# ---- block 1 ----
Figure 1. Where the registers sit (block 1).
Other sequential cells in the stronger grey, the rest of the logic in the fainter grey.
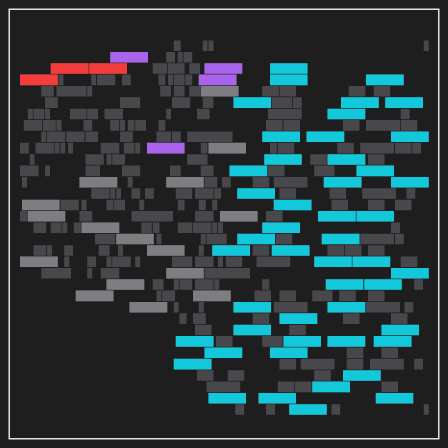

<file path="src/rtl/cpu_fetch_pkg.sv">
// Shared fetch-stage types: instruction/PC widths, queue entry layout, reset PC.
// Latency: n/a (types and constants only).
// Backpressure: n/a.
package cpu_fetch_pkg;

  // Default instruction address width; fetch addresses wrap modulo 2^PC_W.
  localparam int PC_W    = 4;
  // Default instruction word width.
  localparam int INSTR_W = 8;

  // Address fetched first after reset.
  localparam logic [PC_W-1:0] RESET_PC = '0;

  // One prefetched instruction tagged with the address it was fetched from.
  typedef struct packed {
    logic [INSTR_W-1:0] instr;
    logic [PC_W-1:0]    pc;
  } fetch_entry_t;

endpackage

</file>
<file path="src/rtl/fetch_fifo.sv">
// Show-ahead FIFO of fetch entries with single-cycle flush and occupancy count.
// Latency: a push is visible at the head the cycle after it is written.
// Backpressure: pop is ignored while empty; a push while full with no pop is discarded.
module fetch_fifo
  import cpu_fetch_pkg::*;
#(
  parameter int  DEPTH   = 4,
  parameter type entry_t = fetch_entry_t
) (
  input  logic                     clk,
  input  logic                     rst,
  input  logic                     push,
  input  entry_t                   push_dat,
  input  logic                     pop,
  input  logic                     flush,
  output entry_t                   head_dat,
  output logic                     head_vld,
  output logic                     full,
  output logic [$clog2(DEPTH):0]   count
);

  localparam int PTR_W = $clog2(DEPTH);
  localparam int CNT_W = PTR_W + 1;

  logic [PTR_W-1:0] wr_ptr_q, wr_ptr_d;
  logic [PTR_W-1:0] rd_ptr_q, rd_ptr_d;
  logic [CNT_W-1:0] count_q, count_d;
  logic             vld_q, vld_d;
  entry_t           mem_q [DEPTH];
  entry_t           mem_d [DEPTH];

  logic full_w;
  logic do_pop;
  logic do_push;

  // Qualify requests: flush wins over everything, a full queue accepts a push only alongside a pop.
  always_comb begin
    full_w  = (count_q == CNT_W'(DEPTH));
    do_pop  = pop & vld_q & ~flush;
    do_push = push & ~flush & (~full_w | do_pop);
  end

  // Pointer, count and head-valid next state.
  always_comb begin
    wr_ptr_d = wr_ptr_q;
    rd_ptr_d = rd_ptr_q;
    count_d  = count_q;
    if (flush) begin
      wr_ptr_d = '0;
      rd_ptr_d = '0;
      count_d  = '0;
    end else begin
      if (do_push) wr_ptr_d = wr_ptr_q + PTR_W'(1);
      if (do_pop)  rd_ptr_d = rd_ptr_q + PTR_W'(1);
      count_d = count_q + CNT_W'(do_push) - CNT_W'(do_pop);
    end
    // Head-valid is kept as its own flop so the consumer sees a registered valid.
    vld_d = (count_d != '0);
  end

  // Storage next state: only the slot under the write pointer changes.
  always_comb begin
    mem_d = mem_q;
    if (do_push) mem_d[wr_ptr_q] = push_dat;
  end

  // State registers.
  always_ff @(posedge clk or posedge rst) begin
    if (rst) begin
      wr_ptr_q <= '0;
      rd_ptr_q <= '0;
      count_q  <= '0;
      vld_q    <= 1'b0;
      for (int i = 0; i < DEPTH; i++) mem_q[i] <= '0;
    end else begin
      wr_ptr_q <= wr_ptr_d;
      rd_ptr_q <= rd_ptr_d;
      count_q  <= count_d;
      vld_q    <= vld_d;
      mem_q    <= mem_d;
    end
  end

  // Head is forced to zero when empty so stale words never leak to the core.
  always_comb begin
    head_dat = vld_q ? mem_q[rd_ptr_q] : '0;
    head_vld = vld_q;
    full     = full_w;
    count    = count_q;
  end

endmodule

</file>
<file path="src/rtl/instr_prefetch_queue.sv">
// Fetch stage: issues sequential imem requests, queues responses with their PC, presents head to core.
// Latency: request in cycle N with 1-cycle memory gives ir_valid in cycle N+2; 1 instr/cycle steady state.
// Backpressure: requests issue only while queued + in-flight entries stay within DEPTH; ir_ready stalls drain.
module instr_prefetch_queue #(
  parameter int DEPTH   = 4,
  parameter int PC_W    = cpu_fetch_pkg::PC_W,
  parameter int INSTR_W = cpu_fetch_pkg::INSTR_W
) (
  input  logic               clk,
  input  logic               reset,
  output logic               imem_req,
  output logic [PC_W-1:0]    imem_addr,
  input  logic               imem_rvalid,
  input  logic [INSTR_W-1:0] imem_rdata,
  input  logic               redirect,
  input  logic [PC_W-1:0]    redirect_pc,
  input  logic               halt,
  output logic               ir_valid,
  input  logic               ir_ready,
  output logic [INSTR_W-1:0] ir,
  output logic [PC_W-1:0]    ir_pc,
  output logic [PC_W:0]      occupancy,
  output logic               overflow_err
);

  import cpu_fetch_pkg::*;

  localparam int CNT_W = $clog2(DEPTH) + 1;
  localparam int SUM_W = CNT_W + 1;

  typedef struct packed {
    logic [INSTR_W-1:0] instr;
    logic [PC_W-1:0]    pc;
  } entry_t;

  // Architectural state.
  logic [PC_W-1:0]  fetch_pc_q, fetch_pc_d;
  logic [PC_W-1:0]  rsp_pc_q, rsp_pc_d;
  logic [CNT_W-1:0] outstanding_q, outstanding_d;
  logic [CNT_W-1:0] drop_cnt_q, drop_cnt_d;
  logic             overflow_q, overflow_d;

  // Queue interface.
  entry_t           push_dat;
  entry_t           head_dat;
  logic             head_vld;
  logic             fifo_full;
  logic [CNT_W-1:0] fifo_count;

  // Per-cycle decisions.
  logic             pop_req;
  logic             fifo_pop;
  logic             issue;
  logic             push;
  logic             drop_rsp;
  logic [SUM_W-1:0] committed;

  // Credit check: queued + in-flight, less the entry leaving this cycle, must leave room for one more.
  always_comb begin
    pop_req   = head_vld & ir_ready;
    committed = SUM_W'(fifo_count) + SUM_W'(outstanding_q) - SUM_W'(pop_req);
    issue     = ~reset & ~halt & ~redirect & (committed < SUM_W'(DEPTH));
  end

  // Response steering: a redirect kills the arriving word, otherwise pending drops consume it first.
  always_comb begin
    push           = imem_rvalid & ~redirect & (drop_cnt_q == '0);
    drop_rsp       = imem_rvalid & ~redirect & (drop_cnt_q != '0);
    fifo_pop       = pop_req & ~redirect;
    push_dat.instr = imem_rdata;
    push_dat.pc    = rsp_pc_q;
  end

  // Next-state for fetch/response PCs, in-flight tracking and the sticky overflow flag.
  always_comb begin
    fetch_pc_d    = fetch_pc_q;
    rsp_pc_d      = rsp_pc_q;
    outstanding_d = outstanding_q + CNT_W'(issue) - CNT_W'(imem_rvalid);
    drop_cnt_d    = drop_cnt_q - CNT_W'(drop_rsp);
    overflow_d    = overflow_q | (push & fifo_full & ~fifo_pop);

    if (redirect) begin
      fetch_pc_d = redirect_pc;
      rsp_pc_d   = redirect_pc;
      // Everything still in flight after this edge belongs to the abandoned path.
      drop_cnt_d = outstanding_q - CNT_W'(imem_rvalid);
    end else begin
      if (issue) fetch_pc_d = fetch_pc_q + PC_W'(1);
      if (push)  rsp_pc_d   = rsp_pc_q + PC_W'(1);
    end
  end

  // State registers.
  always_ff @(posedge clk or posedge reset) begin
    if (reset) begin
      fetch_pc_q    <= RESET_PC;
      rsp_pc_q      <= RESET_PC;
      outstanding_q <= '0;
      drop_cnt_q    <= '0;
      overflow_q    <= 1'b0;
    end else begin
      fetch_pc_q    <= fetch_pc_d;
      rsp_pc_q      <= rsp_pc_d;
      outstanding_q <= outstanding_d;
      drop_cnt_q    <= drop_cnt_d;
      overflow_q    <= overflow_d;
    end
  end

  fetch_fifo #(
    .DEPTH   (DEPTH),
    .entry_t (entry_t)
  ) u_fifo (
    .clk      (clk),
    .rst      (reset),
    .push     (push),
    .push_dat (push_dat),
    .pop      (fifo_pop),
    .flush    (redirect),
    .head_dat (head_dat),
    .head_vld (head_vld),
    .full     (fifo_full),
    .count    (fifo_count)
  );

  // Output mapping.
  always_comb begin
    imem_req     = issue;
    imem_addr    = fetch_pc_q;
    ir_valid     = head_vld;
    ir           = head_dat.instr;
    ir_pc        = head_dat.pc;
    occupancy    = (PC_W+1)'(fifo_count);
    overflow_err = overflow_q;
  end

endmodule
</file>
<file path="config.mk">
export PLATFORM = sky130hd
export DESIGN_NAME = instr_prefetch_queue
export DESIGN_NICKNAME = d
export VERILOG_FILES = /design/src/rtl/cpu_fetch_pkg.sv /design/src/rtl/fetch_fifo.sv /design/src/rtl/instr_prefetch_queue.sv
export SDC_FILE = /design/constraint.sdc
export NUM_CORES = 1
export LEC_CHECK = 0
export CORE_MARGIN = 2
export CORE_UTILIZATION = 38
export DETAILED_ROUTE_END_ITERATION = 10
export DONT_BUFFER_PORTS = 1
export PLACE_DENSITY = 0.55
export SETUP_SLACK_MARGIN = 0.02
export SLEW_MARGIN = 20
export SYNTH_ARGS = -nofsm -noshare
export SYNTH_HDL_FRONTEND = slang
export SYNTH_SLANG_ARGS = --single-unit
</file>
<file path="constraint.sdc">
create_clock -name clk -period 5.71 [get_ports clk]
set_input_delay 1.142 -clock clk [delete_from_list [all_inputs] [get_ports clk]]
set_output_delay 1.142 -clock clk [all_outputs]
set_load 0.05 [all_outputs]
</file>
# ---- block 2 ----
## config.mk

```make
export PLATFORM = sky130hd
export DESIGN_NAME = alarm_clock_multi
export DESIGN_NICKNAME = d
export VERILOG_FILES = /design/src/rtl/alarm_clock_multi.sv
export SDC_FILE = /design/constraint.sdc
export NUM_CORES = 1
export LEC_CHECK = 0
export ABC_AREA = 1
export CAP_MARGIN = 5
export CORE_MARGIN = 2
export CORE_UTILIZATION = 40
export CTS_CLUSTER_SIZE = 16
export DETAILED_ROUTE_END_ITERATION = 10
export GPL_ROUTABILITY_DRIVEN = 0
export HOLD_SLACK_MARGIN = 0.15
export SLEW_MARGIN = 10
export SYNTH_ARGS = -nofsm -noshare
export SYNTH_HDL_FRONTEND = slang
export SYNTH_SLANG_ARGS = --single-unit
```

## constraint.sdc

```tcl
create_clock -name CLK -period 7.5 [get_ports CLK]
set_clock_uncertainty 0.15 [all_clocks]
set_input_delay 0.75 -clock CLK [delete_from_list [all_inputs] [get_ports CLK]]
set_output_delay 0.75 -clock CLK [all_outputs]
set_load 0.005 [all_outputs]
```

## src/rtl/alarm_clock_multi.sv

```systemverilog
`default_nettype none
// ============================================================================
// Module      : alarm_clock_multi
// Description : Seconds-of-hour clock with NUM_ALARMS alarm registers, a
//               STOP/RUN/RING/SNOOZE controller and a multiplexed 4-digit
//               BCD display output (sec units, sec tens, min units, min tens).
//               Optional snooze support is built when the macro
//               ALARM_CLOCK_SNOOZE_EN is defined; without it the SNOOZE
//               state and snooze counter do not exist and snooze_button is
//               ignored.
// Revision    : 1.0 - initial release
// ============================================================================
module alarm_clock_multi #(
    parameter int NUM_ALARMS = 4,
    parameter int TICK_DIV   = 50000000,
    parameter int SNOOZE_SEC = 300,
    parameter int RING_SEC   = 60,
    parameter int DIGIT_DIV  = 1000
) (
    input  logic                                                CLK,
    input  logic                                                rst_n,
    input  logic                                                start_stop_button,
    input  logic                                                set_button,
    input  logic                                                snooze_button,
    input  logic [((NUM_ALARMS > 1) ? $clog2(NUM_ALARMS) : 1)-1:0] alarm_sel,
    input  logic [11:0]                                         set_value,
    input  logic [NUM_ALARMS-1:0]                               alarm_en,
    output logic [11:0]                                         time_now,
    output logic [3:0]                                          seven_segment,
    output logic [1:0]                                          digit_sel,
    output logic [NUM_ALARMS-1:0]                               led_out,
    output logic                                                ring
);

    localparam int c_tick_w = (TICK_DIV > 1) ? $clog2(TICK_DIV) : 1;
    localparam int c_dig_w  = (DIGIT_DIV > 1) ? $clog2(DIGIT_DIV) : 1;
    localparam int c_ring_w = (RING_SEC > 0) ? $clog2(RING_SEC + 1) : 1;

    localparam logic [11:0]         c_last_sec  = 12'd3599;
    localparam logic [11:0]         c_sec_limit = 12'd3600;
    localparam logic [c_tick_w-1:0] c_tick_last = c_tick_w'(TICK_DIV - 1);
    localparam logic [c_tick_w-1:0] c_tick_one  = c_tick_w'(1);
    localparam logic [c_dig_w-1:0]  c_dig_last  = c_dig_w'(DIGIT_DIV - 1);
    localparam logic [c_dig_w-1:0]  c_dig_one   = c_dig_w'(1);
    localparam logic [c_ring_w-1:0] c_ring_load = c_ring_w'(RING_SEC);
    localparam logic [c_ring_w-1:0] c_ring_one  = c_ring_w'(1);

`ifdef ALARM_CLOCK_SNOOZE_EN
    localparam int c_snz_w = (SNOOZE_SEC > 0) ? $clog2(SNOOZE_SEC + 1) : 1;
    localparam logic [c_snz_w-1:0] c_snz_load = c_snz_w'(SNOOZE_SEC);
    localparam logic [c_snz_w-1:0] c_snz_one  = c_snz_w'(1);

    typedef enum logic [1:0] {
        ST_STOP   = 2'd0,
        ST_RUN    = 2'd1,
        ST_RING   = 2'd2,
        ST_SNOOZE = 2'd3
    } state_t;
`else
    typedef enum logic [1:0] {
        ST_STOP = 2'd0,
        ST_RUN  = 2'd1,
        ST_RING = 2'd2
    } state_t;
`endif

    state_t                 r_state, w_state_next;
    logic                   r_ss_prev, r_set_prev;
    logic                   w_ss_edge, w_set_edge;
    logic [11:0]            r_time, w_time_next, w_time_inc;
    logic [c_tick_w-1:0]    r_tick_cnt, w_tick_next;
    logic                   w_tick;
    logic [11:0]            r_alarm [NUM_ALARMS];
    logic                   w_alarm_we;
    logic                   w_set_ok, w_sel_ok;
    logic [NUM_ALARMS-1:0]  r_led, w_led_next, w_match;
    logic [c_ring_w-1:0]    r_ring_cnt, w_ring_next;
    logic [c_dig_w-1:0]     r_dig_cnt, w_dig_next;
    logic [1:0]             r_digit_sel, w_digit_next;
    logic [3:0]             r_seg, w_seg_next;

`ifdef ALARM_CLOCK_SNOOZE_EN
    logic                   r_snz_prev;
    logic                   w_snz_edge;
    logic [c_snz_w-1:0]     r_snz_cnt, w_snz_next;

    assign w_snz_edge = snooze_button & ~r_snz_prev;
`else
    logic                   w_unused_snooze;

    assign w_unused_snooze = snooze_button;
`endif

    // BCD digit of a seconds-of-hour value selected by the digit index
    function automatic logic [3:0] f_bcd_digit(input logic [11:0] t, input logic [1:0] d);
        logic [5:0] sec;
        logic [5:0] min;
        sec = 6'(t % 12'd60);
        min = 6'(t / 12'd60);
        case (d)
            2'd0:    f_bcd_digit = 4'(sec % 6'd10);
            2'd1:    f_bcd_digit = 4'(sec / 6'd10);
            2'd2:    f_bcd_digit = 4'(min % 6'd10);
            default: f_bcd_digit = 4'(min / 6'd10);
        endcase
    endfunction

    assign w_ss_edge  = start_stop_button & ~r_ss_prev;
    assign w_set_edge = set_button & ~r_set_prev;
    assign w_tick     = (r_state != ST_STOP) && (r_tick_cnt == c_tick_last);
    assign w_time_inc = (r_time >= c_last_sec) ? 12'd0 : r_time + 12'd1;
    assign w_set_ok   = (set_value < c_sec_limit);
    assign w_sel_ok   = (int'(alarm_sel) < NUM_ALARMS);

    // Alarms compare against the time value being entered on this tick
    genvar gi;
    for (gi = 0; gi < NUM_ALARMS; gi++) begin : g_match
        assign w_match[gi] = w_tick & alarm_en[gi] & (r_alarm[gi] == w_time_inc);
    end

    // Next-state and datapath-next logic for the controller
    always_comb begin
        w_state_next = r_state;
        w_time_next  = w_tick ? w_time_inc : r_time;
        w_tick_next  = (r_state == ST_STOP) ? r_tick_cnt
                     : (w_tick ? '0 : r_tick_cnt + c_tick_one);
        w_led_next   = r_led | w_match;
        w_ring_next  = r_ring_cnt;
        w_alarm_we   = 1'b0;
`ifdef ALARM_CLOCK_SNOOZE_EN
        w_snz_next   = r_snz_cnt;
`endif
        case (r_state)
            ST_STOP: begin
                if (w_ss_edge) begin
                    w_state_next = ST_RUN;
                end else if (w_set_edge && w_set_ok) begin
                    w_time_next = set_value;
                    w_tick_next = '0;
                end
            end
            ST_RUN: begin
                if (w_ss_edge) begin
                    w_state_next = ST_STOP;
                end else begin
                    w_alarm_we = w_set_edge & w_set_ok & w_sel_ok;
                    if (|w_match) begin
                        w_state_next = ST_RING;
                        w_ring_next  = c_ring_load;
                    end
                end
            end
            ST_RING: begin
                if (w_ss_edge) begin
                    w_state_next = ST_RUN;
                    w_led_next   = '0;
`ifdef ALARM_CLOCK_SNOOZE_EN
                end else if (w_snz_edge) begin
                    w_state_next = ST_SNOOZE;
                    w_snz_next   = c_snz_load;
`endif
                end else begin
                    w_alarm_we = w_set_edge & w_set_ok & w_sel_ok;
                    if (w_tick) begin
                        // Unattended ring times out on the tick that consumes its last second
                        if (r_ring_cnt <= c_ring_one) begin
                            w_state_next = ST_RUN;
                            w_led_next   = '0;
                        end else begin
                            w_ring_next = r_ring_cnt - c_ring_one;
                        end
                    end
                end
            end
`ifdef ALARM_CLOCK_SNOOZE_EN
            ST_SNOOZE: begin
                if (w_ss_edge) begin
                    w_state_next = ST_RUN;
                    w_led_next   = '0;
                end else begin
                    w_alarm_we = w_set_edge & w_set_ok & w_sel_ok;
                    if (|w_match) begin
                        w_state_next = ST_RING;
                        w_ring_next  = c_ring_load;
                    end else if (w_tick) begin
                        if (r_snz_cnt <= c_snz_one) begin
                            w_state_next = ST_RING;
                            w_ring_next  = c_ring_load;
                        end else begin
                            w_snz_next = r_snz_cnt - c_snz_one;
                        end
                    end
                end
            end
`endif
            default: begin
                w_state_next = ST_STOP;
            end
        endcase
    end

    // Display scan: digit index steps every DIGIT_DIV cycles, segment value tracks it
    always_comb begin
        w_dig_next   = (r_dig_cnt == c_dig_last) ? '0 : r_dig_cnt + c_dig_one;
        w_digit_next = (r_dig_cnt == c_dig_last) ? r_digit_sel + 2'd1 : r_digit_sel;
        w_seg_next   = f_bcd_digit(w_time_next, w_digit_next);
    end

    // Controller, timekeeping and display registers
    always_ff @(posedge CLK) begin
        if (!rst_n) begin
            r_state     <= ST_STOP;
            r_ss_prev   <= 1'b1;
            r_set_prev  <= 1'b1;
            r_time      <= '0;
            r_tick_cnt  <= '0;
            r_led       <= '0;
            r_ring_cnt  <= '0;
            r_dig_cnt   <= '0;
            r_digit_sel <= '0;
            r_seg       <= '0;
`ifdef ALARM_CLOCK_SNOOZE_EN
            r_snz_prev  <= 1'b1;
            r_snz_cnt   <= '0;
`endif
        end else begin
            r_state     <= w_state_next;
            r_ss_prev   <= start_stop_button;
            r_set_prev  <= set_button;
            r_time      <= w_time_next;
            r_tick_cnt  <= w_tick_next;
            r_led       <= w_led_next;
            r_ring_cnt  <= w_ring_next;
            r_dig_cnt   <= w_dig_next;
            r_digit_sel <= w_digit_next;
            r_seg       <= w_seg_next;
`ifdef ALARM_CLOCK_SNOOZE_EN
            r_snz_prev  <= snooze_button;
            r_snz_cnt   <= w_snz_next;
`endif
        end
    end

    // Alarm register file, written by set while the clock is running
    always_ff @(posedge CLK) begin
        for (int i = 0; i < NUM_ALARMS; i++) begin
            if (!rst_n) begin
                r_alarm[i] <= '0;
            end else if (w_alarm_we && (int'(alarm_sel) == i)) begin
                r_alarm[i] <= set_value;
            end
        end
    end

    assign time_now      = r_time;
    assign seven_segment = r_seg;
    assign digit_sel     = r_digit_sel;
    assign led_out       = r_led;
    assign ring          = (r_state == ST_RING);

endmodule
`default_nettype wire

```

# ---- block 3 ----
$ cat config.mk
export PLATFORM = sky130hd
export DESIGN_NAME = router_1xn
export DESIGN_NICKNAME = d
export VERILOG_FILES = /design/src/rtl/router_pkg.sv /design/src/rtl/router_fifo.sv /design/src/rtl/router_1xn.sv
export SDC_FILE = /design/constraint.sdc
export NUM_CORES = 1
export LEC_CHECK = 0
export CORE_MARGIN = 5
export CORE_UTILIZATION = 25
export DETAILED_ROUTE_END_ITERATION = 7
export SYNTH_ARGS = -nofsm -noshare
export SYNTH_HDL_FRONTEND = slang
export SYNTH_SLANG_ARGS = --single-unit
$ cat constraint.sdc
create_clock -name clk -period 5.3 [get_ports clk]
set_input_delay 1.325 -clock clk [delete_from_list [all_inputs] [get_ports clk]]
set_output_delay 1.325 -clock clk [all_outputs]
set_load 0.03 [all_outputs]
$ cat src/rtl/router_pkg.sv
// rtl/router_pkg.sv - shared FSM state type and address-width helper for router_1xn
package router_pkg;

  typedef enum logic [2:0] {
    ST_IDLE,
    ST_WAIT,
    ST_PAYLOAD,
    ST_PARITY,
    ST_CHECK,
    ST_DROP
  } state_t;

  function automatic int calc_addr_w(input int num_ch);
    return (num_ch <= 2) ? 1 : $clog2(num_ch);
  endfunction

endpackage

$ cat src/rtl/router_fifo.sv
// rtl/router_fifo.sv - per-channel output FIFO with registered read data and flush
module router_fifo #(
  parameter int DATA_W = 8,
  parameter int DEPTH  = 16
) (
  input  logic              clk,
  input  logic              reset,
  input  logic              flush,
  input  logic              we,
  input  logic              re,
  input  logic [DATA_W-1:0] din,
  output logic [DATA_W-1:0] dout,
  output logic              full,
  output logic              empty
);

  localparam int PW = $clog2(DEPTH);

  logic [DATA_W-1:0] r_mem [DEPTH];
  logic [PW:0]       r_wp;
  logic [PW:0]       r_rp;
  logic [DATA_W-1:0] r_dout;
  logic              w_full;
  logic              w_empty;
  logic              w_wr;
  logic              w_rd;

  // Extra pointer bit tells a full ring from an empty one.
  assign w_full  = (r_wp[PW] != r_rp[PW]) && (r_wp[PW-1:0] == r_rp[PW-1:0]);
  assign w_empty = (r_wp == r_rp);
  assign w_wr    = we && !w_full && !flush;
  assign w_rd    = re && !w_empty && !flush;

  always_ff @(posedge clk) begin
    if (reset) begin
      r_wp   <= '0;
      r_rp   <= '0;
      r_dout <= '0;
    end else if (flush) begin
      r_wp <= '0;
      r_rp <= '0;
    end else begin
      if (w_wr) r_wp <= r_wp + 1'b1;
      if (w_rd) begin
        r_dout <= r_mem[r_rp[PW-1:0]];
        r_rp   <= r_rp + 1'b1;
      end
    end
  end

  always_ff @(posedge clk) begin
    if (!reset && w_wr) r_mem[r_wp[PW-1:0]] <= din;
  end

  assign dout  = r_dout;
  assign full  = w_full;
  assign empty = w_empty;

endmodule

$ cat src/rtl/router_1xn.sv
// rtl/router_1xn.sv - 1-to-NUM_CH packet router; ROUTER_SOFTRST_EN adds idle-channel flush
module router_1xn
  import router_pkg::*;
#(
  parameter int NUM_CH  = 3,
  parameter int DATA_W  = 8,
  parameter int DEPTH   = 16,
  parameter int TIMEOUT = 30
) (
  input  logic                     clk,
  input  logic                     reset,
  input  logic                     pkt_valid,
  input  logic [DATA_W-1:0]        data_in,
  output logic                     busy,
  input  logic [NUM_CH-1:0]        read_enable,
  output logic [NUM_CH-1:0]        valid_out,
  output logic [NUM_CH*DATA_W-1:0] data_out,
  output logic                     error,
  output logic                     drop
);

  localparam int ADDR_W = calc_addr_w(NUM_CH);
  localparam int LW     = DATA_W - ADDR_W;
  localparam int NPAD   = 1 << ADDR_W;

  if (NUM_CH < 2 || NUM_CH > 8 || DATA_W < ADDR_W + 2 || DEPTH < 4 ||
      (DEPTH & (DEPTH - 1)) != 0 || TIMEOUT < 1) begin : g_bad_param
    $error("router_1xn: illegal parameter set");
  end

  state_t            r_state;
  state_t            w_next;
  logic [ADDR_W-1:0] r_dest;
  logic [LW-1:0]     r_len;
  logic [DATA_W-1:0] r_parity;
  logic [DATA_W-1:0] r_hdr;
  logic [DATA_W-1:0] r_rx_par;
  logic              r_error;

  logic [NUM_CH-1:0] w_full;
  logic [NUM_CH-1:0] w_empty;
  logic [NUM_CH-1:0] w_flush;
  logic [NPAD-1:0]   w_full_pad;
  logic [NPAD-1:0]   w_flush_pad;
  logic [ADDR_W-1:0] w_hdr_dest;
  logic [LW-1:0]     w_hdr_len;
  logic              w_hdr_ok;
  logic              w_busy;
  logic              w_accept;
  logic              w_we;
  logic [ADDR_W-1:0] w_wsel;
  logic [DATA_W-1:0] w_wdata;
  logic              w_drop;

  assign w_hdr_dest = data_in[ADDR_W-1:0];
  assign w_hdr_len  = data_in[DATA_W-1:ADDR_W];
  assign w_hdr_ok   = 32'(w_hdr_dest) < NUM_CH;
  assign w_accept   = pkt_valid && !w_busy;

  // Non-existent channels read as full/never-flushed so indexing by dest is always safe.
  always_comb begin
    w_full_pad  = '1;
    w_flush_pad = '0;
    for (int i = 0; i < NUM_CH; i++) begin
      w_full_pad[i]  = w_full[i];
      w_flush_pad[i] = w_flush[i];
    end
  end

  always_comb begin
    w_next  = r_state;
    w_busy  = 1'b0;
    w_we    = 1'b0;
    w_wsel  = r_dest;
    w_wdata = data_in;
    w_drop  = 1'b0;
    case (r_state)
      ST_IDLE: begin
        w_wsel = w_hdr_dest;
        if (pkt_valid) begin
          if (!w_hdr_ok)                   w_next = ST_DROP;
          else if (w_full_pad[w_hdr_dest]) w_next = ST_WAIT;
          else begin
            w_we   = 1'b1;
            w_next = (w_hdr_len == '0) ? ST_PARITY : ST_PAYLOAD;
          end
        end
      end
      ST_WAIT: begin
        w_busy  = 1'b1;
        w_wdata = r_hdr;
        if (!w_full_pad[r_dest]) begin
          w_we   = 1'b1;
          w_next = (r_len == '0) ? ST_PARITY : ST_PAYLOAD;
        end
      end
      ST_PAYLOAD: begin
        w_busy = w_full_pad[r_dest];
        if (pkt_valid && !w_busy) begin
          w_we = 1'b1;
          if (r_len == LW'(1)) w_next = ST_PARITY;
        end
      end
      ST_PARITY: begin
        w_busy = w_full_pad[r_dest];
        if (pkt_valid && !w_busy) begin
          w_we   = 1'b1;
          w_next = ST_CHECK;
        end
      end
      ST_CHECK: begin
        w_busy = 1'b1;
        w_next = ST_IDLE;
      end
      ST_DROP: begin
        if (pkt_valid && r_len == '0) begin
          w_drop = 1'b1;
          w_next = ST_IDLE;
        end
      end
      default: w_next = ST_IDLE;
    endcase
    // A flushed destination abandons the packet silently.
    if ((r_state == ST_WAIT || r_state == ST_PAYLOAD || r_state == ST_PARITY) &&
        w_flush_pad[r_dest]) begin
      w_we   = 1'b0;
      w_next = ST_IDLE;
    end
  end

  always_ff @(posedge clk) begin
    if (reset) begin
      r_state  <= ST_IDLE;
      r_dest   <= '0;
      r_len    <= '0;
      r_parity <= '0;
      r_hdr    <= '0;
      r_rx_par <= '0;
      r_error  <= 1'b0;
    end else begin
      r_state <= w_next;
      case (r_state)
        ST_IDLE: if (pkt_valid) begin
          r_dest   <= w_hdr_dest;
          r_len    <= w_hdr_len;
          r_parity <= data_in;
          r_hdr    <= data_in;
        end
        ST_PAYLOAD: if (w_accept) begin
          r_parity <= r_parity ^ data_in;
          r_len    <= r_len - 1'b1;
        end
        ST_PARITY: if (w_accept) r_rx_par <= data_in;
        ST_CHECK:  r_error <= (r_rx_par != r_parity);
        ST_DROP:   if (pkt_valid && r_len != '0) r_len <= r_len - 1'b1;
        default: ;
      endcase
    end
  end

`ifdef ROUTER_SOFTRST_EN
  localparam int CW = $clog2(TIMEOUT + 1);
  logic [CW-1:0] r_idle_cnt [NUM_CH];

  always_ff @(posedge clk) begin
    for (int i = 0; i < NUM_CH; i++) begin
      if (reset || w_flush[i])                 r_idle_cnt[i] <= '0;
      else if (w_empty[i] || read_enable[i])   r_idle_cnt[i] <= '0;
      else                                     r_idle_cnt[i] <= r_idle_cnt[i] + 1'b1;
    end
  end

  always_comb begin
    for (int i = 0; i < NUM_CH; i++) w_flush[i] = (r_idle_cnt[i] == CW'(TIMEOUT));
  end
`else
  assign w_flush = '0;
`endif

  for (genvar g = 0; g < NUM_CH; g++) begin : g_ch
    router_fifo #(
      .DATA_W(DATA_W),
      .DEPTH (DEPTH)
    ) u_fifo (
      .clk  (clk),
      .reset(reset),
      .flush(w_flush[g]),
      .we   (w_we && (w_wsel == ADDR_W'(g))),
      .re   (read_enable[g]),
      .din  (w_wdata),
      .dout (data_out[g*DATA_W +: DATA_W]),
      .full (w_full[g]),
      .empty(w_empty[g])
    );
  end

  assign valid_out = ~w_empty;
  assign busy      = w_busy;
  assign error     = r_error;
  assign drop      = w_drop;

endmodule

Figure 2. M1 wires (block 2).
Supply wires on this layer in grey. Cells faint in the background.
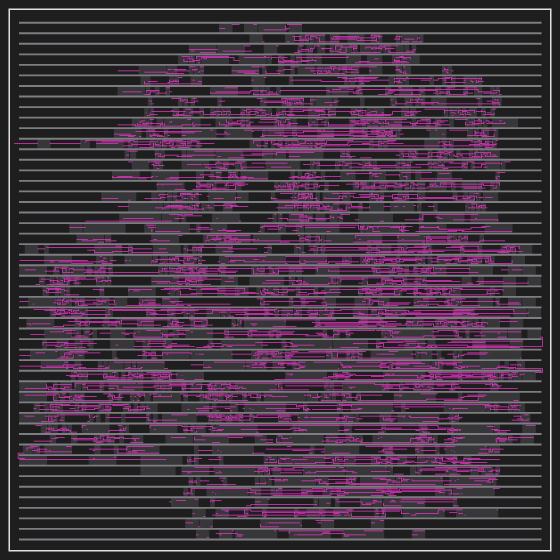
- main direction: horizontal
- longest straight run: 57.0 um
- nets with wire on the layer: 1025

Figure 3. Routing congestion (block 2).
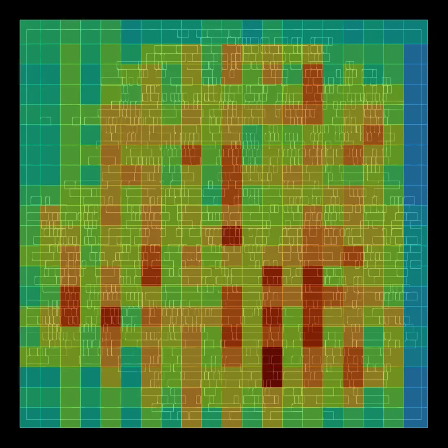
M1 GR Usage: 25.9%
wire per inst: 13.7 um

==> flow_metrics.py, block 2 <==
# Synthesis and PnR figures
metrics = {
    "cells_and_area": {
        "layout-drive-gt1-share_pct": 11.6,
        "logic_gates": 742,
        "clock_cell_area_share_pct": 6.67,
        "buffer_area_share_pct": 5.38,
        "n_clock_buffer": 20,
        "final_cells": 1301,
        "comb_share_pct": 46.1,
        "n_all_buffers": 47,
    },
    "worst_setup_path": {
        "path_max_fanout": 15,
        "worstSetupPathType": "reg2reg",
        "crit_buf_inv": 4,
        "cp.depth": 50,
        "path_delay_family": "simple AND/OR/NAND/NOR gates",
    },
    "floorplanning": {
        "core.rowCount": 49,
        "nWellTaps": 229,
        "fp_util_pct": 40.7,
    },
    "sta": {
        "worst_slew_pin_slew_ns": 0.881,
        "rsz0062_at_grt": "false",
    },
    "hold_path": {
        "worstHoldEndpoint": "r_dig_cnt[9]$_SDFF_PP0_",
    },
    "outcome": {
        "outcome": "complete, no violations",
    },
    "placement": {
        "place_area_um2": 8020,
    },
    "logic_synthesis": {
        "syn_inst": 1006,
        "area_leaders": "edfxtp_1, dfxtp_1, nand2_1",
        "most_common_cell": "nand2_1",
    },
    "routing": {
        "routed_wl_um": 17800,
        "wl_met2_um": 7900,
        "drt_iter0_drc": 401,
        "drt_first_pass_iters": 5,
    },
    "grt": {
        "grt.overflow.total": 0,
    },
}
## block 2: state kept, by name, summed over array words and instances, names as in the netlist, 2 cells and up
register,cells
digit_sel,2
led_out,4
r_alarm,48
r_dig_cnt,10
r_ring_cnt,6
r_state,2
r_tick_cnt,26
seven_segment,4
time_now,12
## block 2: cell usage in the layout, fill, tap and decap left out, drive strengths merged, types with 20 or more instances in the layout
| cell type | count |
|---|---|
| dfxtp | 68 |
| nor2 | 187 |
| nor3 | 29 |
| o21ai | 23 |
| a21oi | 20 |
| xor2 | 26 |
| inv | 134 |
| nand3 | 75 |
| edfxtp | 48 |
| clkbuf | 20 |
| clkdlybuf4s50 | 44 |
| nand2 | 264 |
## block 2: power breakdown
part           internal (mW)  switching, mW  leakage, nW
Clock                  0.515          0.282        0.276
Sequential             0.712         0.0383         1.05
Combinational          0.365          0.611         2.39
## block 2: routing by layer
layer	track usage, %	up-vias
li1	-	3399
met1	25.9	2934
met2	30.0	125
met3	3.65	17
met4	6.17	0
met5	0	-
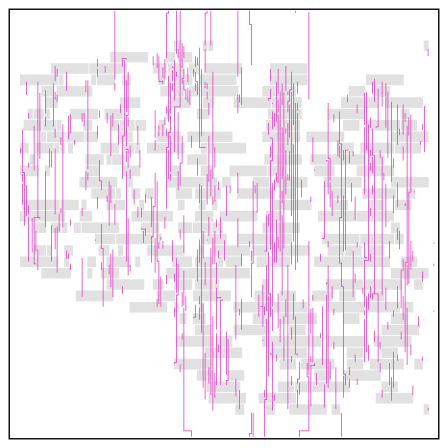
Figure 4: block 1, M2 wires.
Cells faint in the background.
- wire length on this layer: 3260 um
- nets with wire on the layer: 267
- longest straight run: 39.8 um
- main direction: vertical

Notes on Figure 1 above:
- cyan: u_fifo.mem_q (sequential cells 48)
- purple: imem_addr (sequential cells 4; where top centre)
- red: outstanding_q (sequential cells 3)
- not coloured: 16

==> flow_metrics.py, block 1 <==
# Synthesis and PnR figures
metrics = {
    "cts": {
        "tritoncts": "built",
        "clock_latency_ns": 0.35,
        "root_buffer": "clkbuf_8",
        "numCtsBuffers": 9,
        "path_clk_slew_ns": 0.07,
    },
    "routing": {
        "wl_met2_um": 3260,
        "vias_per_cell": 4.93,
    },
    "worst_setup_path": {
        "crit_path_start_kind": "flop",
        "crit_path_end_kind": "output pin",
        "arrival_ns": 3.35,
    },
    "cells_and_area": {
        "buffer_area_share_pct": 0.377,
        "largestClassByArea": "flip-flops and latches",
        "lay_top_cells": "dfrtp_1, mux2_2, inv_1, ha_1",
        "fillers": 913,
        "fin_area_um2": 3980,
    },
    "pwr": {
        "pg_seq_uw": 749,
        "total_power_mw": 1.73,
        "clkPwrFrac_pct": 25.1,
        "netSwitchingPower_uw": 627,
    },
    "job": {
        "warning_count": 31,
        "cap_violations": 0,
    },
    "sta": {
        "setup_tns_ns": 0,
        "rsz0062_at_grt": "false",
        "hold_viol_final": 0,
        "skew_ns": 0.00496,
        "layout_min_cycle_time_ns": 4.50,
    },
    "placement": {
        "port_buffers": 0,
        "preCtsSetupSlack_ns": 1.56,
    },
    "floorplanning": {
        "die-area_um2": 10500,
        "core_um2": 9330,
        "ioPinCount": 42,
    },
    "grt": {
        "grt_pass1_wl_um": 11200,
        "grt.overflow.total": 0,
    },
    "logic_synthesis": {
        "syn_inst": 285,
        "yosys_warnings": 0,
        "synthMuxAreaShare_pct": 22.9,
    },
    "outcome": {
        "outcome": "complete, no violations",
    },
    "hold_path": {
        "hp-start": "u_fifo.mem_q[8]$_DFFE_PP0P_",
    },
}
block 1: state kept, by name, summed over array words and instances (netlist names):
| name | count |
|---|---|
| u_fifo.mem_q | 48 |
| imem_addr | 4 |
| rsp_pc_q | 4 |
| drop_cnt_q | 3 |
| outstanding_q | 3 |
| u_fifo.count | 3 |
| u_fifo.rd_ptr_q | 2 |
| u_fifo.wr_ptr_q | 2 |
| overflow_err | 1 |
| u_fifo.head_vld | 1 |
block 1: per-layer routing:
| layer | up-vias | global-route usage, % |
|---|---|---|
| met1 | 1029 | 17.9 |
| met3 | 7 | 5.88 |
| met4 | 0 | 4.31 |
| li1 | 988 | - |
| met2 | 40 | 23.2 |
| met5 | - | 0 |
block 1: critical path: cells and delay by family (launching register included):
kind | cells | cell delay (ns)
AND-OR/OR-AND | 1 | 0.67
buffers and inverters | 2 | 0.13
flip-flops | 1 | 0.69
AND/OR/NAND/NOR | 2 | 0.94
adder cells (fa/ha/maj) | 2 | 0.58
block 1: cells by family after synthesis:
kind of cell | count (synthesis)
compound gates | 22
xor+xnor | 12
fa+ha+maj | 21
buf+inv | 38
flops | 71
mux | 63
other cells | 1
simple gates | 57
Figure 5. M2 wires (block 3).
Cells faint in the background.
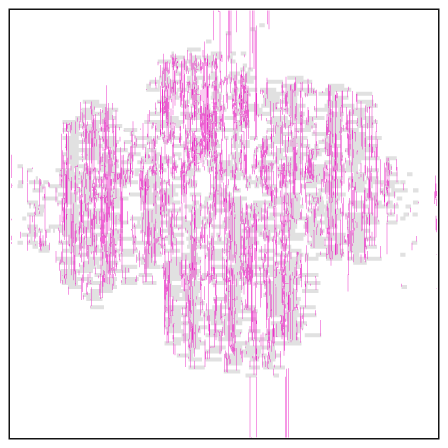
- wire length on this layer: 20.8 mm
- main direction: vertical
- longest straight run: 78.5 um
- share of all routed wire: 47%

==> flow_metrics.py, block 3 <==
# Synthesis and PnR figures
metrics = {
    "cts": {
        "hold_buffers": 0,
        "tritoncts": "built",
        "cts.sinks": 472,
        "h-tree-depth": 2,
        "numCtsBuffers": 49,
    },
    "logic_synthesis": {
        "yosys_warnings": 0,
        "area_leaders": "edfxtp_1, mux4_2, dfxtp_1",
        "synthFlopType": "edfxtp_1",
        "syn_area_um2": 19500,
        "edf_count": 384,
        "async_flop_share_pct": 0,
        "syn_inst": 1143,
    },
    "pwr": {
        "clkPwrFrac_pct": 33.4,
        "pwr-share-seq_pct": 44.9,
        "total_power_mw": 10.1,
        "top_power_group": "registers",
        "power_frac_comb_pct": 21.7,
    },
    "cells_and_area": {
        "n_all_inverters": 19,
        "ff_count": 472,
        "clock_cell_area_share_pct": 6.96,
        "layout-drive-gt1-share_pct": 22.1,
        "logic_gates": 585,
        "logic_area_um2": 5850,
        "largest_reg_flops": 384,
    },
    "sta": {
        "worst_slack_ns": 0.795,
        "slew_viol_final": 0,
        "hold_slack_ns": 0.459,
        "rsz0062_at_grt": "false",
    },
    "placement": {
        "placed_cells": 2203,
        "place_area_um2": 21300,
        "gp_congestion": 0.787,
    },
    "outcome": {
        "outcome": "complete, no violations",
    },
    "floorplanning": {
        "die-area_um2": 83600,
        "die_y_um": 289,
    },
    "worst_setup_path": {
        "crit_buf_inv": 2,
        "worstSetupPathType": "reg2out",
        "slowest_stage": "clkdlybuf4s50_1",
        "crit_path_end_kind": "output pin",
    },
    "routing": {
        "drc_errors": 0,
        "postRouteAntennaNets": 0,
        "wirelength_met1_um": 20100,
        "vias_per_cell": 4.52,
        "drt_iter0_drc": 906,
    },
    "grt": {
        "met3_usage_pct": 2.15,
        "grt_usage_pct": 10.6,
        "grt_pass1_wl_um": 68000,
        "antenna_found_initial": 1,
    },
    "hold_path": {
        "hp-class": "reg2reg",
    },
}
## block 3: path summary, 6_finish.rpt
check	from	endpoint	slack [ns]	cells past startpoint
max reg2reg	g_ch[1].u_fifo.r_rp[3]$_SDFFE_PP0P_	g_ch[0].u_fifo.r_mem[14][0]$_DFFE_PP_	1.57	7
min	r_hdr[5]$_SDFFE_PP0P_	r_hdr[5]$_SDFFE_PP0P_	0.46	2
min reg2reg	r_hdr[5]$_SDFFE_PP0P_	r_hdr[5]$_SDFFE_PP0P_	0.46	2
max	g_ch[1].u_fifo.r_rp[3]$_SDFFE_PP0P_	busy	0.79	7
## block 3: cells by family (layout without fill, tap and decap cells)
family,Yosys count,after routing,share of synthesized area (%)
muxes,170,170,16.5
xor gates and xnor gates,41,41,1.92
AOI/OAI and AO/OA,97,97,3.50
DFF,472,472,68.2
adders and majority gates,18,18,1.16
other,0,2,0
and+or+nand+nor,259,259,6.81
buffers and inverters,86,196,1.84
## block 3: tightest hold or removal path: stages, from the launching register on
cell     delay (ns)
dfxtp_1        0.31
nand2_1        0.05
a21oi_1        0.06

# ---- block 4 ----
`src/rtl/slot_pkg.sv`:
```
// Shared types and constants for the slot machine credit path.
// Widths, credit bounds, payout multipliers and the ledger state encoding live here.
package slot_pkg;

   localparam int NUM_W = 11;
   localparam int BET_W = 4;
   localparam int SYM_W = 3;
   localparam int WIN_W = 9;
   localparam int SUM_W = 12;
   localparam int MULT_W = 5;

   localparam int CREDIT_MAX = 999;
   localparam int CREDIT_MIN = -999;

   localparam logic signed [SUM_W-1:0] CREDIT_MAX_S = SUM_W'(CREDIT_MAX);
   localparam logic signed [SUM_W-1:0] CREDIT_MIN_S = SUM_W'(CREDIT_MIN);

   localparam logic [MULT_W-1:0] MULT_JACKPOT = 5'd20;
   localparam logic [MULT_W-1:0] MULT_TRIPLE  = 5'd10;
   localparam logic [MULT_W-1:0] MULT_PAIR    = 5'd2;
   localparam logic [SYM_W-1:0]  JACKPOT_SYM  = 3'd7;

   typedef enum logic [1:0] {
      ST_IDLE      = 2'd0,
      ST_WAIT_SPIN = 2'd1,
      ST_PAYOUT    = 2'd2
   } ledger_state_e;

   // The display only has three digits, so every balance update goes through this clamp.
   function automatic logic signed [SUM_W-1:0] sat_credit(input logic signed [SUM_W-1:0] value);
      if (value > CREDIT_MAX_S) begin
         return CREDIT_MAX_S;
      end
      if (value < CREDIT_MIN_S) begin
         return CREDIT_MIN_S;
      end
      return value;
   endfunction

endpackage

```
`src/rtl/payout_eval.sv`:
```
// Combinational payout: symbol-match multiplier times the wager.
// Maximum result is 15 * 20 = 300, which fits the 9-bit output.
module payout_eval
   import slot_pkg::*;
(
   input  logic [SYM_W-1:0] reel0,
   input  logic [SYM_W-1:0] reel1,
   input  logic [SYM_W-1:0] reel2,
   input  logic [BET_W-1:0] bet,
   output logic [WIN_W-1:0] payout
);

   logic [MULT_W-1:0] mult;
   logic              all_equal;
   logic              any_pair;

   assign all_equal = (reel0 == reel1) && (reel1 == reel2);
   assign any_pair  = (reel0 == reel1) || (reel1 == reel2) || (reel0 == reel2);

   always_comb begin
      mult = '0;
      if (all_equal) begin
         mult = (reel0 == JACKPOT_SYM) ? MULT_JACKPOT : MULT_TRIPLE;
      end else if (any_pair) begin
         mult = MULT_PAIR;
      end
   end

   assign payout = WIN_W'(mult) * WIN_W'(bet);

endmodule

```
`src/rtl/credit_ledger.sv`:
```
// Player credit ledger: debits bets, launches spins, credits payouts back to the balance.
// Define SPIN_TIMEOUT_EN to add a spin watchdog that refunds the bet after TIMEOUT_CYCLES.
module credit_ledger
   import slot_pkg::*;
#(
   parameter int INIT_CREDITS   = 100,
   parameter int TIMEOUT_CYCLES = 50_000_000
) (
   input  logic             clk,
   input  logic             rst,
   input  logic             bet_req,
   input  logic [BET_W-1:0] bet_amt,
   input  logic             spin_done,
   input  logic [SYM_W-1:0] reel0,
   input  logic [SYM_W-1:0] reel1,
   input  logic [SYM_W-1:0] reel2,
   output logic             spin_start,
   output logic [NUM_W-1:0] number,
   output logic [WIN_W-1:0] last_win,
   output logic             bet_rej,
   output logic             busy
);

   localparam logic signed [NUM_W-1:0] INIT_NUM = NUM_W'(INIT_CREDITS);

   if (INIT_CREDITS > CREDIT_MAX || INIT_CREDITS < CREDIT_MIN || TIMEOUT_CYCLES < 1) begin : g_param_check
      $error("credit_ledger: INIT_CREDITS must be within -999..999 and TIMEOUT_CYCLES >= 1");
   end

   ledger_state_e           state_q, state_d;
   logic signed [NUM_W-1:0] number_q, number_d;
   logic [WIN_W-1:0]        last_win_q, last_win_d;
   logic                    spin_start_q, spin_start_d;
   logic                    bet_rej_q, bet_rej_d;
   logic [BET_W-1:0]        bet_q, bet_d;
   logic [SYM_W-1:0]        reel0_q, reel0_d;
   logic [SYM_W-1:0]        reel1_q, reel1_d;
   logic [SYM_W-1:0]        reel2_q, reel2_d;

   logic [WIN_W-1:0]        payout;
   logic signed [SUM_W-1:0] number_ext;
   logic signed [SUM_W-1:0] bet_amt_ext;
   logic signed [SUM_W-1:0] payout_ext;
   logic signed [SUM_W-1:0] debit_sum;
   logic signed [SUM_W-1:0] credit_sum;

`ifdef SPIN_TIMEOUT_EN
   localparam int TIMER_W = (TIMEOUT_CYCLES > 1) ? $clog2(TIMEOUT_CYCLES) : 1;
   localparam logic [TIMER_W-1:0] TIMER_LAST = TIMER_W'(TIMEOUT_CYCLES - 1);

   logic [TIMER_W-1:0]      timer_q, timer_d;
   logic signed [SUM_W-1:0] bet_latched_ext;
   logic signed [SUM_W-1:0] refund_sum;

   assign bet_latched_ext = signed'(SUM_W'(bet_q));
   assign refund_sum      = number_ext + bet_latched_ext;
`endif

   payout_eval u_payout_eval (
      .reel0  (reel0_q),
      .reel1  (reel1_q),
      .reel2  (reel2_q),
      .bet    (bet_q),
      .payout (payout)
   );

   // 12-bit signed arithmetic leaves headroom for 999 + 300 and -999 - 15.
   assign number_ext  = SUM_W'(number_q);
   assign bet_amt_ext = signed'(SUM_W'(bet_amt));
   assign payout_ext  = signed'(SUM_W'(payout));
   assign debit_sum   = number_ext - bet_amt_ext;
   assign credit_sum  = number_ext + payout_ext;

   always_comb begin
      state_d      = state_q;
      number_d     = number_q;
      last_win_d   = last_win_q;
      spin_start_d = 1'b0;
      bet_rej_d    = 1'b0;
      bet_d        = bet_q;
      reel0_d      = reel0_q;
      reel1_d      = reel1_q;
      reel2_d      = reel2_q;
`ifdef SPIN_TIMEOUT_EN
      timer_d      = timer_q;
`endif

      case (state_q)
         ST_IDLE: begin
            if (bet_req && (bet_amt != '0)) begin
               if (debit_sum >= CREDIT_MIN_S) begin
                  number_d     = NUM_W'(debit_sum);
                  bet_d        = bet_amt;
                  spin_start_d = 1'b1;
                  state_d      = ST_WAIT_SPIN;
`ifdef SPIN_TIMEOUT_EN
                  timer_d      = '0;
`endif
               end else begin
                  bet_rej_d = 1'b1;
               end
            end
         end

         // A spin_done coinciding with our own spin_start pulse cannot belong to this spin.
         ST_WAIT_SPIN: begin
            if (spin_done && !spin_start_q) begin
               reel0_d = reel0;
               reel1_d = reel1;
               reel2_d = reel2;
               state_d = ST_PAYOUT;
`ifdef SPIN_TIMEOUT_EN
            end else if (timer_q == TIMER_LAST) begin
               number_d   = NUM_W'(sat_credit(refund_sum));
               last_win_d = '0;
               state_d    = ST_IDLE;
            end else begin
               timer_d = timer_q + 1'b1;
`endif
            end
         end

         ST_PAYOUT: begin
            number_d   = NUM_W'(sat_credit(credit_sum));
            last_win_d = payout;
            state_d    = ST_IDLE;
         end

         default: begin
            state_d = ST_IDLE;
         end
      endcase
   end

   always_ff @(posedge clk) begin
      if (rst) begin
         state_q      <= ST_IDLE;
         number_q     <= INIT_NUM;
         last_win_q   <= '0;
         spin_start_q <= 1'b0;
         bet_rej_q    <= 1'b0;
         bet_q        <= '0;
         reel0_q      <= '0;
         reel1_q      <= '0;
         reel2_q      <= '0;
`ifdef SPIN_TIMEOUT_EN
         timer_q      <= '0;
`endif
      end else begin
         state_q      <= state_d;
         number_q     <= number_d;
         last_win_q   <= last_win_d;
         spin_start_q <= spin_start_d;
         bet_rej_q    <= bet_rej_d;
         bet_q        <= bet_d;
         reel0_q      <= reel0_d;
         reel1_q      <= reel1_d;
         reel2_q      <= reel2_d;
`ifdef SPIN_TIMEOUT_EN
         timer_q      <= timer_d;
`endif
      end
   end

   assign spin_start = spin_start_q;
   assign number     = number_q;
   assign last_win   = last_win_q;
   assign bet_rej    = bet_rej_q;
   assign busy       = (state_q != ST_IDLE);

endmodule

```
`config.mk`:
```
export PLATFORM = sky130hd
export DESIGN_NAME = credit_ledger
export DESIGN_NICKNAME = d
export VERILOG_FILES = /design/src/rtl/slot_pkg.sv /design/src/rtl/payout_eval.sv /design/src/rtl/credit_ledger.sv
export SDC_FILE = /design/constraint.sdc
export NUM_CORES = 1
export LEC_CHECK = 0
export ABC_AREA = 1
export CAP_MARGIN = 20
export CELL_PAD_IN_SITES_DETAIL_PLACEMENT = 1
export CELL_PAD_IN_SITES_GLOBAL_PLACEMENT = 2
export CORE_MARGIN = 4
export CORE_UTILIZATION = 27
export DETAILED_ROUTE_END_ITERATION = 7
export GPL_ROUTABILITY_DRIVEN = 0
export GPL_TIMING_DRIVEN = 0
export PLACE_DENSITY_LB_ADDON = 0.1
export SYNTH_ARGS = -nofsm -noshare
export SYNTH_HDL_FRONTEND = slang
export SYNTH_SLANG_ARGS = --single-unit
export TNS_END_PERCENT = 1
```
`constraint.sdc`:
```
create_clock -name clk -period 4.45 [get_ports clk]
set_input_delay 1.335 -clock clk [delete_from_list [all_inputs] [get_ports clk]]
set_output_delay 1.335 -clock clk [all_outputs]
set_load 0.02 [all_outputs]
```
# ---- block 5 ----
File: src/rtl/bus_arb_pkg.sv
// Shared types and helpers for the bus arbiter slice.
package bus_arb_pkg;

  localparam int unsigned ADDR_W = 64;

  typedef enum logic [2:0] {
    IDLE,
    I_RD,
    D_RD,
    D_WR,
    RESP
  } state_e;

  typedef enum logic {
    PORT_I = 1'b0,
    PORT_D = 1'b1
  } port_e;

  function automatic int unsigned max_u(input int unsigned a, input int unsigned b);
    return (a > b) ? a : b;
  endfunction

endpackage

File: src/rtl/bus_arb_line_buf.sv
// Line buffer plus beat counter: beat-indexed load for read assembly,
// beat-indexed select for write split.
module line_buf
  import bus_arb_pkg::*;
#(
  parameter int unsigned W     = 256,
  parameter int unsigned MEM_W = 64,
  parameter int unsigned CW    = 3
) (
  input  logic             clk,
  input  logic             rst_n,
  input  logic             start,
  input  logic [W-1:0]     line_i,
  input  logic             adv,
  input  logic             beat_we,
  input  logic [MEM_W-1:0] beat_i,
  input  logic [CW-1:0]    sel,
  output logic [CW-1:0]    beat_o,
  output logic [W-1:0]     line_nxt_o,
  output logic [MEM_W-1:0] sel_o
);

  localparam int unsigned NB = W / MEM_W;

  logic [W-1:0]  line_q, line_d;
  logic [CW-1:0] beat_q, beat_d;

  // Next line/counter: reload at grant, otherwise store the acked beat and advance.
  always_comb begin
    line_d = line_q;
    beat_d = beat_q;
    if (start) begin
      line_d = line_i;
      beat_d = '0;
    end else if (adv) begin
      if (beat_we) begin
        for (int unsigned j = 0; j < NB; j++) begin
          if (beat_q == CW'(j)) line_d[j*MEM_W +: MEM_W] = beat_i;
        end
      end
      beat_d = beat_q + CW'(1);
    end
  end

  // Beat-indexed select of the stored line.
  always_comb begin
    sel_o = '0;
    for (int unsigned j = 0; j < NB; j++) begin
      if (sel == CW'(j)) sel_o = line_q[j*MEM_W +: MEM_W];
    end
  end

  // Buffer and counter registers.
  always_ff @(posedge clk or negedge rst_n) begin
    if (!rst_n) begin
      line_q <= '0;
      beat_q <= '0;
    end else begin
      line_q <= line_d;
      beat_q <= beat_d;
    end
  end

  assign beat_o     = beat_q;
  assign line_nxt_o = line_d;

endmodule

File: src/rtl/bus_arb.sv
// Two-port (I-fetch / D-cache) line arbiter onto a beat-based memory port.
module bus_arb
  import bus_arb_pkg::*;
#(
  parameter int unsigned I_LINE = 256,
  parameter int unsigned D_LINE = 256,
  parameter int unsigned MEM_W  = 64
) (
  input  logic              clk,
  input  logic              rst_n,
  input  logic [ADDR_W-1:0] b_addr_i,
  output logic [I_LINE-1:0] b_data_i,
  input  logic              b_rd_i,
  output logic              b_dv_i,
  input  logic [ADDR_W-1:0] b_addr,
  output logic [D_LINE-1:0] b_data_in,
  input  logic              b_rd,
  output logic              b_dv,
  input  logic [D_LINE-1:0] b_data_out,
  input  logic              b_wr,
  output logic [ADDR_W-1:0] m_addr,
  output logic [MEM_W-1:0]  m_wdata,
  input  logic [MEM_W-1:0]  m_rdata,
  output logic              m_req,
  output logic              m_we,
  input  logic              m_ack
);

  localparam int unsigned BUF_W   = max_u(I_LINE, D_LINE);
  localparam int unsigned CW      = $clog2(BUF_W / MEM_W) + 1;
  localparam int unsigned I_BEATS = I_LINE / MEM_W;
  localparam int unsigned D_BEATS = D_LINE / MEM_W;
  localparam int unsigned BYTES   = MEM_W / 8;
  localparam logic [ADDR_W-1:0] I_MASK = ~(ADDR_W'(I_LINE / 8) - ADDR_W'(1));
  localparam logic [ADDR_W-1:0] D_MASK = ~(ADDR_W'(D_LINE / 8) - ADDR_W'(1));

  state_e              state_q, state_d;
  port_e               rr_last_q, rr_last_d;
  logic [CW-1:0]       beats_q, beats_d;
  logic [ADDR_W-1:0]   m_addr_q, m_addr_d;
  logic [MEM_W-1:0]    m_wdata_q, m_wdata_d;
  logic                m_req_q, m_req_d;
  logic                m_we_q, m_we_d;
  logic                b_dv_i_q, b_dv_i_d;
  logic                b_dv_q, b_dv_d;
  logic [I_LINE-1:0]   b_data_i_q, b_data_i_d;
  logic [D_LINE-1:0]   b_data_in_q, b_data_in_d;

  logic                grant_d_port;
  logic                lb_start, lb_adv, lb_we;
  logic [BUF_W-1:0]    lb_line;
  logic [BUF_W-1:0]    lb_line_nxt;
  logic [CW-1:0]       lb_beat;
  logic [MEM_W-1:0]    lb_sel;

  line_buf #(
    .W     (BUF_W),
    .MEM_W (MEM_W),
    .CW    (CW)
  ) u_line_buf (
    .clk        (clk),
    .rst_n      (rst_n),
    .start      (lb_start),
    .line_i     (lb_line),
    .adv        (lb_adv),
    .beat_we    (lb_we),
    .beat_i     (m_rdata),
    .sel        (lb_beat + CW'(1)),
    .beat_o     (lb_beat),
    .line_nxt_o (lb_line_nxt),
    .sel_o      (lb_sel)
  );

  // FSM next-state: grant with round-robin, run the burst, pulse completion.
  always_comb begin
    state_d      = state_q;
    rr_last_d    = rr_last_q;
    beats_d      = beats_q;
    m_addr_d     = m_addr_q;
    m_wdata_d    = m_wdata_q;
    m_req_d      = m_req_q;
    m_we_d       = m_we_q;
    b_dv_i_d     = 1'b0;
    b_dv_d       = 1'b0;
    b_data_i_d   = b_data_i_q;
    b_data_in_d  = b_data_in_q;
    lb_start     = 1'b0;
    lb_adv       = 1'b0;
    lb_we        = 1'b0;
    lb_line      = '0;
    // D wins when it is the only requester or when I was granted last.
    grant_d_port = (b_rd || b_wr) && (!b_rd_i || rr_last_q == PORT_I);

    case (state_q)
      IDLE: begin
        if (b_rd_i || b_rd || b_wr) begin
          lb_start = 1'b1;
          m_req_d  = 1'b1;
          if (grant_d_port) begin
            rr_last_d = PORT_D;
            m_addr_d  = b_addr & D_MASK;
            beats_d   = CW'(D_BEATS);
            if (b_wr) begin
              state_d   = D_WR;
              m_we_d    = 1'b1;
              lb_line   = BUF_W'(b_data_out);
              m_wdata_d = b_data_out[MEM_W-1:0];
            end else begin
              state_d = D_RD;
            end
          end else begin
            rr_last_d = PORT_I;
            m_addr_d  = b_addr_i & I_MASK;
            beats_d   = CW'(I_BEATS);
            state_d   = I_RD;
          end
        end
      end
      I_RD, D_RD, D_WR: begin
        if (m_req_q && m_ack) begin
          lb_adv = 1'b1;
          lb_we  = (state_q != D_WR);
          if ((lb_beat + CW'(1)) == beats_q) begin
            // The last beat is folded into the returned line through the
            // buffer's next-value path, so dv can follow the final ack directly.
            m_req_d = 1'b0;
            m_we_d  = 1'b0;
            state_d = RESP;
            if (state_q == I_RD) begin
              b_dv_i_d   = 1'b1;
              b_data_i_d = lb_line_nxt[I_LINE-1:0];
            end else begin
              b_dv_d = 1'b1;
              if (state_q == D_RD) b_data_in_d = lb_line_nxt[D_LINE-1:0];
            end
          end else begin
            m_addr_d = m_addr_q + ADDR_W'(BYTES);
            if (state_q == D_WR) m_wdata_d = lb_sel;
          end
        end
      end
      RESP:    state_d = IDLE;
      default: state_d = IDLE;
    endcase
  end

  // State and registered outputs.
  always_ff @(posedge clk or negedge rst_n) begin
    if (!rst_n) begin
      state_q     <= IDLE;
      rr_last_q   <= PORT_I;
      beats_q     <= '0;
      m_addr_q    <= '0;
      m_wdata_q   <= '0;
      m_req_q     <= 1'b0;
      m_we_q      <= 1'b0;
      b_dv_i_q    <= 1'b0;
      b_dv_q      <= 1'b0;
      b_data_i_q  <= '0;
      b_data_in_q <= '0;
    end else begin
      state_q     <= state_d;
      rr_last_q   <= rr_last_d;
      beats_q     <= beats_d;
      m_addr_q    <= m_addr_d;
      m_wdata_q   <= m_wdata_d;
      m_req_q     <= m_req_d;
      m_we_q      <= m_we_d;
      b_dv_i_q    <= b_dv_i_d;
      b_dv_q      <= b_dv_d;
      b_data_i_q  <= b_data_i_d;
      b_data_in_q <= b_data_in_d;
    end
  end

  // Simultaneous read and write on the data port: the write is served.
  rd_wr_conflict: cover property (@(posedge clk) disable iff (!rst_n)
    (state_q == IDLE) && b_rd && b_wr);

  assign m_addr    = m_addr_q;
  assign m_wdata   = m_wdata_q;
  assign m_req     = m_req_q;
  assign m_we      = m_we_q;
  assign b_dv_i    = b_dv_i_q;
  assign b_dv      = b_dv_q;
  assign b_data_i  = b_data_i_q;
  assign b_data_in = b_data_in_q;

endmodule
File: config.mk
export PLATFORM = sky130hd
export DESIGN_NAME = bus_arb
export DESIGN_NICKNAME = d
export VERILOG_FILES = /design/src/rtl/bus_arb_pkg.sv /design/src/rtl/bus_arb_line_buf.sv /design/src/rtl/bus_arb.sv
export SDC_FILE = /design/constraint.sdc
export NUM_CORES = 2
export LEC_CHECK = 0
export ABC_AREA = 0
export CAP_MARGIN = 20
export CORE_AREA = 2 2 425 427
export CTS_BUF_LIST = sky130_fd_sc_hd__clkbuf_8
export CTS_CLUSTER_SIZE = 25
export DETAILED_ROUTE_END_ITERATION = 7
export DIE_AREA = 0 0 427 429
export HOLD_SLACK_MARGIN = 0.15
export MAX_ROUTING_LAYER = met4
export PLACE_DENSITY = 0.49
export SLEW_MARGIN = 25
export SYNTH_ARGS = -nofsm -noshare
export SYNTH_HDL_FRONTEND = slang
export SYNTH_SLANG_ARGS = --single-unit
File: constraint.sdc
create_clock -name clk -period 3.8 [get_ports clk]
set_input_delay 0.76 -clock clk [delete_from_list [all_inputs] [get_ports clk]]
set_output_delay 0.76 -clock clk [all_outputs]
set_load 0.02 [all_outputs]
# ---- block 6 ----
### config.mk
export PLATFORM = sky130hd
export DESIGN_NAME = pc_sequencer
export DESIGN_NICKNAME = d
export VERILOG_FILES = /design/src/rtl/pc_sequencer.sv
export SDC_FILE = /design/constraint.sdc
export NUM_CORES = 1
export LEC_CHECK = 0
export CAP_MARGIN = 25
export CELL_PAD_IN_SITES_DETAIL_PLACEMENT = 0
export CELL_PAD_IN_SITES_GLOBAL_PLACEMENT = 2
export CORE_ASPECT_RATIO = 1.25
export CORE_MARGIN = 10
export CORE_UTILIZATION = 26
export CTS_BUF_LIST = sky130_fd_sc_hd__clkbuf_4
export DETAILED_ROUTE_END_ITERATION = 8
export GPL_TIMING_DRIVEN = 0
export PLACE_DENSITY_LB_ADDON = 0.1
export REMOVE_ABC_BUFFERS = 1
export SLEW_MARGIN = 20
export SYNTH_ARGS = -nofsm -noshare
export SYNTH_HDL_FRONTEND = slang
export SYNTH_SLANG_ARGS = --single-unit
### constraint.sdc
create_clock -name clk -period 10.49 [get_ports clk]
set_clock_uncertainty 0.2 [all_clocks]
set_input_delay 2.098 -clock clk [delete_from_list [all_inputs] [get_ports clk]]
set_output_delay 2.098 -clock clk [all_outputs]
set_load 0.05 [all_outputs]
### src/rtl/pc_sequencer.sv
// rtl/pc_sequencer.sv - next-PC controller for the RV32I fetch stage
module pc_sequencer #(
  parameter int ADDR_WIDTH = 32,
  parameter logic [ADDR_WIDTH-1:0] RESET_VECTOR = '0
) (
  input  logic                  clk,
  input  logic                  rst,
  input  logic [ADDR_WIDTH-1:0] pc_cur,
  input  logic                  stall,
  input  logic                  br_taken,
  input  logic [ADDR_WIDTH-1:0] br_target,
  input  logic                  trap,
  input  logic [ADDR_WIDTH-1:0] trap_vec,
  input  logic                  mret,
  input  logic [ADDR_WIDTH-1:0] mepc,
  input  logic                  imem_ready,
  input  logic                  halt_req,
  output logic                  pc_en,
  output logic [ADDR_WIDTH-1:0] pc_next,
  output logic                  fetch_valid,
  output logic                  flush_if_id,
  output logic                  flush_id_ex,
  output logic                  misalign_exc,
  output logic                  halted
);

  typedef enum logic [1:0] {
    S_BOOT   = 2'd0,
    S_RUN    = 2'd1,
    S_WAIT   = 2'd2,
    S_HALTED = 2'd3
  } state_t;

  state_t                state, state_nxt;
  logic                  pend_valid, pend_valid_nxt;
  logic [ADDR_WIDTH-1:0] pend_addr, pend_addr_nxt;
  logic [1:0]            pend_prio, pend_prio_nxt;

  logic                  req_valid;
  logic [ADDR_WIDTH-1:0] req_addr;
  logic [1:0]            req_prio;
  logic                  req_chk;
  logic                  req_misalign;
  logic                  flush;

  assign flush_if_id = flush;
  assign flush_id_ex = flush;

  // Pick the highest-priority live redirect; trap vectors are trusted, others are alignment-checked
  always_comb begin
    req_valid = trap | mret | br_taken;
    req_addr  = '0;
    req_prio  = 2'd0;
    req_chk   = 1'b0;
    if (trap) begin
      req_addr = trap_vec;
      req_prio = 2'd3;
    end else if (mret) begin
      req_addr = mepc;
      req_prio = 2'd2;
      req_chk  = 1'b1;
    end else if (br_taken) begin
      req_addr = br_target;
      req_prio = 2'd1;
      req_chk  = 1'b1;
    end
    req_misalign = req_valid & req_chk & (req_addr[1:0] != 2'b00);
  end

  // Next-state, pending-buffer update and PC-control outputs
  always_comb begin
    state_nxt      = state;
    pend_valid_nxt = pend_valid;
    pend_addr_nxt  = pend_addr;
    pend_prio_nxt  = pend_prio;
    pc_en          = 1'b0;
    pc_next        = pc_cur;
    fetch_valid    = 1'b0;
    flush          = 1'b0;
    misalign_exc   = 1'b0;
    case (state)
      S_BOOT: begin
        pc_en     = 1'b1;
        pc_next   = RESET_VECTOR;
        flush     = 1'b1;
        state_nxt = S_RUN;
      end
      S_RUN: begin
        if (req_valid) begin
          flush = 1'b1;
          if (req_misalign) begin
            misalign_exc = 1'b1;
          end else begin
            pc_en          = 1'b1;
            pc_next        = req_addr;
            pend_valid_nxt = 1'b0;
          end
        end else if (pend_valid) begin
          pc_en          = 1'b1;
          pc_next        = pend_addr;
          flush          = 1'b1;
          pend_valid_nxt = 1'b0;
        end else begin
          if (!stall && imem_ready) begin
            pc_en       = 1'b1;
            pc_next     = pc_cur + ADDR_WIDTH'(4);
            fetch_valid = 1'b1;
          end
          if (halt_req) begin
            state_nxt = S_HALTED;
          end else if (!stall && !imem_ready) begin
            state_nxt = S_WAIT;
          end
        end
      end
      S_WAIT: begin
        if (req_valid) begin
          flush = 1'b1;
          if (req_misalign) begin
            misalign_exc = 1'b1;
          end else if (!pend_valid || req_prio >= pend_prio) begin
            pend_valid_nxt = 1'b1;
            pend_addr_nxt  = req_addr;
            pend_prio_nxt  = req_prio;
          end
        end
        if (imem_ready) begin
          state_nxt = S_RUN;
        end
      end
      S_HALTED: begin
        if (trap) begin
          flush          = 1'b1;
          pend_valid_nxt = 1'b1;
          pend_addr_nxt  = trap_vec;
          pend_prio_nxt  = 2'd3;
        end
        if (!halt_req) begin
          state_nxt = S_RUN;
        end
      end
      default: begin
        state_nxt = S_BOOT;
      end
    endcase
  end

  // State, pending redirect buffer and halted flag
  always_ff @(posedge clk) begin
    if (!rst) begin
      state      <= S_BOOT;
      pend_valid <= 1'b0;
      pend_addr  <= '0;
      pend_prio  <= 2'd0;
      halted     <= 1'b0;
    end else begin
      state      <= state_nxt;
      pend_valid <= pend_valid_nxt;
      pend_addr  <= pend_addr_nxt;
      pend_prio  <= pend_prio_nxt;
      halted     <= (state_nxt == S_HALTED);
    end
  end

endmodule

Figure 6. Routing congestion (block 4).
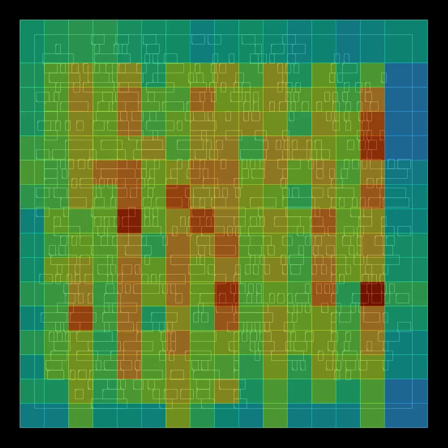
met3 Use GR: 2.45%
fin util: 39.1%
GRT Overall Usage: 16.4%
M1 GR Usage: 21.1%
met2 usage: 29.0%

==> flow_metrics.py, block 4 <==
# Synthesis and PnR figures
metrics = {
    "hold_path": {
        "hp-class": "reg2reg",
    },
    "routing": {
        "wl_met3_um": 200,
        "vias_per_cell": 4.70,
        "vias": 3292,
        "drc_errors": 0,
    },
    "placement": {
        "port_buffers": 38,
        "preCtsSetupSlack_ns": -1.02,
    },
    "grt": {
        "antenna_found_initial": 0,
        "grt.overflow.total": 0,
    },
    "pwr": {
        "netSwitchingFraction_pct": 42.0,
        "total_power_mw": 1.65,
        "top_power_group": "combinational logic",
        "power.density_nw_per_um2": 371,
        "comb_power_uw": 831,
    },
    "sta": {
        "rsz0062_at_grt": "true",
        "setup_viol": 11,
        "worst_slack_ns": -0.336,
    },
    "cts": {
        "path_clk_slew_ns": 0.06,
    },
    "floorplanning": {
        "core.rowCount": 39,
        "core_um2": 11400,
        "die_w_um": 116,
    },
    "cells_and_area": {
        "n_all_inverters": 71,
        "ff_count": 36,
        "seq_area_share_pct": 16.7,
        "final_cells": 700,
    },
    "logic_synthesis": {
        "async_flop_share_pct": 0,
        "synth_seq_share_pct": 23.0,
        "synthFlopType": "dfxtp_1",
        "syn_inst": 491,
    },
    "outcome": {
        "violations": "setup timing",
        "outcome": "finished with violations",
    },
    "worst_setup_path": {
        "slowest_stage": "fa_1",
    },
}
-- block 4: synth_stat cells, drive strengths merged, types with 2 or more instances --
| library cell | count | area share, % |
|---|---|---|
| nor4 | 2 | 0.60 |
| nor3 | 4 | 0.64 |
| or2 | 2 | 0.40 |
| buf | 4 | 1.2 |
| dfxtp | 36 | 23 |
| nand4 | 4 | 0.80 |
| nand2 | 123 | 16 |
| inv | 70 | 8.4 |
| o21bai | 2 | 0.60 |
| clkbuf | 6 | 0.72 |
| fa | 6 | 3.8 |
| nand3 | 56 | 9.4 |
| a21oi | 21 | 4.0 |
| xor2 | 9 | 2.5 |
| nor2 | 77 | 9.5 |
| ha | 25 | 10 |
| xnor2 | 9 | 2.5 |
| o21ai | 27 | 4.4 |
-- block 4: logic make-up (layout without fill, tap and decap cells) --
family / after synthesis / count (layout) / share of synthesized area [%]
buffers and inverters: 81 / 146 / 10.4
AOI/OAI and AO/OA: 56 / 56 / 10.5
adders and majority gates: 31 / 31 / 13.8
DFF: 36 / 36 / 23.0
other: 1 / 1 / 0.120
xor gates and xnor gates: 18 / 18 / 5.04
and+or+nand+nor: 268 / 269 / 37.1
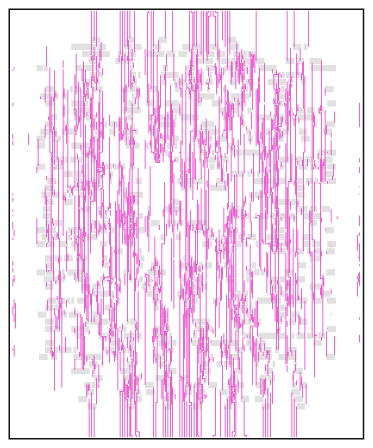
Figure 7: block 6, M2 wires.
Cells faint in the background.
- wire length on this layer: 10400 um
- share of all routed wire: 50%

Figure 8. M1 wires (block 6).
Supply wires on this layer in grey. Cells faint in the background.
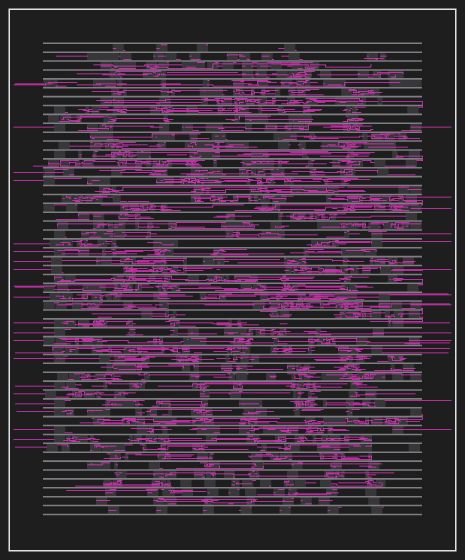
- wire length on this layer: 9030 um
- nets with wire on the layer: 821

==> flow_metrics.py, block 6 <==
# Synthesis and PnR figures
metrics = {
    "routing": {
        "wl_per_cell_um": 21.2,
        "postRouteAntennaNets": 0,
        "routed_wl_um": 20800,
    },
    "outcome": {
        "outcome": "complete, no violations",
    },
    "logic_synthesis": {
        "synth-compound-area-share_pct": 42.0,
        "top_area_share_pct": 17.3,
        "ys_sh_adder_pct": 2.00,
    },
    "sta": {
        "fmax_ghz": 0.116,
        "worst_slew_pin_slew_ns": 0.995,
    },
    "worst_setup_path": {
        "required_ns": 8.19,
        "crit_path_start_kind": "input port",
        "path_delay_family": "buffers and inverters",
        "worstSetupPathType": "in2out",
    },
    "floorplanning": {
        "die-area_um2": 22500,
    },
    "grt": {
        "grt.overflow.total": 0,
        "grt_pass1_vias": 5558,
        "grt_max_degree": 65,
    },
    "cells_and_area": {
        "clock_cell_area_share_pct": 0.819,
        "fillers": 1847,
        "final_cells": 979,
        "layout-drive-gt1-share_pct": 5.15,
        "ff_count": 38,
    },
    "placement": {
        "preCtsSetupSlack_ns": 1.74,
    },
    "job": {
        "warning_count": 28,
    },
}
[block 6: through the flow]
step,power [mW],utilization [%]
CTS,0.530,38.4
global route,0.552,38.4
floorplan,0.296,-
detailed placement,0.440,38.1
finish,0.523,38.4
global placement,0.431,36.8
[block 6: layer usage]
layer | vias up | part of all wire, % | GRT usage [%]
li1 | 2627 | - | -
met1 | 2480 | 43 | 21.6
met2 | 156 | 50 | 31.9
met3 | 5 | 6.0 | 4.18
met4 | 0 | 0.56 | 2.91
met5 | - | 0 | 0
[block 6: path summary, 6_finish.rpt]
path / to / slack [ns] / cells past startpoint
setup / recovery: pc_next[7] / 1.85 / 8
hold / removal: pend_addr[6]$_SDFFE_PN0P_ / 0.31 / 1
setup reg to reg: pend_addr[10]$_SDFFE_PN0P_ / 6.82 / 8
hold reg to reg: pend_addr[6]$_SDFFE_PN0P_ / 0.31 / 1
[block 6: worst register-to-register path, stage by stage (launching register included)]
cell and delay (ns):
dfxtp_1 0.35, ha_1 0.49, inv_2 0.76, o21ai_0 0.33, a2111oi_4 0.73, buf_6 0.25, buf_4 0.21, o211ai_1 0.12
o211a_1 0.16
Figure 9. Where the registers sit (block 5).
Other sequential cells in the stronger grey, the rest of the logic in the fainter grey.
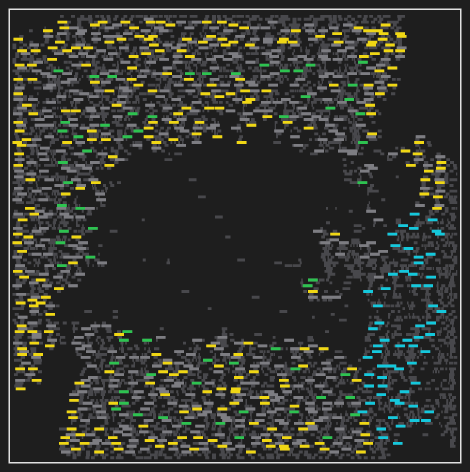
- yellow: b_data_i (sequential cells 256; where spread over the die)
- green: m_wdata (sequential cells 64; where spread over the die)
- cyan: m_addr (sequential cells 61)

==> flow_metrics.py, block 5 <==
# Synthesis and PnR figures
metrics = {
    "cts": {
        "cts.path.max_buffers": 3,
        "path_clk_slew_ns": 0.05,
        "tritoncts": "built",
    },
    "routing": {
        "drt_iter0_drc": 2281,
        "vias": 34400,
        "drc_errors": 0,
    },
    "logic_synthesis": {
        "synth.distinct_cells": 77,
        "ys_sh_adder_pct": 0.216,
    },
    "worst_setup_path": {
        "crit_buf_inv": 3,
        "path_delay_family": "buffers and inverters",
    },
    "grt": {
        "grt_pass1_wl_um": 278000,
        "grt_max_degree": 99,
    },
    "placement": {
        "port_buffers": 1084,
    },
    "outcome": {
        "outcome": "complete, no violations",
    },
    "cells_and_area": {
        "fin_area_um2": 59000,
    },
}
==> block 5: placed cells by master, fill, tap and decap left out, types with 8 or more instances in the layout <==
cell type,count
nand3_1,52
a311oi_1,9
nor3_1,87
a211oi_1,73
a22oi_1,24
and4_1,16
or4_1,8
dfrtp_1,905
nor2_1,219
o31ai_1,73
a21oi_1,95
clkbuf_8,214
nor4_1,17
mux2_2,488
o22a_1,9
nand2_1,457
and3_1,17
inv_1,88
clkdlybuf4s50_1,1083
nand4_1,31
diode_2,37
mux2i_1,235
buf_4,109
a221oi_1,65
buf_12,57
o21ai_0,270
clkinv_2,25
==> block 5: per-layer routing <==
| metal | vias up | wire (um) | track usage [%] |
|---|---|---|---|
| met5 | - | 0 | - |
| met4 | 0 | 7770 | 8.60 |
| met3 | 305 | 13500 | 5.81 |
| met2 | 1190 | 100000 | 36.4 |
| met1 | 17500 | 78700 | 24.8 |
| li1 | 15300 | - | - |
==> block 5: through the flow <==
step                hold slack (ns)  setup slack, ns  util (%)
floorplan                     0.454             1.11         -
global placement              0.461            0.321      31.1
detailed placement            0.466            0.264      31.1
CTS                           0.196            0.452      33.1
global route                  0.297            0.351      33.1
finish                        0.377            0.477      33.1

# ---- block 7 ----
Figure 10. Port wiring (block 7).
The bar under the picture is 20 um long.
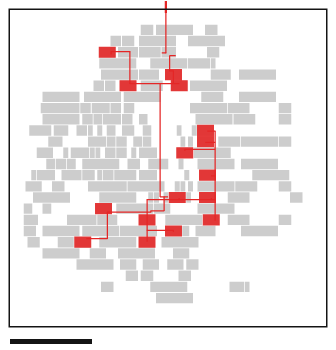

**src/rtl/serial_word_loader.sv**
```systemverilog
// serial_word_loader
//   Bit-serial to parallel deserializer feeding a WIDTH-bit register.
//   Bits are accepted one per bit_valid/bit_ready handshake into a shift
//   buffer. A completed word moves into an output buffer, which is
//   presented on word_out/word_valid. The next word may assemble while
//   the previous one waits for the consumer.
//
// Ports
//   clk        in   rising-edge system clock
//   reset      in   asynchronous active-high reset
//   clear      in   synchronous abort of the partially assembled word
//   bit_in     in   serial data bit
//   bit_valid  in   bit_in is valid this cycle
//   bit_ready  out  loader can accept a bit this cycle
//   word_out   out  WIDTH-bit word from the output buffer
//   word_valid out  word_out holds an unconsumed word
//   word_ready in   consumer accepts word_out this cycle
//   load       out  word_valid & word_ready (downstream register load)
module serial_word_loader #(
    parameter int WIDTH     = 16,
    parameter bit LSB_FIRST = 1'b1
) (
    input  logic             clk,
    input  logic             reset,
    input  logic             clear,
    input  logic             bit_in,
    input  logic             bit_valid,
    output logic             bit_ready,
    output logic [WIDTH-1:0] word_out,
    output logic             word_valid,
    input  logic             word_ready,
    output logic             load
);

    localparam int CW = $clog2(WIDTH + 1);
    localparam logic [CW-1:0] CNT_FULL = CW'(WIDTH);
    localparam logic [CW-1:0] CNT_TOP  = CW'(WIDTH - 1);

    logic [CW-1:0]    cnt_r;
    logic [WIDTH-1:0] shreg_r;
    logic [WIDTH-1:0] obuf_r;
    logic             word_valid_r;

    logic             full_s;
    logic             xfer_s;
    logic             accept_s;
    logic             consume_s;
    logic             bit_ready_s;
    logic [CW-1:0]    wr_idx_s;
    logic [CW-1:0]    cnt_nxt_s;
    logic [WIDTH-1:0] shreg_nxt_s;

    assign full_s      = (cnt_r == CNT_FULL);
    // clear blocks acceptance so a bit presented with clear is dropped.
    assign bit_ready_s = ~full_s & ~clear;
    assign accept_s    = bit_valid & bit_ready_s;
    assign consume_s   = word_valid_r & word_ready;
    // A full shift buffer moves out when the output buffer is empty or
    // being consumed on this same edge (no bubble).
    assign xfer_s      = full_s & (~word_valid_r | word_ready);

    // Bit position written by the next accepted bit.
    always_comb begin
        if (LSB_FIRST) begin
            wr_idx_s = cnt_r;
        end else begin
            wr_idx_s = CNT_TOP - cnt_r;
        end
    end

    // Shift buffer next value: decoded single-bit write on accept.
    always_comb begin
        shreg_nxt_s = shreg_r;
        for (int i = 0; i < WIDTH; i++) begin
            if (accept_s && (wr_idx_s == CW'(i))) begin
                shreg_nxt_s[i] = bit_in;
            end else begin
                shreg_nxt_s[i] = shreg_r[i];
            end
        end
    end

    // Bit counter next value; a full buffer ignores clear until it transfers.
    always_comb begin
        cnt_nxt_s = cnt_r;
        if (xfer_s) begin
            cnt_nxt_s = '0;
        end else if (full_s) begin
            cnt_nxt_s = cnt_r;
        end else if (clear) begin
            cnt_nxt_s = '0;
        end else if (accept_s) begin
            cnt_nxt_s = cnt_r + CW'(1);
        end else begin
            cnt_nxt_s = cnt_r;
        end
    end

    // Assembly state: counter and shift buffer.
    always_ff @(posedge clk or posedge reset) begin
        if (reset) begin
            cnt_r   <= '0;
            shreg_r <= '0;
        end else begin
            cnt_r   <= cnt_nxt_s;
            shreg_r <= shreg_nxt_s;
        end
    end

    // Output buffer and its valid flag.
    always_ff @(posedge clk or posedge reset) begin
        if (reset) begin
            obuf_r       <= '0;
            word_valid_r <= 1'b0;
        end else if (xfer_s) begin
            obuf_r       <= shreg_r;
            word_valid_r <= 1'b1;
        end else if (consume_s) begin
            obuf_r       <= obuf_r;
            word_valid_r <= 1'b0;
        end else begin
            obuf_r       <= obuf_r;
            word_valid_r <= word_valid_r;
        end
    end

    assign bit_ready  = bit_ready_s;
    assign word_out   = obuf_r;
    assign word_valid = word_valid_r;
    // word_valid_r is held low by reset, so load cannot fire during reset.
    assign load       = consume_s;

endmodule

```
**config.mk**
```make
export PLATFORM = sky130hd
export DESIGN_NAME = serial_word_loader
export DESIGN_NICKNAME = d
export VERILOG_FILES = /design/src/rtl/serial_word_loader.sv
export SDC_FILE = /design/constraint.sdc
export NUM_CORES = 1
export LEC_CHECK = 0
export CORE_MARGIN = 3
export CORE_UTILIZATION = 35
export DETAILED_ROUTE_END_ITERATION = 12
export GPL_TIMING_DRIVEN = 0
export PLACE_DENSITY = 0.65
export SLEW_MARGIN = 10
export SYNTH_ARGS = -nofsm -noshare
export SYNTH_HDL_FRONTEND = slang
export SYNTH_SLANG_ARGS = --single-unit
```
**constraint.sdc**
```tcl
create_clock -name clk -period 1.93 [get_ports clk]
set_clock_uncertainty 0.15 [all_clocks]
set_input_delay 0.386 -clock clk [delete_from_list [all_inputs] [get_ports clk]]
set_output_delay 0.386 -clock clk [all_outputs]
set_load 0.05 [all_outputs]
```
# ---- block 8 ----
File: config.mk
export PLATFORM = sky130hd
export DESIGN_NAME = fetch_sequencer
export DESIGN_NICKNAME = d
export VERILOG_FILES = /design/src/rtl/fetch_sequencer.sv
export SDC_FILE = /design/constraint.sdc
export NUM_CORES = 1
export LEC_CHECK = 0
export ABC_AREA = 1
export CORE_ASPECT_RATIO = 0.7
export CORE_MARGIN = 2
export CORE_UTILIZATION = 38
export CTS_BUF_LIST = sky130_fd_sc_hd__clkbuf_8
export CTS_CLUSTER_DIAMETER = 200
export CTS_CLUSTER_SIZE = 40
export DETAILED_ROUTE_END_ITERATION = 8
export HOLD_SLACK_MARGIN = 0.06
export PLACE_DENSITY = 0.83
export REMOVE_ABC_BUFFERS = 1
export SLEW_MARGIN = 20
export SYNTH_ARGS = -nofsm -noshare
export SYNTH_HDL_FRONTEND = slang
export SYNTH_SLANG_ARGS = --single-unit
File: constraint.sdc
create_clock -name clk -period 2.05 [get_ports clk]
set_clock_uncertainty 0.2 [all_clocks]
set_input_delay 0.41 -clock clk [delete_from_list [all_inputs] [get_ports clk]]
set_output_delay 0.41 -clock clk [all_outputs]
set_load 0.01 [all_outputs]
File: src/rtl/fetch_sequencer.sv
// rtl/fetch_sequencer.sv - fetch-stage PC sequencer with capture register, branch flush and halt
// Optional feature macro: FETCH_BOUND_CHECK_EN (fault on out-of-range fetch or branch target)
module fetch_sequencer #(
  parameter int unsigned MEM_BYTES = 256,
  parameter logic [31:0] RESET_PC  = 32'h0000_0000,
  parameter logic [31:0] HALT_WORD = 32'hFFFF_FFFF
) (
  input  logic        clk,
  input  logic        reset,
  input  logic        start,
  input  logic        branch_valid,
  input  logic [31:0] branch_target,
  output logic [31:0] mem_address,
  input  logic [31:0] mem_inst,
  output logic        inst_valid,
  input  logic        inst_ready,
  output logic [31:0] inst_out,
  output logic [31:0] inst_pc,
  output logic        halted,
  output logic        fault
);

  typedef enum logic [1:0] {
    ST_IDLE  = 2'd0,
    ST_FETCH = 2'd1,
    ST_HALT  = 2'd2
  } state_t;

  // Byte addresses are kept inside the memory window by masking.
  localparam logic [31:0] ADDR_MASK = 32'(MEM_BYTES - 1);

  state_t      state;
  logic [31:0] pc;
  logic        fault_q;

  logic [31:0] target_aligned;
  logic [31:0] pc_inc;
  logic        out_free;
  logic        target_oob;
  logic        seq_oob;

  assign mem_address    = pc;
  assign target_aligned = branch_target & ~32'd3 & ADDR_MASK;
  assign pc_inc         = (pc + 32'd4) & ADDR_MASK;
  assign out_free       = !inst_valid || inst_ready;

`ifdef FETCH_BOUND_CHECK_EN
  localparam logic [31:0] MEM_LIMIT = 32'(MEM_BYTES);
  localparam logic [31:0] LAST_PC   = 32'(MEM_BYTES - 4);

  // Out-of-window branch targets and running off the end both trap.
  assign target_oob = (branch_target >= MEM_LIMIT);
  assign seq_oob    = (pc == LAST_PC);
`else
  // Without bound checking the window simply wraps; nothing can trap.
  assign target_oob = 1'b0;
  assign seq_oob    = 1'b0;
`endif

  assign fault = fault_q;

  // Sequencer FSM: owns pc, the output register, halted and the sticky fault.
  always_ff @(posedge clk or posedge reset) begin
    if (reset) begin
      state      <= ST_IDLE;
      pc         <= RESET_PC;
      inst_valid <= 1'b0;
      inst_out   <= 32'd0;
      inst_pc    <= 32'd0;
      halted     <= 1'b0;
      fault_q    <= 1'b0;
    end else begin
      case (state)
        ST_IDLE: begin
          if (branch_valid && target_oob) begin
            state   <= ST_HALT;
            halted  <= 1'b1;
            fault_q <= 1'b1;
          end else begin
            if (branch_valid) begin
              pc <= target_aligned;
            end
            if (start) begin
              state <= ST_FETCH;
            end
          end
        end

        ST_FETCH: begin
          if (branch_valid) begin
            // Redirect wins over capture and stall; the held word is dropped.
            if (target_oob) begin
              state   <= ST_HALT;
              halted  <= 1'b1;
              fault_q <= 1'b1;
            end else begin
              pc         <= target_aligned;
              inst_valid <= 1'b0;
            end
          end else if (out_free) begin
            if (mem_inst == HALT_WORD) begin
              // Halt word is never presented; a pending word still drains.
              state  <= ST_HALT;
              halted <= 1'b1;
              if (inst_ready) begin
                inst_valid <= 1'b0;
              end
            end else begin
              inst_out   <= mem_inst;
              inst_pc    <= pc;
              inst_valid <= 1'b1;
              if (seq_oob) begin
                state   <= ST_HALT;
                halted  <= 1'b1;
                fault_q <= 1'b1;
              end else begin
                pc <= pc_inc;
              end
            end
          end
        end

        ST_HALT: begin
          // Frozen except for letting decode take the last captured word.
          if (inst_valid && inst_ready) begin
            inst_valid <= 1'b0;
          end
        end

        default: begin
          state <= ST_IDLE;
        end
      endcase
    end
  end

endmodule

# ---- block 9 ----
==> config.mk <==
export PLATFORM = sky130hd
export DESIGN_NAME = pll_reset_sequencer_flat
export DESIGN_NICKNAME = d
export VERILOG_FILES = /design/src/rtl/pll_rstseq_pkg.sv /design/src/rtl/pll_reset_sequencer_if.sv /design/src/rtl/pll_reset_sequencer_bit_sync.sv /design/src/rtl/pll_reset_sequencer.sv /design/src/flat_wrapper.sv
export SDC_FILE = /design/constraint.sdc
export NUM_CORES = 1
export LEC_CHECK = 0
export CAP_MARGIN = 20
export CORE_MARGIN = 5
export CORE_UTILIZATION = 35
export CTS_BUF_LIST = sky130_fd_sc_hd__clkbuf_4
export CTS_CLUSTER_DIAMETER = 30
export DETAILED_ROUTE_END_ITERATION = 8
export PLACE_DENSITY = 0.56
export SLEW_MARGIN = 20
export SYNTH_ARGS = -nofsm -noshare
export SYNTH_HDL_FRONTEND = slang
export SYNTH_HIERARCHICAL = 1
export SYNTH_SLANG_ARGS = --single-unit
export TNS_END_PERCENT = 5
==> constraint.sdc <==
create_clock -name clock -period 2.4 [get_ports clock]
set_input_delay 0.72 -clock clock [delete_from_list [all_inputs] [get_ports clock]]
set_output_delay 0.72 -clock clock [all_outputs]
set_load 0.02 [all_outputs]
==> src/rtl/pll_rstseq_pkg.sv <==
// Shared types and helpers for the PLL reset sequencer.
// Optional status counters are enabled with PLL_RSTSEQ_STATUS_EN.
package pll_rstseq_pkg;

    // Sequencer states; the encoding is fixed so that it reads the same in a waveform viewer.
    typedef enum logic [1:0] {
        PLL_RST   = 2'd0,
        WAIT_LOCK = 2'd1,
        HOLD      = 2'd2,
        RUN       = 2'd3
    } state_t;

    // Width of the saturating retry / loss counters.
    localparam int STATUS_W = 8;

    // Counter width: enough bits for the largest terminal count, plus one.
    function automatic int cnt_width(input int a, input int b, input int c, input int d);
        int m;
        m = a;
        if (b > m) m = b;
        if (c > m) m = c;
        if (d > m) m = d;
        return $clog2(m) + 1;
    endfunction

endpackage

==> src/rtl/pll_reset_sequencer_if.sv <==
// Signal bundle between the PLL reset sequencer and its surroundings.
// The retry_count / loss_count members exist only with PLL_RSTSEQ_STATUS_EN.
interface pll_reset_sequencer_if;
    import pll_rstseq_pkg::*;

    logic pll_locked;   // raw PLL LOCK, asynchronous to the sequencer clock
    logic rst_req;      // single-cycle soft reset request
    logic pll_rst;      // to PLL RST pin, active-high
    logic sys_reset;    // system reset, active-high
    logic ready;        // high only while running
`ifdef PLL_RSTSEQ_STATUS_EN
    logic [STATUS_W-1:0] retry_count;
    logic [STATUS_W-1:0] loss_count;

    modport master (
        input  pll_locked, rst_req,
        output pll_rst, sys_reset, ready, retry_count, loss_count
    );
    modport slave (
        output pll_locked, rst_req,
        input  pll_rst, sys_reset, ready, retry_count, loss_count
    );
`else
    modport master (
        input  pll_locked, rst_req,
        output pll_rst, sys_reset, ready
    );
    modport slave (
        output pll_locked, rst_req,
        input  pll_rst, sys_reset, ready
    );
`endif

endinterface

==> src/rtl/pll_reset_sequencer_bit_sync.sv <==
// N-stage single-bit synchronizer, asynchronous active-low reset to 0.
module bit_sync #(
    parameter int STAGES = 2
) (
    input  logic clock,
    input  logic reset_n,
    input  logic d,
    output logic q
);

    logic [STAGES-1:0] sync_q;
    logic [STAGES-1:0] sync_d;

    // Shift the asynchronous input one stage further down the chain each cycle.
    always_comb begin
        sync_d = {sync_q[STAGES-2:0], d};
    end

    // Synchronizer flops.
    always_ff @(posedge clock or negedge reset_n) begin
        if (!reset_n) begin
            sync_q <= '0;
        end else begin
            sync_q <= sync_d;
        end
    end

    assign q = sync_q[STAGES-1];

endmodule

==> src/rtl/pll_reset_sequencer.sv <==
// PLL reset sequencer: pulses the PLL reset, qualifies the synchronized
// lock flag with a glitch filter, retries on lock timeout and releases a
// clean active-high system reset after a hold period.
// Define PLL_RSTSEQ_STATUS_EN to add saturating retry / loss counters.
module pll_reset_sequencer
    import pll_rstseq_pkg::*;
#(
    parameter int SYNC_STAGES    = 2,
    parameter int PLL_RST_CYCLES = 16,
    parameter int LOCK_FILTER    = 16,
    parameter int LOCK_TIMEOUT   = 65536,
    parameter int HOLD_CYCLES    = 1024
) (
    input logic                   clock,
    input logic                   reset_n,
    pll_reset_sequencer_if.master bus
);

    localparam int CNT_W = cnt_width(PLL_RST_CYCLES, LOCK_FILTER, LOCK_TIMEOUT, HOLD_CYCLES);

    localparam logic [CNT_W-1:0] RST_LAST     = CNT_W'(PLL_RST_CYCLES - 1);
    localparam logic [CNT_W-1:0] FILTER_LAST  = CNT_W'(LOCK_FILTER - 1);
    localparam logic [CNT_W-1:0] TIMEOUT_LAST = CNT_W'(LOCK_TIMEOUT - 1);
    localparam logic [CNT_W-1:0] HOLD_LAST    = CNT_W'(HOLD_CYCLES - 1);

    state_t           state_q, state_d;
    logic [CNT_W-1:0] cnt_q, cnt_d;
    logic [CNT_W-1:0] filt_q, filt_d;
    logic             pll_rst_q, pll_rst_d;
    logic             sys_reset_q, sys_reset_d;
    logic             ready_q, ready_d;
    logic             locked_s;
`ifdef PLL_RSTSEQ_STATUS_EN
    logic                retry_inc, loss_inc;
    logic [STATUS_W-1:0] retry_q, retry_d;
    logic [STATUS_W-1:0] loss_q, loss_d;
`endif

    bit_sync #(
        .STAGES (SYNC_STAGES)
    ) u_lock_sync (
        .clock   (clock),
        .reset_n (reset_n),
        .d       (bus.pll_locked),
        .q       (locked_s)
    );

    // Next-state, counter updates and output decode from the next state.
    always_comb begin
        state_d = state_q;
        cnt_d   = cnt_q;
        filt_d  = filt_q;
`ifdef PLL_RSTSEQ_STATUS_EN
        retry_inc = 1'b0;
        loss_inc  = 1'b0;
`endif
        case (state_q)
            PLL_RST: begin
                cnt_d = cnt_q + 1'b1;
                if (cnt_q == RST_LAST) begin
                    state_d = WAIT_LOCK;
                    cnt_d   = '0;
                    filt_d  = '0;
                end
            end
            WAIT_LOCK: begin
                cnt_d  = cnt_q + 1'b1;
                filt_d = locked_s ? (filt_q + 1'b1) : '0;
                // A lock accepted on the same cycle as the timeout wins.
                if (locked_s && (filt_q == FILTER_LAST)) begin
                    state_d = HOLD;
                    cnt_d   = '0;
                end else if (cnt_q == TIMEOUT_LAST) begin
                    state_d = PLL_RST;
                    cnt_d   = '0;
`ifdef PLL_RSTSEQ_STATUS_EN
                    retry_inc = 1'b1;
`endif
                end
            end
            HOLD: begin
                cnt_d = cnt_q + 1'b1;
                if (!locked_s) begin
                    state_d = WAIT_LOCK;
                    cnt_d   = '0;
                    filt_d  = '0;
                end else if (bus.rst_req) begin
                    cnt_d = '0;
                end else if (cnt_q == HOLD_LAST) begin
                    state_d = RUN;
                end
            end
            RUN: begin
                if (!locked_s) begin
                    // Lock lost: re-qualify without resetting the PLL; the
                    // timeout window restarts from zero.
                    state_d = WAIT_LOCK;
                    cnt_d   = '0;
                    filt_d  = '0;
`ifdef PLL_RSTSEQ_STATUS_EN
                    loss_inc = 1'b1;
`endif
                end else if (bus.rst_req) begin
                    state_d = HOLD;
                    cnt_d   = '0;
                end
            end
            default: begin
                state_d = PLL_RST;
                cnt_d   = '0;
                filt_d  = '0;
            end
        endcase
        pll_rst_d   = (state_d == PLL_RST);
        sys_reset_d = (state_d != RUN);
        ready_d     = (state_d == RUN);
    end

    // State, counters and registered outputs.
    always_ff @(posedge clock or negedge reset_n) begin
        if (!reset_n) begin
            state_q     <= PLL_RST;
            cnt_q       <= '0;
            filt_q      <= '0;
            pll_rst_q   <= 1'b1;
            sys_reset_q <= 1'b1;
            ready_q     <= 1'b0;
        end else begin
            state_q     <= state_d;
            cnt_q       <= cnt_d;
            filt_q      <= filt_d;
            pll_rst_q   <= pll_rst_d;
            sys_reset_q <= sys_reset_d;
            ready_q     <= ready_d;
        end
    end

    assign bus.pll_rst   = pll_rst_q;
    assign bus.sys_reset = sys_reset_q;
    assign bus.ready     = ready_q;

`ifdef PLL_RSTSEQ_STATUS_EN
    // Saturating retry / loss counters; only reset_n clears them.
    always_comb begin
        retry_d = retry_q;
        loss_d  = loss_q;
        if (retry_inc && (retry_q != {STATUS_W{1'b1}})) begin
            retry_d = retry_q + 1'b1;
        end
        if (loss_inc && (loss_q != {STATUS_W{1'b1}})) begin
            loss_d = loss_q + 1'b1;
        end
    end

    // Status counter registers.
    always_ff @(posedge clock or negedge reset_n) begin
        if (!reset_n) begin
            retry_q <= '0;
            loss_q  <= '0;
        end else begin
            retry_q <= retry_d;
            loss_q  <= loss_d;
        end
    end

    assign bus.retry_count = retry_q;
    assign bus.loss_count  = loss_q;
`endif

endmodule

==> src/flat_wrapper.sv <==
// flat-port wrapper written by rule: the top's interface ports become plain ports
module pll_reset_sequencer_flat import pll_rstseq_pkg::*;
#(
    parameter int SYNC_STAGES    = 2,
    parameter int PLL_RST_CYCLES = 16,
    parameter int LOCK_FILTER    = 16,
    parameter int LOCK_TIMEOUT   = 65536,
    parameter int HOLD_CYCLES    = 1024
)
  (clock, reset_n, bus_pll_locked, bus_rst_req, bus_pll_rst, bus_sys_reset, bus_ready);
  pll_reset_sequencer_if bus_i ();
  input logic clock;
  input logic reset_n;
  input wire logic [$bits(bus_i.pll_locked)-1:0] bus_pll_locked;
  input wire logic [$bits(bus_i.rst_req)-1:0] bus_rst_req;
  output wire logic [$bits(bus_i.pll_rst)-1:0] bus_pll_rst;
  output wire logic [$bits(bus_i.sys_reset)-1:0] bus_sys_reset;
  output wire logic [$bits(bus_i.ready)-1:0] bus_ready;
  assign bus_i.pll_locked = bus_pll_locked;
  assign bus_i.rst_req = bus_rst_req;
  assign bus_pll_rst = bus_i.pll_rst;
  assign bus_sys_reset = bus_i.sys_reset;
  assign bus_ready = bus_i.ready;
  pll_reset_sequencer #(.SYNC_STAGES(SYNC_STAGES), .PLL_RST_CYCLES(PLL_RST_CYCLES), .LOCK_FILTER(LOCK_FILTER), .LOCK_TIMEOUT(LOCK_TIMEOUT), .HOLD_CYCLES(HOLD_CYCLES)) u_core (.clock(clock), .reset_n(reset_n), .bus(bus_i));
endmodule
# ---- block 10 ----
## src/rtl/servo_pkg.sv

```systemverilog
`default_nettype none
// ============================================================================
// Module      : servo_pkg
// Description : Shared constants and helpers for the servo PWM array.
// Revision    : 1.0 - initial release
// ============================================================================
package servo_pkg;

  localparam int DUTY_W        = 32;
  localparam int DC_MIN_DEF    = 25_000;
  localparam int DC_MID_DEF    = 37_500;
  localparam int DC_MAX_DEF    = 50_000;
  localparam int COORD_MAX_DEF = 270;

  // Frame length in clocks for a given clock and frame rate.
  function automatic int calc_period(input int freq, input int target_freq);
    return freq / target_freq;
  endfunction

endpackage
`default_nettype wire

```

## src/rtl/servo_slew_ch.sv

```systemverilog
`default_nettype none
// ============================================================================
// Module      : servo_slew_ch
// Description : One servo channel: clamp/map angle, pending/target/current
//               duty registers and at_target flag. SERVO_PWM_SLEW_EN enables
//               per-frame slew limiting of the current duty.
// Revision    : 1.0 - initial release
// ============================================================================
module servo_slew_ch
  import servo_pkg::*;
#(
  parameter int BIT_SIZE  = 10,
  parameter int DC_MIN    = DC_MIN_DEF,
  parameter int DC_MID    = DC_MID_DEF,
  parameter int DC_MAX    = DC_MAX_DEF,
  parameter int COORD_MAX = COORD_MAX_DEF,
  parameter int STEP      = 2_500
) (
  input  logic                clk,
  input  logic                rst,
  input  logic [BIT_SIZE-1:0] angle,
  input  logic                accept,
  input  logic                load,
  input  logic                frame_end,
  output logic [DUTY_W-1:0]   current,
  output logic                at_target,
  output logic                clipped
);

  localparam logic [DUTY_W-1:0] c_mid     = DUTY_W'(DC_MID);
  localparam logic [DUTY_W-1:0] c_hi_span = DUTY_W'(DC_MAX - DC_MID);
  localparam logic [DUTY_W-1:0] c_lo_span = DUTY_W'(DC_MID - DC_MIN);
  localparam logic [DUTY_W-1:0] c_coord   = DUTY_W'(COORD_MAX);

  logic signed [31:0] w_a;
  logic signed [31:0] w_clamped;
  logic [31:0]        w_mag;
  logic [DUTY_W-1:0]  w_map;
  logic               w_over;
  logic [DUTY_W-1:0]  w_next_target;
  logic [DUTY_W-1:0]  w_next_current;

  logic [DUTY_W-1:0]  r_pending;
  logic [DUTY_W-1:0]  r_target;
  logic [DUTY_W-1:0]  r_current;
  logic               r_at_target;
  logic               r_clipped;

  // Sign-extending to 32 bits keeps |-2^(BIT_SIZE-1)| representable.
  always_comb begin
    w_a       = 32'(signed'(angle));
    w_over    = 1'b0;
    w_clamped = w_a;
    if (w_a > COORD_MAX) begin
      w_clamped = COORD_MAX;
      w_over    = 1'b1;
    end else if (w_a < -COORD_MAX) begin
      w_clamped = -COORD_MAX;
      w_over    = 1'b1;
    end
    w_mag = (w_clamped < 0) ? 32'(-w_clamped) : 32'(w_clamped);
    if (w_clamped < 0) begin
      w_map = c_mid - (c_lo_span * w_mag) / c_coord;
    end else begin
      w_map = c_mid + (c_hi_span * w_mag) / c_coord;
    end
  end

`ifdef SERVO_PWM_SLEW_EN
  localparam logic [DUTY_W-1:0] c_step = DUTY_W'(STEP);
  logic [DUTY_W-1:0] w_diff;

  always_comb begin
    w_next_target  = load ? r_pending : r_target;
    w_diff         = '0;
    w_next_current = r_current;
    if (w_next_target > r_current) begin
      w_diff         = w_next_target - r_current;
      w_next_current = r_current + ((w_diff < c_step) ? w_diff : c_step);
    end else if (w_next_target < r_current) begin
      w_diff         = r_current - w_next_target;
      w_next_current = r_current - ((w_diff < c_step) ? w_diff : c_step);
    end
  end
`else
  logic [31:0] w_unused_step;
  assign w_unused_step = 32'(STEP);

  always_comb begin
    w_next_target  = load ? r_pending : r_target;
    w_next_current = w_next_target;
  end
`endif

  always_ff @(posedge clk) begin
    if (rst) begin
      r_pending   <= c_mid;
      r_target    <= c_mid;
      r_current   <= c_mid;
      r_at_target <= 1'b1;
      r_clipped   <= 1'b0;
    end else begin
      if (accept) begin
        r_pending <= w_map;
        r_clipped <= w_over;
      end
      if (frame_end) begin
        r_target  <= w_next_target;
        r_current <= w_next_current;
      end
      r_at_target <= (r_current == r_target);
    end
  end

  assign current   = r_current;
  assign at_target = r_at_target;
  assign clipped   = r_clipped;

endmodule
`default_nettype wire

```

## src/rtl/servo_pwm_array.sv

```systemverilog
`default_nettype none
// ============================================================================
// Module      : servo_pwm_array
// Description : N_CH-channel servo PWM generator with shared frame counter and
//               a single handshake updating all angle lanes at once.
//               Optional slew limiting via SERVO_PWM_SLEW_EN.
// Revision    : 1.0 - initial release
// ============================================================================
module servo_pwm_array
  import servo_pkg::*;
#(
  parameter int FREQ        = 25_000_000,
  parameter int TARGET_FREQ = 50,
  parameter int N_CH        = 3,
  parameter int BIT_SIZE    = 10,
  parameter int DC_MIN      = DC_MIN_DEF,
  parameter int DC_MID      = DC_MID_DEF,
  parameter int DC_MAX      = DC_MAX_DEF,
  parameter int COORD_MAX   = COORD_MAX_DEF,
  parameter int STEP        = 2_500
) (
  input  logic                     clk,
  input  logic                     rst,
  input  logic [N_CH*BIT_SIZE-1:0] angle_in,
  input  logic                     in_valid,
  output logic                     in_ready,
  output logic [N_CH-1:0]          pwm_out,
  output logic                     frame_start,
  output logic [N_CH-1:0]          at_target,
  output logic [N_CH-1:0]          clipped
);

  localparam int c_period = calc_period(FREQ, TARGET_FREQ);
  localparam int c_cnt_w  = (c_period > 1) ? $clog2(c_period) : 1;

  logic [c_cnt_w-1:0] r_cnt;
  logic               r_pending_full;
  logic               r_frame_start;
  logic [N_CH-1:0]    r_pwm;

  logic               w_frame_end;
  logic               w_accept;
  logic               w_load;
  logic [N_CH-1:0]    w_pwm_next;
  logic [DUTY_W-1:0]  w_current [N_CH];

  assign w_frame_end = (r_cnt == c_cnt_w'(c_period - 1));
  assign w_accept    = in_valid && !r_pending_full;
  assign w_load      = w_frame_end && r_pending_full;

  always_ff @(posedge clk) begin
    if (rst) begin
      r_cnt          <= '0;
      r_pending_full <= 1'b0;
      r_frame_start  <= 1'b0;
      r_pwm          <= '0;
    end else begin
      r_cnt         <= w_frame_end ? '0 : r_cnt + 1'b1;
      r_frame_start <= (r_cnt == '0);
      r_pwm         <= w_pwm_next;
      // Accept needs an empty buffer, so it never coincides with a load.
      if (w_load) begin
        r_pending_full <= 1'b0;
      end else if (w_accept) begin
        r_pending_full <= 1'b1;
      end
    end
  end

  for (genvar gi = 0; gi < N_CH; gi++) begin : g_ch
    servo_slew_ch #(
      .BIT_SIZE  (BIT_SIZE),
      .DC_MIN    (DC_MIN),
      .DC_MID    (DC_MID),
      .DC_MAX    (DC_MAX),
      .COORD_MAX (COORD_MAX),
      .STEP      (STEP)
    ) u_ch (
      .clk       (clk),
      .rst       (rst),
      .angle     (angle_in[gi*BIT_SIZE +: BIT_SIZE]),
      .accept    (w_accept),
      .load      (w_load),
      .frame_end (w_frame_end),
      .current   (w_current[gi]),
      .at_target (at_target[gi]),
      .clipped   (clipped[gi])
    );

    assign w_pwm_next[gi] = (DUTY_W'(r_cnt) < w_current[gi]);
  end

  assign in_ready    = !r_pending_full;
  assign pwm_out     = r_pwm;
  assign frame_start = r_frame_start;

endmodule
`default_nettype wire

```

## config.mk

```make
export PLATFORM = sky130hd
export DESIGN_NAME = servo_pwm_array
export DESIGN_NICKNAME = d
export VERILOG_FILES = /design/src/rtl/servo_pkg.sv /design/src/rtl/servo_slew_ch.sv /design/src/rtl/servo_pwm_array.sv
export SDC_FILE = /design/constraint.sdc
export NUM_CORES = 1
export LEC_CHECK = 0
export CORE_MARGIN = 1.5
export CORE_UTILIZATION = 50
export DETAILED_ROUTE_END_ITERATION = 10
export PLACE_DENSITY = 0.66
export SLEW_MARGIN = 0
export SYNTH_ARGS = -nofsm -noshare
export SYNTH_HDL_FRONTEND = slang
export SYNTH_SLANG_ARGS = --single-unit
```

## constraint.sdc

```tcl
create_clock -name clk -period 46.3 [get_ports clk]
set_input_delay 6.945 -clock clk [delete_from_list [all_inputs] [get_ports clk]]
set_output_delay 6.945 -clock clk [all_outputs]
set_load 0.03 [all_outputs]
```

Figure 11. Routing congestion (block 10).
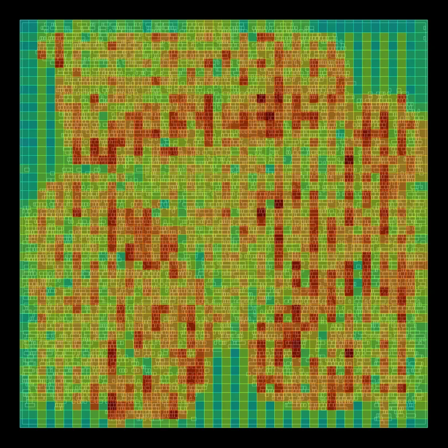
GRT Overall Usage: 25.8%
M1 GR Usage: 36.9%
met2 usage: 42.8%
fin util: 52.9%

Figure 12. M1 wires (block 10).
Supply wires on this layer in grey. Cells faint in the background.
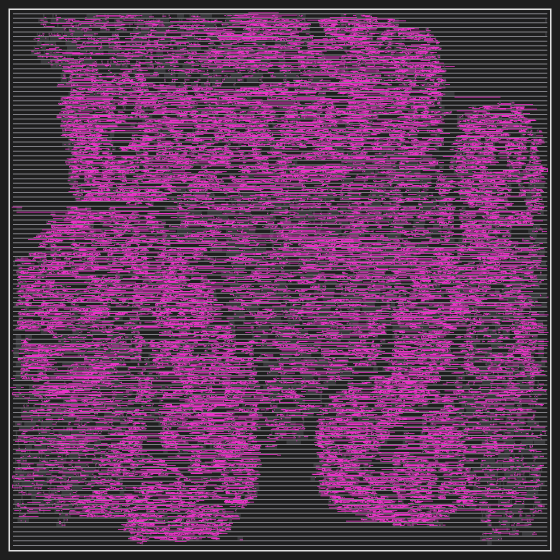
- nets with wire on the layer: 7207
- wire length on this layer: 65.6 mm
- share of all routed wire: 48%
- longest straight run: 83.7 um

==> flow_metrics.py, block 10 <==
# Synthesis and PnR figures
metrics = {
    "cts": {
        "numCtsBuffers": 25,
        "tritoncts": "built",
        "hold_buffers": 0,
        "h-tree-depth": 1,
        "root_buffer": "clkbuf_16",
    },
    "placement": {
        "gp_congestion": 0.963,
        "place_area_um2": 52000,
    },
    "logic_synthesis": {
        "ys_area_um2": 50400,
        "most_common_cell": "nand2_1",
        "area_leaders": "ha_1, dfxtp_1, fa_1",
        "synthFlopType": "dfxtp_1",
        "synth_seq_share_pct": 8.70,
        "top_area_share_pct": 10.2,
    },
    "cells_and_area": {
        "largest_reg_flops": 96,
        "fin_area_um2": 52900,
        "final_cells": 8192,
    },
    "floorplanning": {
        "fp_util_pct": 50.4,
        "die-area_um2": 103000,
    },
    "routing": {
        "routed_wl_um": 137000,
        "postRouteAntennaNets": 0,
        "drt_first_pass_iters": 6,
        "drt_iter0_drc": 3933,
    },
    "worst_setup_path": {
        "slowest_delay_ns": 0.78,
        "worstSetupPathType": "in2reg",
        "rr_startpoint": "r_cnt[1]$_SDFF_PP0_",
        "arrival_ns": 38.78,
        "crit_top_cell": "nand2_1",
        "worstSetupStartpoint": "angle_in[14]",
    },
    "sta": {
        "hold_viol_final": 0,
        "fin_crit_sh_pct": 82.9,
        "worst_slack_ns": 7.91,
        "worst_slew_pin_slew_ns": 1.13,
    },
    "outcome": {
        "outcome": "complete, no violations",
    },
    "hold_path": {
        "hold_depth": 2,
    },
    "grt": {
        "antenna_found_initial": 0,
    },
}
==> block 10: cells by family after synthesis <==
group | share of synthesized area [%]
AND-OR/OR-AND | 31.6
XOR/XNOR | 7.25
adder cells (fa/ha/maj) | 19.0
buffers and inverters | 7.55
flip-flops | 8.70
multiplexers | 2.85
other | 0.0149
AND/OR/NAND/NOR | 23.0
==> block 10: layer usage <==
metal	vias to the layer above	part of all wire [%]	routed length (um)	global-route usage, %
met1	23800	48	65600	36.9
met3	157	4.8	6620	1.76
met4	0	1.5	2060	4.53
met2	1472	46	62800	42.8
li1	25000	-	-	-
met5	-	0	0	0
==> block 10: area by class of cell <==
cell class	instances	area, um2
fillers	9813	47100
multi-input cells	5938	43000
flip-flops and latches	219	4380
inverters	620	2330
well taps	1298	1620
clock buffers	32	682
repair buffers	71	634
clock inverters	14	236
Figure 13. Routing congestion (block 9).
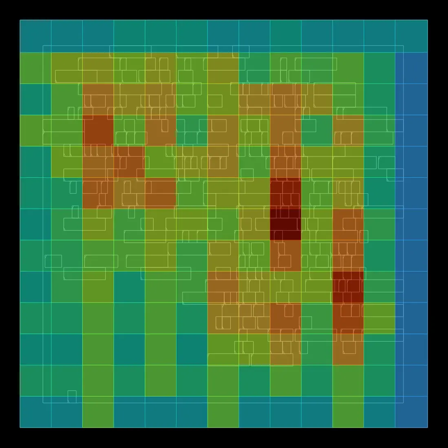
GRT Overall Usage: 12.0%
M1 GR Usage: 17.3%
met3 Use GR: 2.59%
wire per inst: 14.5 um
met2 usage: 18.0%

==> flow_metrics.py, block 9 <==
# Synthesis and PnR figures
metrics = {
    "outcome": {
        "outcome": "complete, no violations",
    },
    "logic_synthesis": {
        "yosys_warnings": 6,
        "top_area_share_pct": 43.6,
        "ys_area_um2": 2240,
        "synthFlopType": "dfrtp_1",
        "area_leaders": "dfrtp_1, nor2_1, xor2_1",
    },
    "worst_setup_path": {
        "rr_startpoint": "u_core/cnt_q[10]$_DFFE_PN0P_",
        "required_ns": 2.66,
        "r2r_cells": 10,
        "rr_endpoint": "u_core/cnt_q[0]$_DFFE_PN0P_",
    },
    "cts": {
        "path_clk_slew_ns": 0.12,
    },
    "sta": {
        "skew_ns": 0.0190,
        "hold_viol_final": 0,
        "worst_slack_ns": 0.205,
        "setup_viol": 0,
        "layout_min_cycle_time_ns": 2.19,
    },
    "cells_and_area": {
        "fin_nets": 258,
        "syn2layout_area_growth_pct": 11.5,
    },
    "placement": {
        "place_area_um2": 2420,
    },
    "job": {
        "warning_count": 27,
    },
    "routing": {
        "drc_errors": 0,
        "vias_per_cell": 5.27,
    },
    "floorplanning": {
        "die-area_um2": 8090,
    },
    "grt": {
        "grt.busiest_layer": "met2",
    },
}
block 9: registers in the layout, summed over array words and instances (netlist names):
signal and count:
u_core/bus.pll_rst 1, u_core/bus.ready 1, u_core/bus.sys_reset 1, u_core/cnt_q 17, u_core/filt_q 17, u_core/state_q 2
u_core/u_lock_sync/sync_q 2
block 9: routing by layer:
metal  vias up  wire length [um]
met3         9               168
met4         0                65
li1        869                 -
met5         -                 0
met2        29              2120
met1       823              2420
block 9: cell families after synthesis:
kind of cell,share of synthesized area (%)
buffers and inverters,4.14
AND/OR/NAND/NOR,27.5
adder cells (fa/ha/maj),2.24
AND-OR/OR-AND,13.4
XOR/XNOR,5.87
multiplexers,0.950
flip-flops,45.9
block 9: worst max-delay path: stages (launching register included):
cell	delay (ns)
dfrtp_1	0.46
and3_1	0.21
and3_1	0.20
nand3_1	0.13
inv_1	0.06
ha_1	0.17
nand2b_1	0.13
a21oi_1	0.28
nor3_4	0.08
buf_12	0.17
o31ai_1	0.22
block 9: cell type report:
class	instances	share of cell area [%]
well taps	77	3.86
multi-input cells	180	44.8
repair buffers	15	5.92
flip-flops and latches	41	41.2
clock buffers	6	1.81
inverters	7	1.05
clock inverters	2	1.35
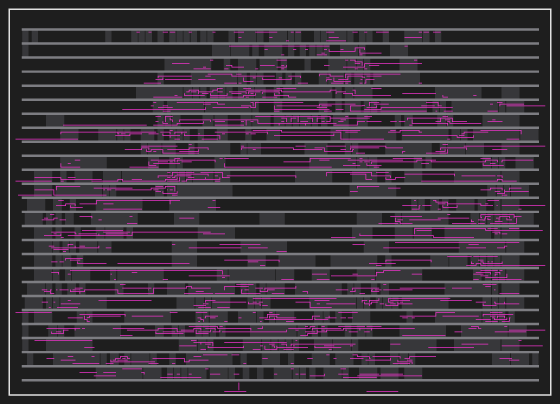
Figure 14: block 8, M1 wires.
Supply wires on this layer in grey. Cells faint in the background.
- share of all routed wire: 45%
- main direction: horizontal
- wire length on this layer: 2620 um

==> flow_metrics.py, block 8 <==
# Synthesis and PnR figures
metrics = {
    "floorplanning": {
        "die_w_um": 105,
    },
    "worst_setup_path": {
        "reg2reg_slack_ns": 0.45,
        "worstSetupEndpoint": "mem_address[4]",
    },
    "cts": {
        "cts.path.max_buffers": 2,
        "cts_setup_buffers": 0,
    },
    "routing": {
        "routed_wl_um": 5810,
        "wl_per_cell_um": 11.1,
        "vias_per_cell": 4.17,
    },
    "job": {
        "warning_count": 51,
    },
    "outcome": {
        "outcome": "complete, no violations",
    },
    "cells_and_area": {
        "syn2layout_area_growth_pct": 35.9,
    },
    "logic_synthesis": {
        "synth-compound-area-share_pct": 9.32,
        "post_synth.cell_area_avg_um2": 8.13,
        "xor_share_pct": 0.974,
    },
    "sta": {
        "slew_viol_final": 0,
    },
}
==> block 8: layer usage <==
layer | wire (um) | GRT usage (%) | up-vias
met5 | 0 | 0 | -
met4 | 19 | 2.22 | 0
met3 | 411 | 4.73 | 2
met2 | 2760 | 26.5 | 71
met1 | 2620 | 19.0 | 999
li1 | - | - | 1112
==> block 8: flip-flops by register name, indices dropped and copies added (netlist names) <==
signal	flops
state	2
inst_out	32
inst_valid	1
halted	1
mem_address	6
inst_pc	6
==> block 8: metrics by stage <==
stage	hold WS, ns	TNS, ns	setup WS (ns)
4_1_cts	0.279	0	0.0251
6_report	0.266	0	0.0902
3_3_place_gp	0.249	-7.98	-0.206
2_1_floorplan	0.300	0	0.296
5_1_grt	0.305	0	0.0213
3_5_place_dp	0.258	-9.41	-0.249
==> block 8: cell type report <==
class,count,area [um2]
clock buffer,7,96.3
tap,94,118
sequential,48,1200
multi-input combinational,229,1030
inverter,46,175
timing repair buffer,99,1010
clock inverter,1,30.0
fill,652,3150
Figure 15. Where the registers sit (block 7).
Other sequential cells in the stronger grey, the rest of the logic in the fainter grey.
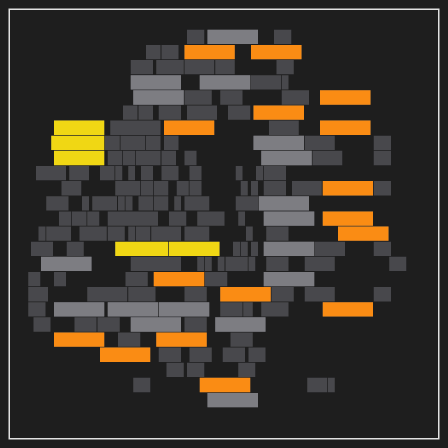
- orange: word_out (sequential cells 16)
- yellow: cnt_r (sequential cells 5)

Figure 16. M1 wires (block 7).
Supply wires on this layer in grey. Cells faint in the background.
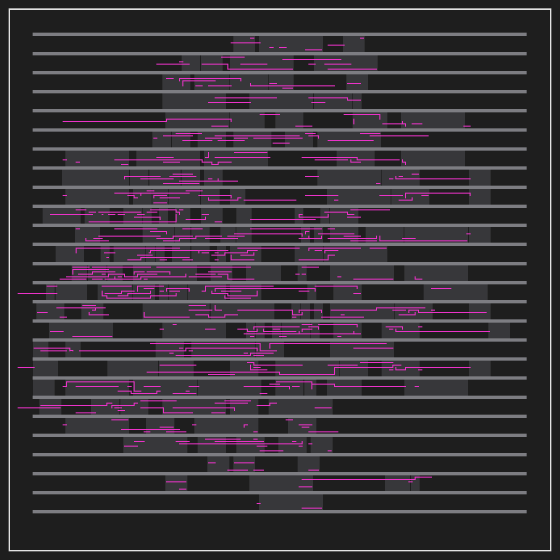
- main direction: horizontal
- longest straight run: 18.9 um
- wire length on this layer: 1420 um
- nets with wire on the layer: 157

Notes on Figure 10 above:
- red: bit_in (bits 1; direction input; end cells 16; buffers 2; wire 172 um)

==> flow_metrics.py, block 7 <==
# Synthesis and PnR figures
metrics = {
    "outcome": {
        "outcome": "finished with violations",
        "violations": "setup timing",
    },
    "cells_and_area": {
        "lay_top_count": "dfrtp_1",
        "seq_area_share_pct": 41.9,
        "clock_cell_area_share_pct": 4.01,
        "n_all_inverters": 5,
        "antennaDiodeCount": 0,
        "fin_nets": 178,
    },
    "sta": {
        "worst_slack_ns": -0.0741,
        "setup_viol": 2,
    },
    "routing": {
        "wirelength_met1_um": 1420,
    },
    "hold_path": {
        "hold_depth": 1,
    },
    "grt": {
        "use_met1_pct": 13.5,
        "grt.busiest_layer": "met2",
    },
    "cts": {
        "path_clk_slew_ns": 0.07,
    },
    "floorplanning": {
        "die_y_um": 76.9,
    },
    "logic_synthesis": {
        "syn_inst": 130,
        "ys_area_um2": 1760,
    },
    "worst_setup_path": {
        "r2r_cells": 7,
    },
}
block 7: synthesized netlist by cell type:
library cell,instances,area [um2]
buf_4,1,7.51
nor4bb_1,2,20.0
and4bb_2,2,25.0
or3_1,1,6.26
a32o_1,2,20.0
dfrtp_1,38,951
nor4b_1,1,8.76
and3_1,1,6.26
mux2_2,22,248
nand2b_1,2,12.5
inv_1,5,18.8
xor2_1,1,8.76
clkbuf_1,3,11.3
ha_1,5,62.6
or2_2,1,6.26
a221oi_1,1,8.76
a21o_1,1,7.51
nor4b_2,1,15.0
nor3b_1,3,22.5
nand4_1,1,6.26
nor2_1,2,7.51
and2_1,1,6.26
mux2i_1,1,10.0
buf_6,1,11.3
nor2b_1,4,25.0
buf_2,1,5.00
nand2_1,14,52.6
nand2_4,1,11.3
nand4b_1,1,8.76
mux2_4,10,150

==> gallery <==
M2 wires.
Cells faint in the background.
(a)
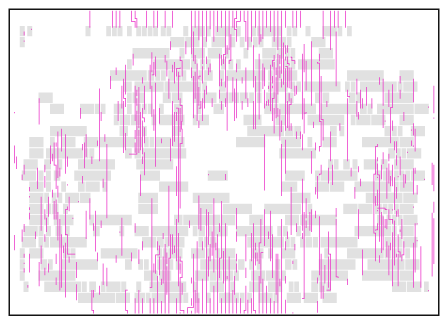
(b)
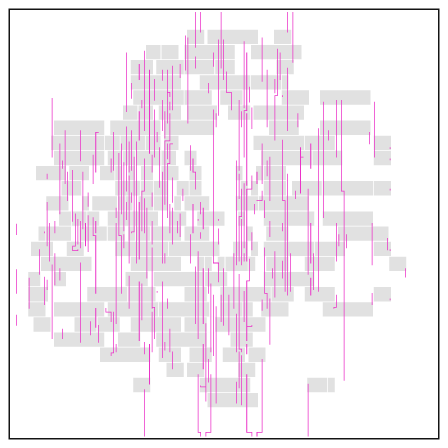
(c)
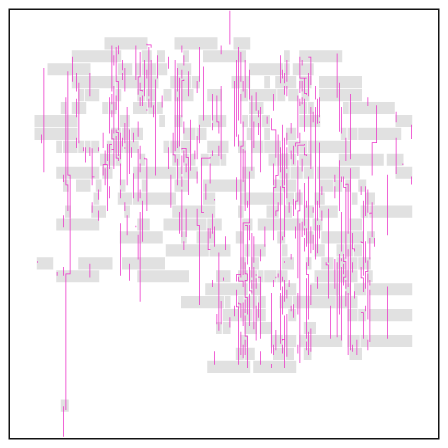
(d)
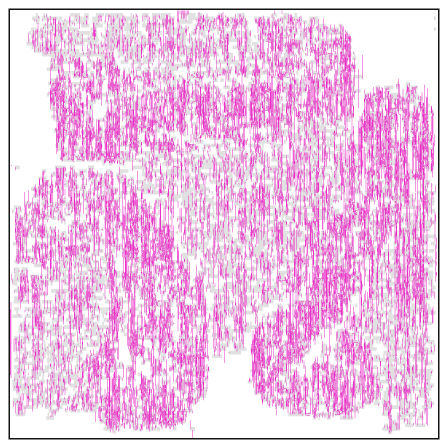
(d) is block 10.
(b) is block 7.
(a) is block 8.
(c) is block 9.



==> layout pictures side by side <==
Where the registers sit.
Other sequential cells in the stronger grey, the rest of the logic in the fainter grey.
panel A
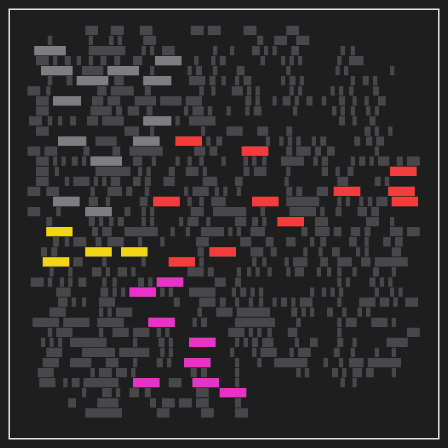
panel B
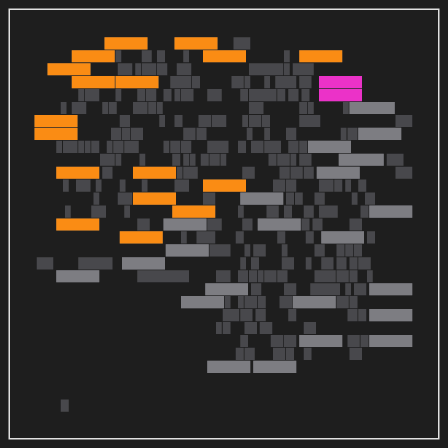
panel C
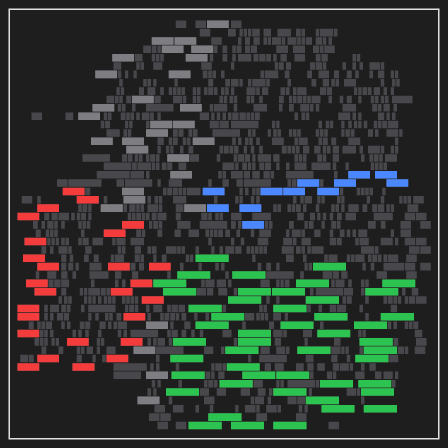
panel D
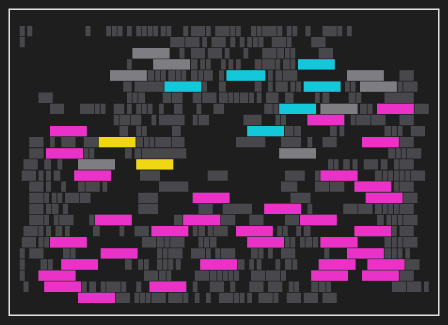
panel E
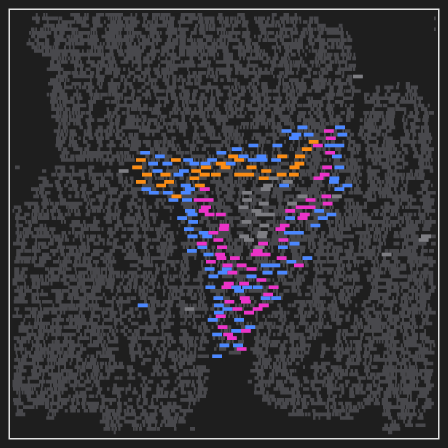
panel F
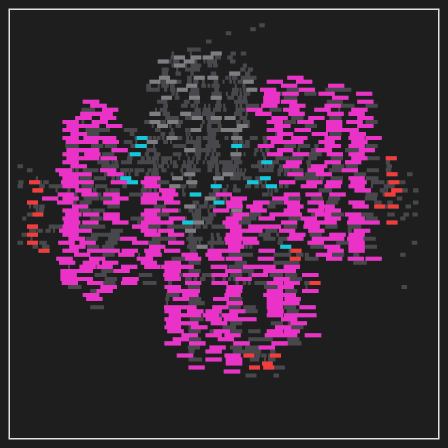
| from | picture |
|---|---|
| block 4 | panel A |
| block 3 | panel F |
| block 9 | panel B |
| block 10 | panel E |
| block 2 | panel C |
| block 8 | panel D |


==> gallery <==
Port wiring.
picture 1
The bar under the picture is 20 um long.
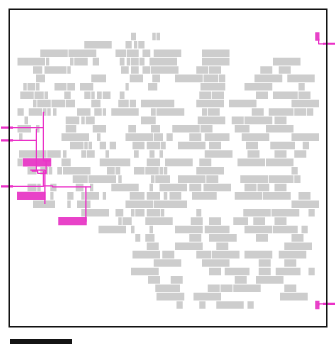
picture 2
The bar under the picture is 50 um long.
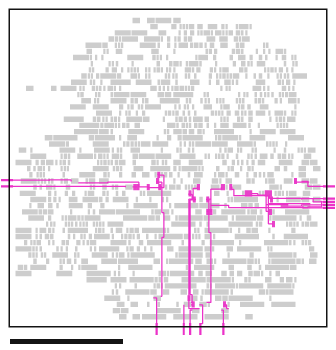
picture 3
The bar under the picture is 20 um long.
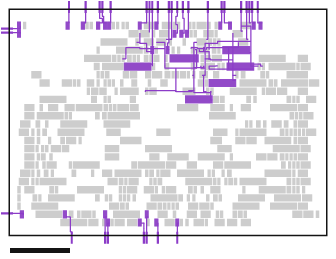
picture 4
The bar under the picture is 100 um long.
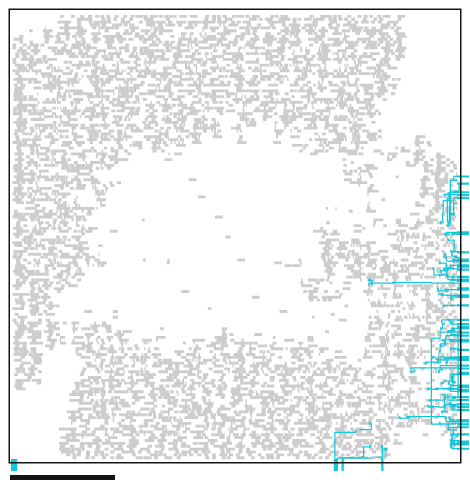
picture 5
The bar under the picture is 100 um long.
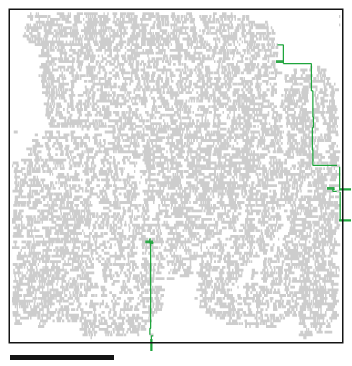
picture 6
The bar under the picture is 50 um long.
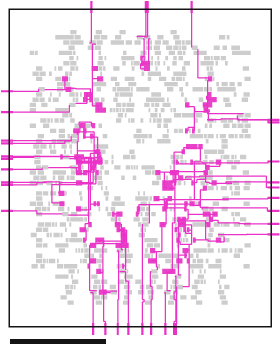
Of these, smallest die: picture 3
Picture 5 is block 10.
Picture 3 is block 8.
Picture 2 is block 2.
Picture 1 is block 1.
Picture 4 is block 5.
Picture 6 is block 6.

No activity file was given, so power comes from the tool's default toggle rates.
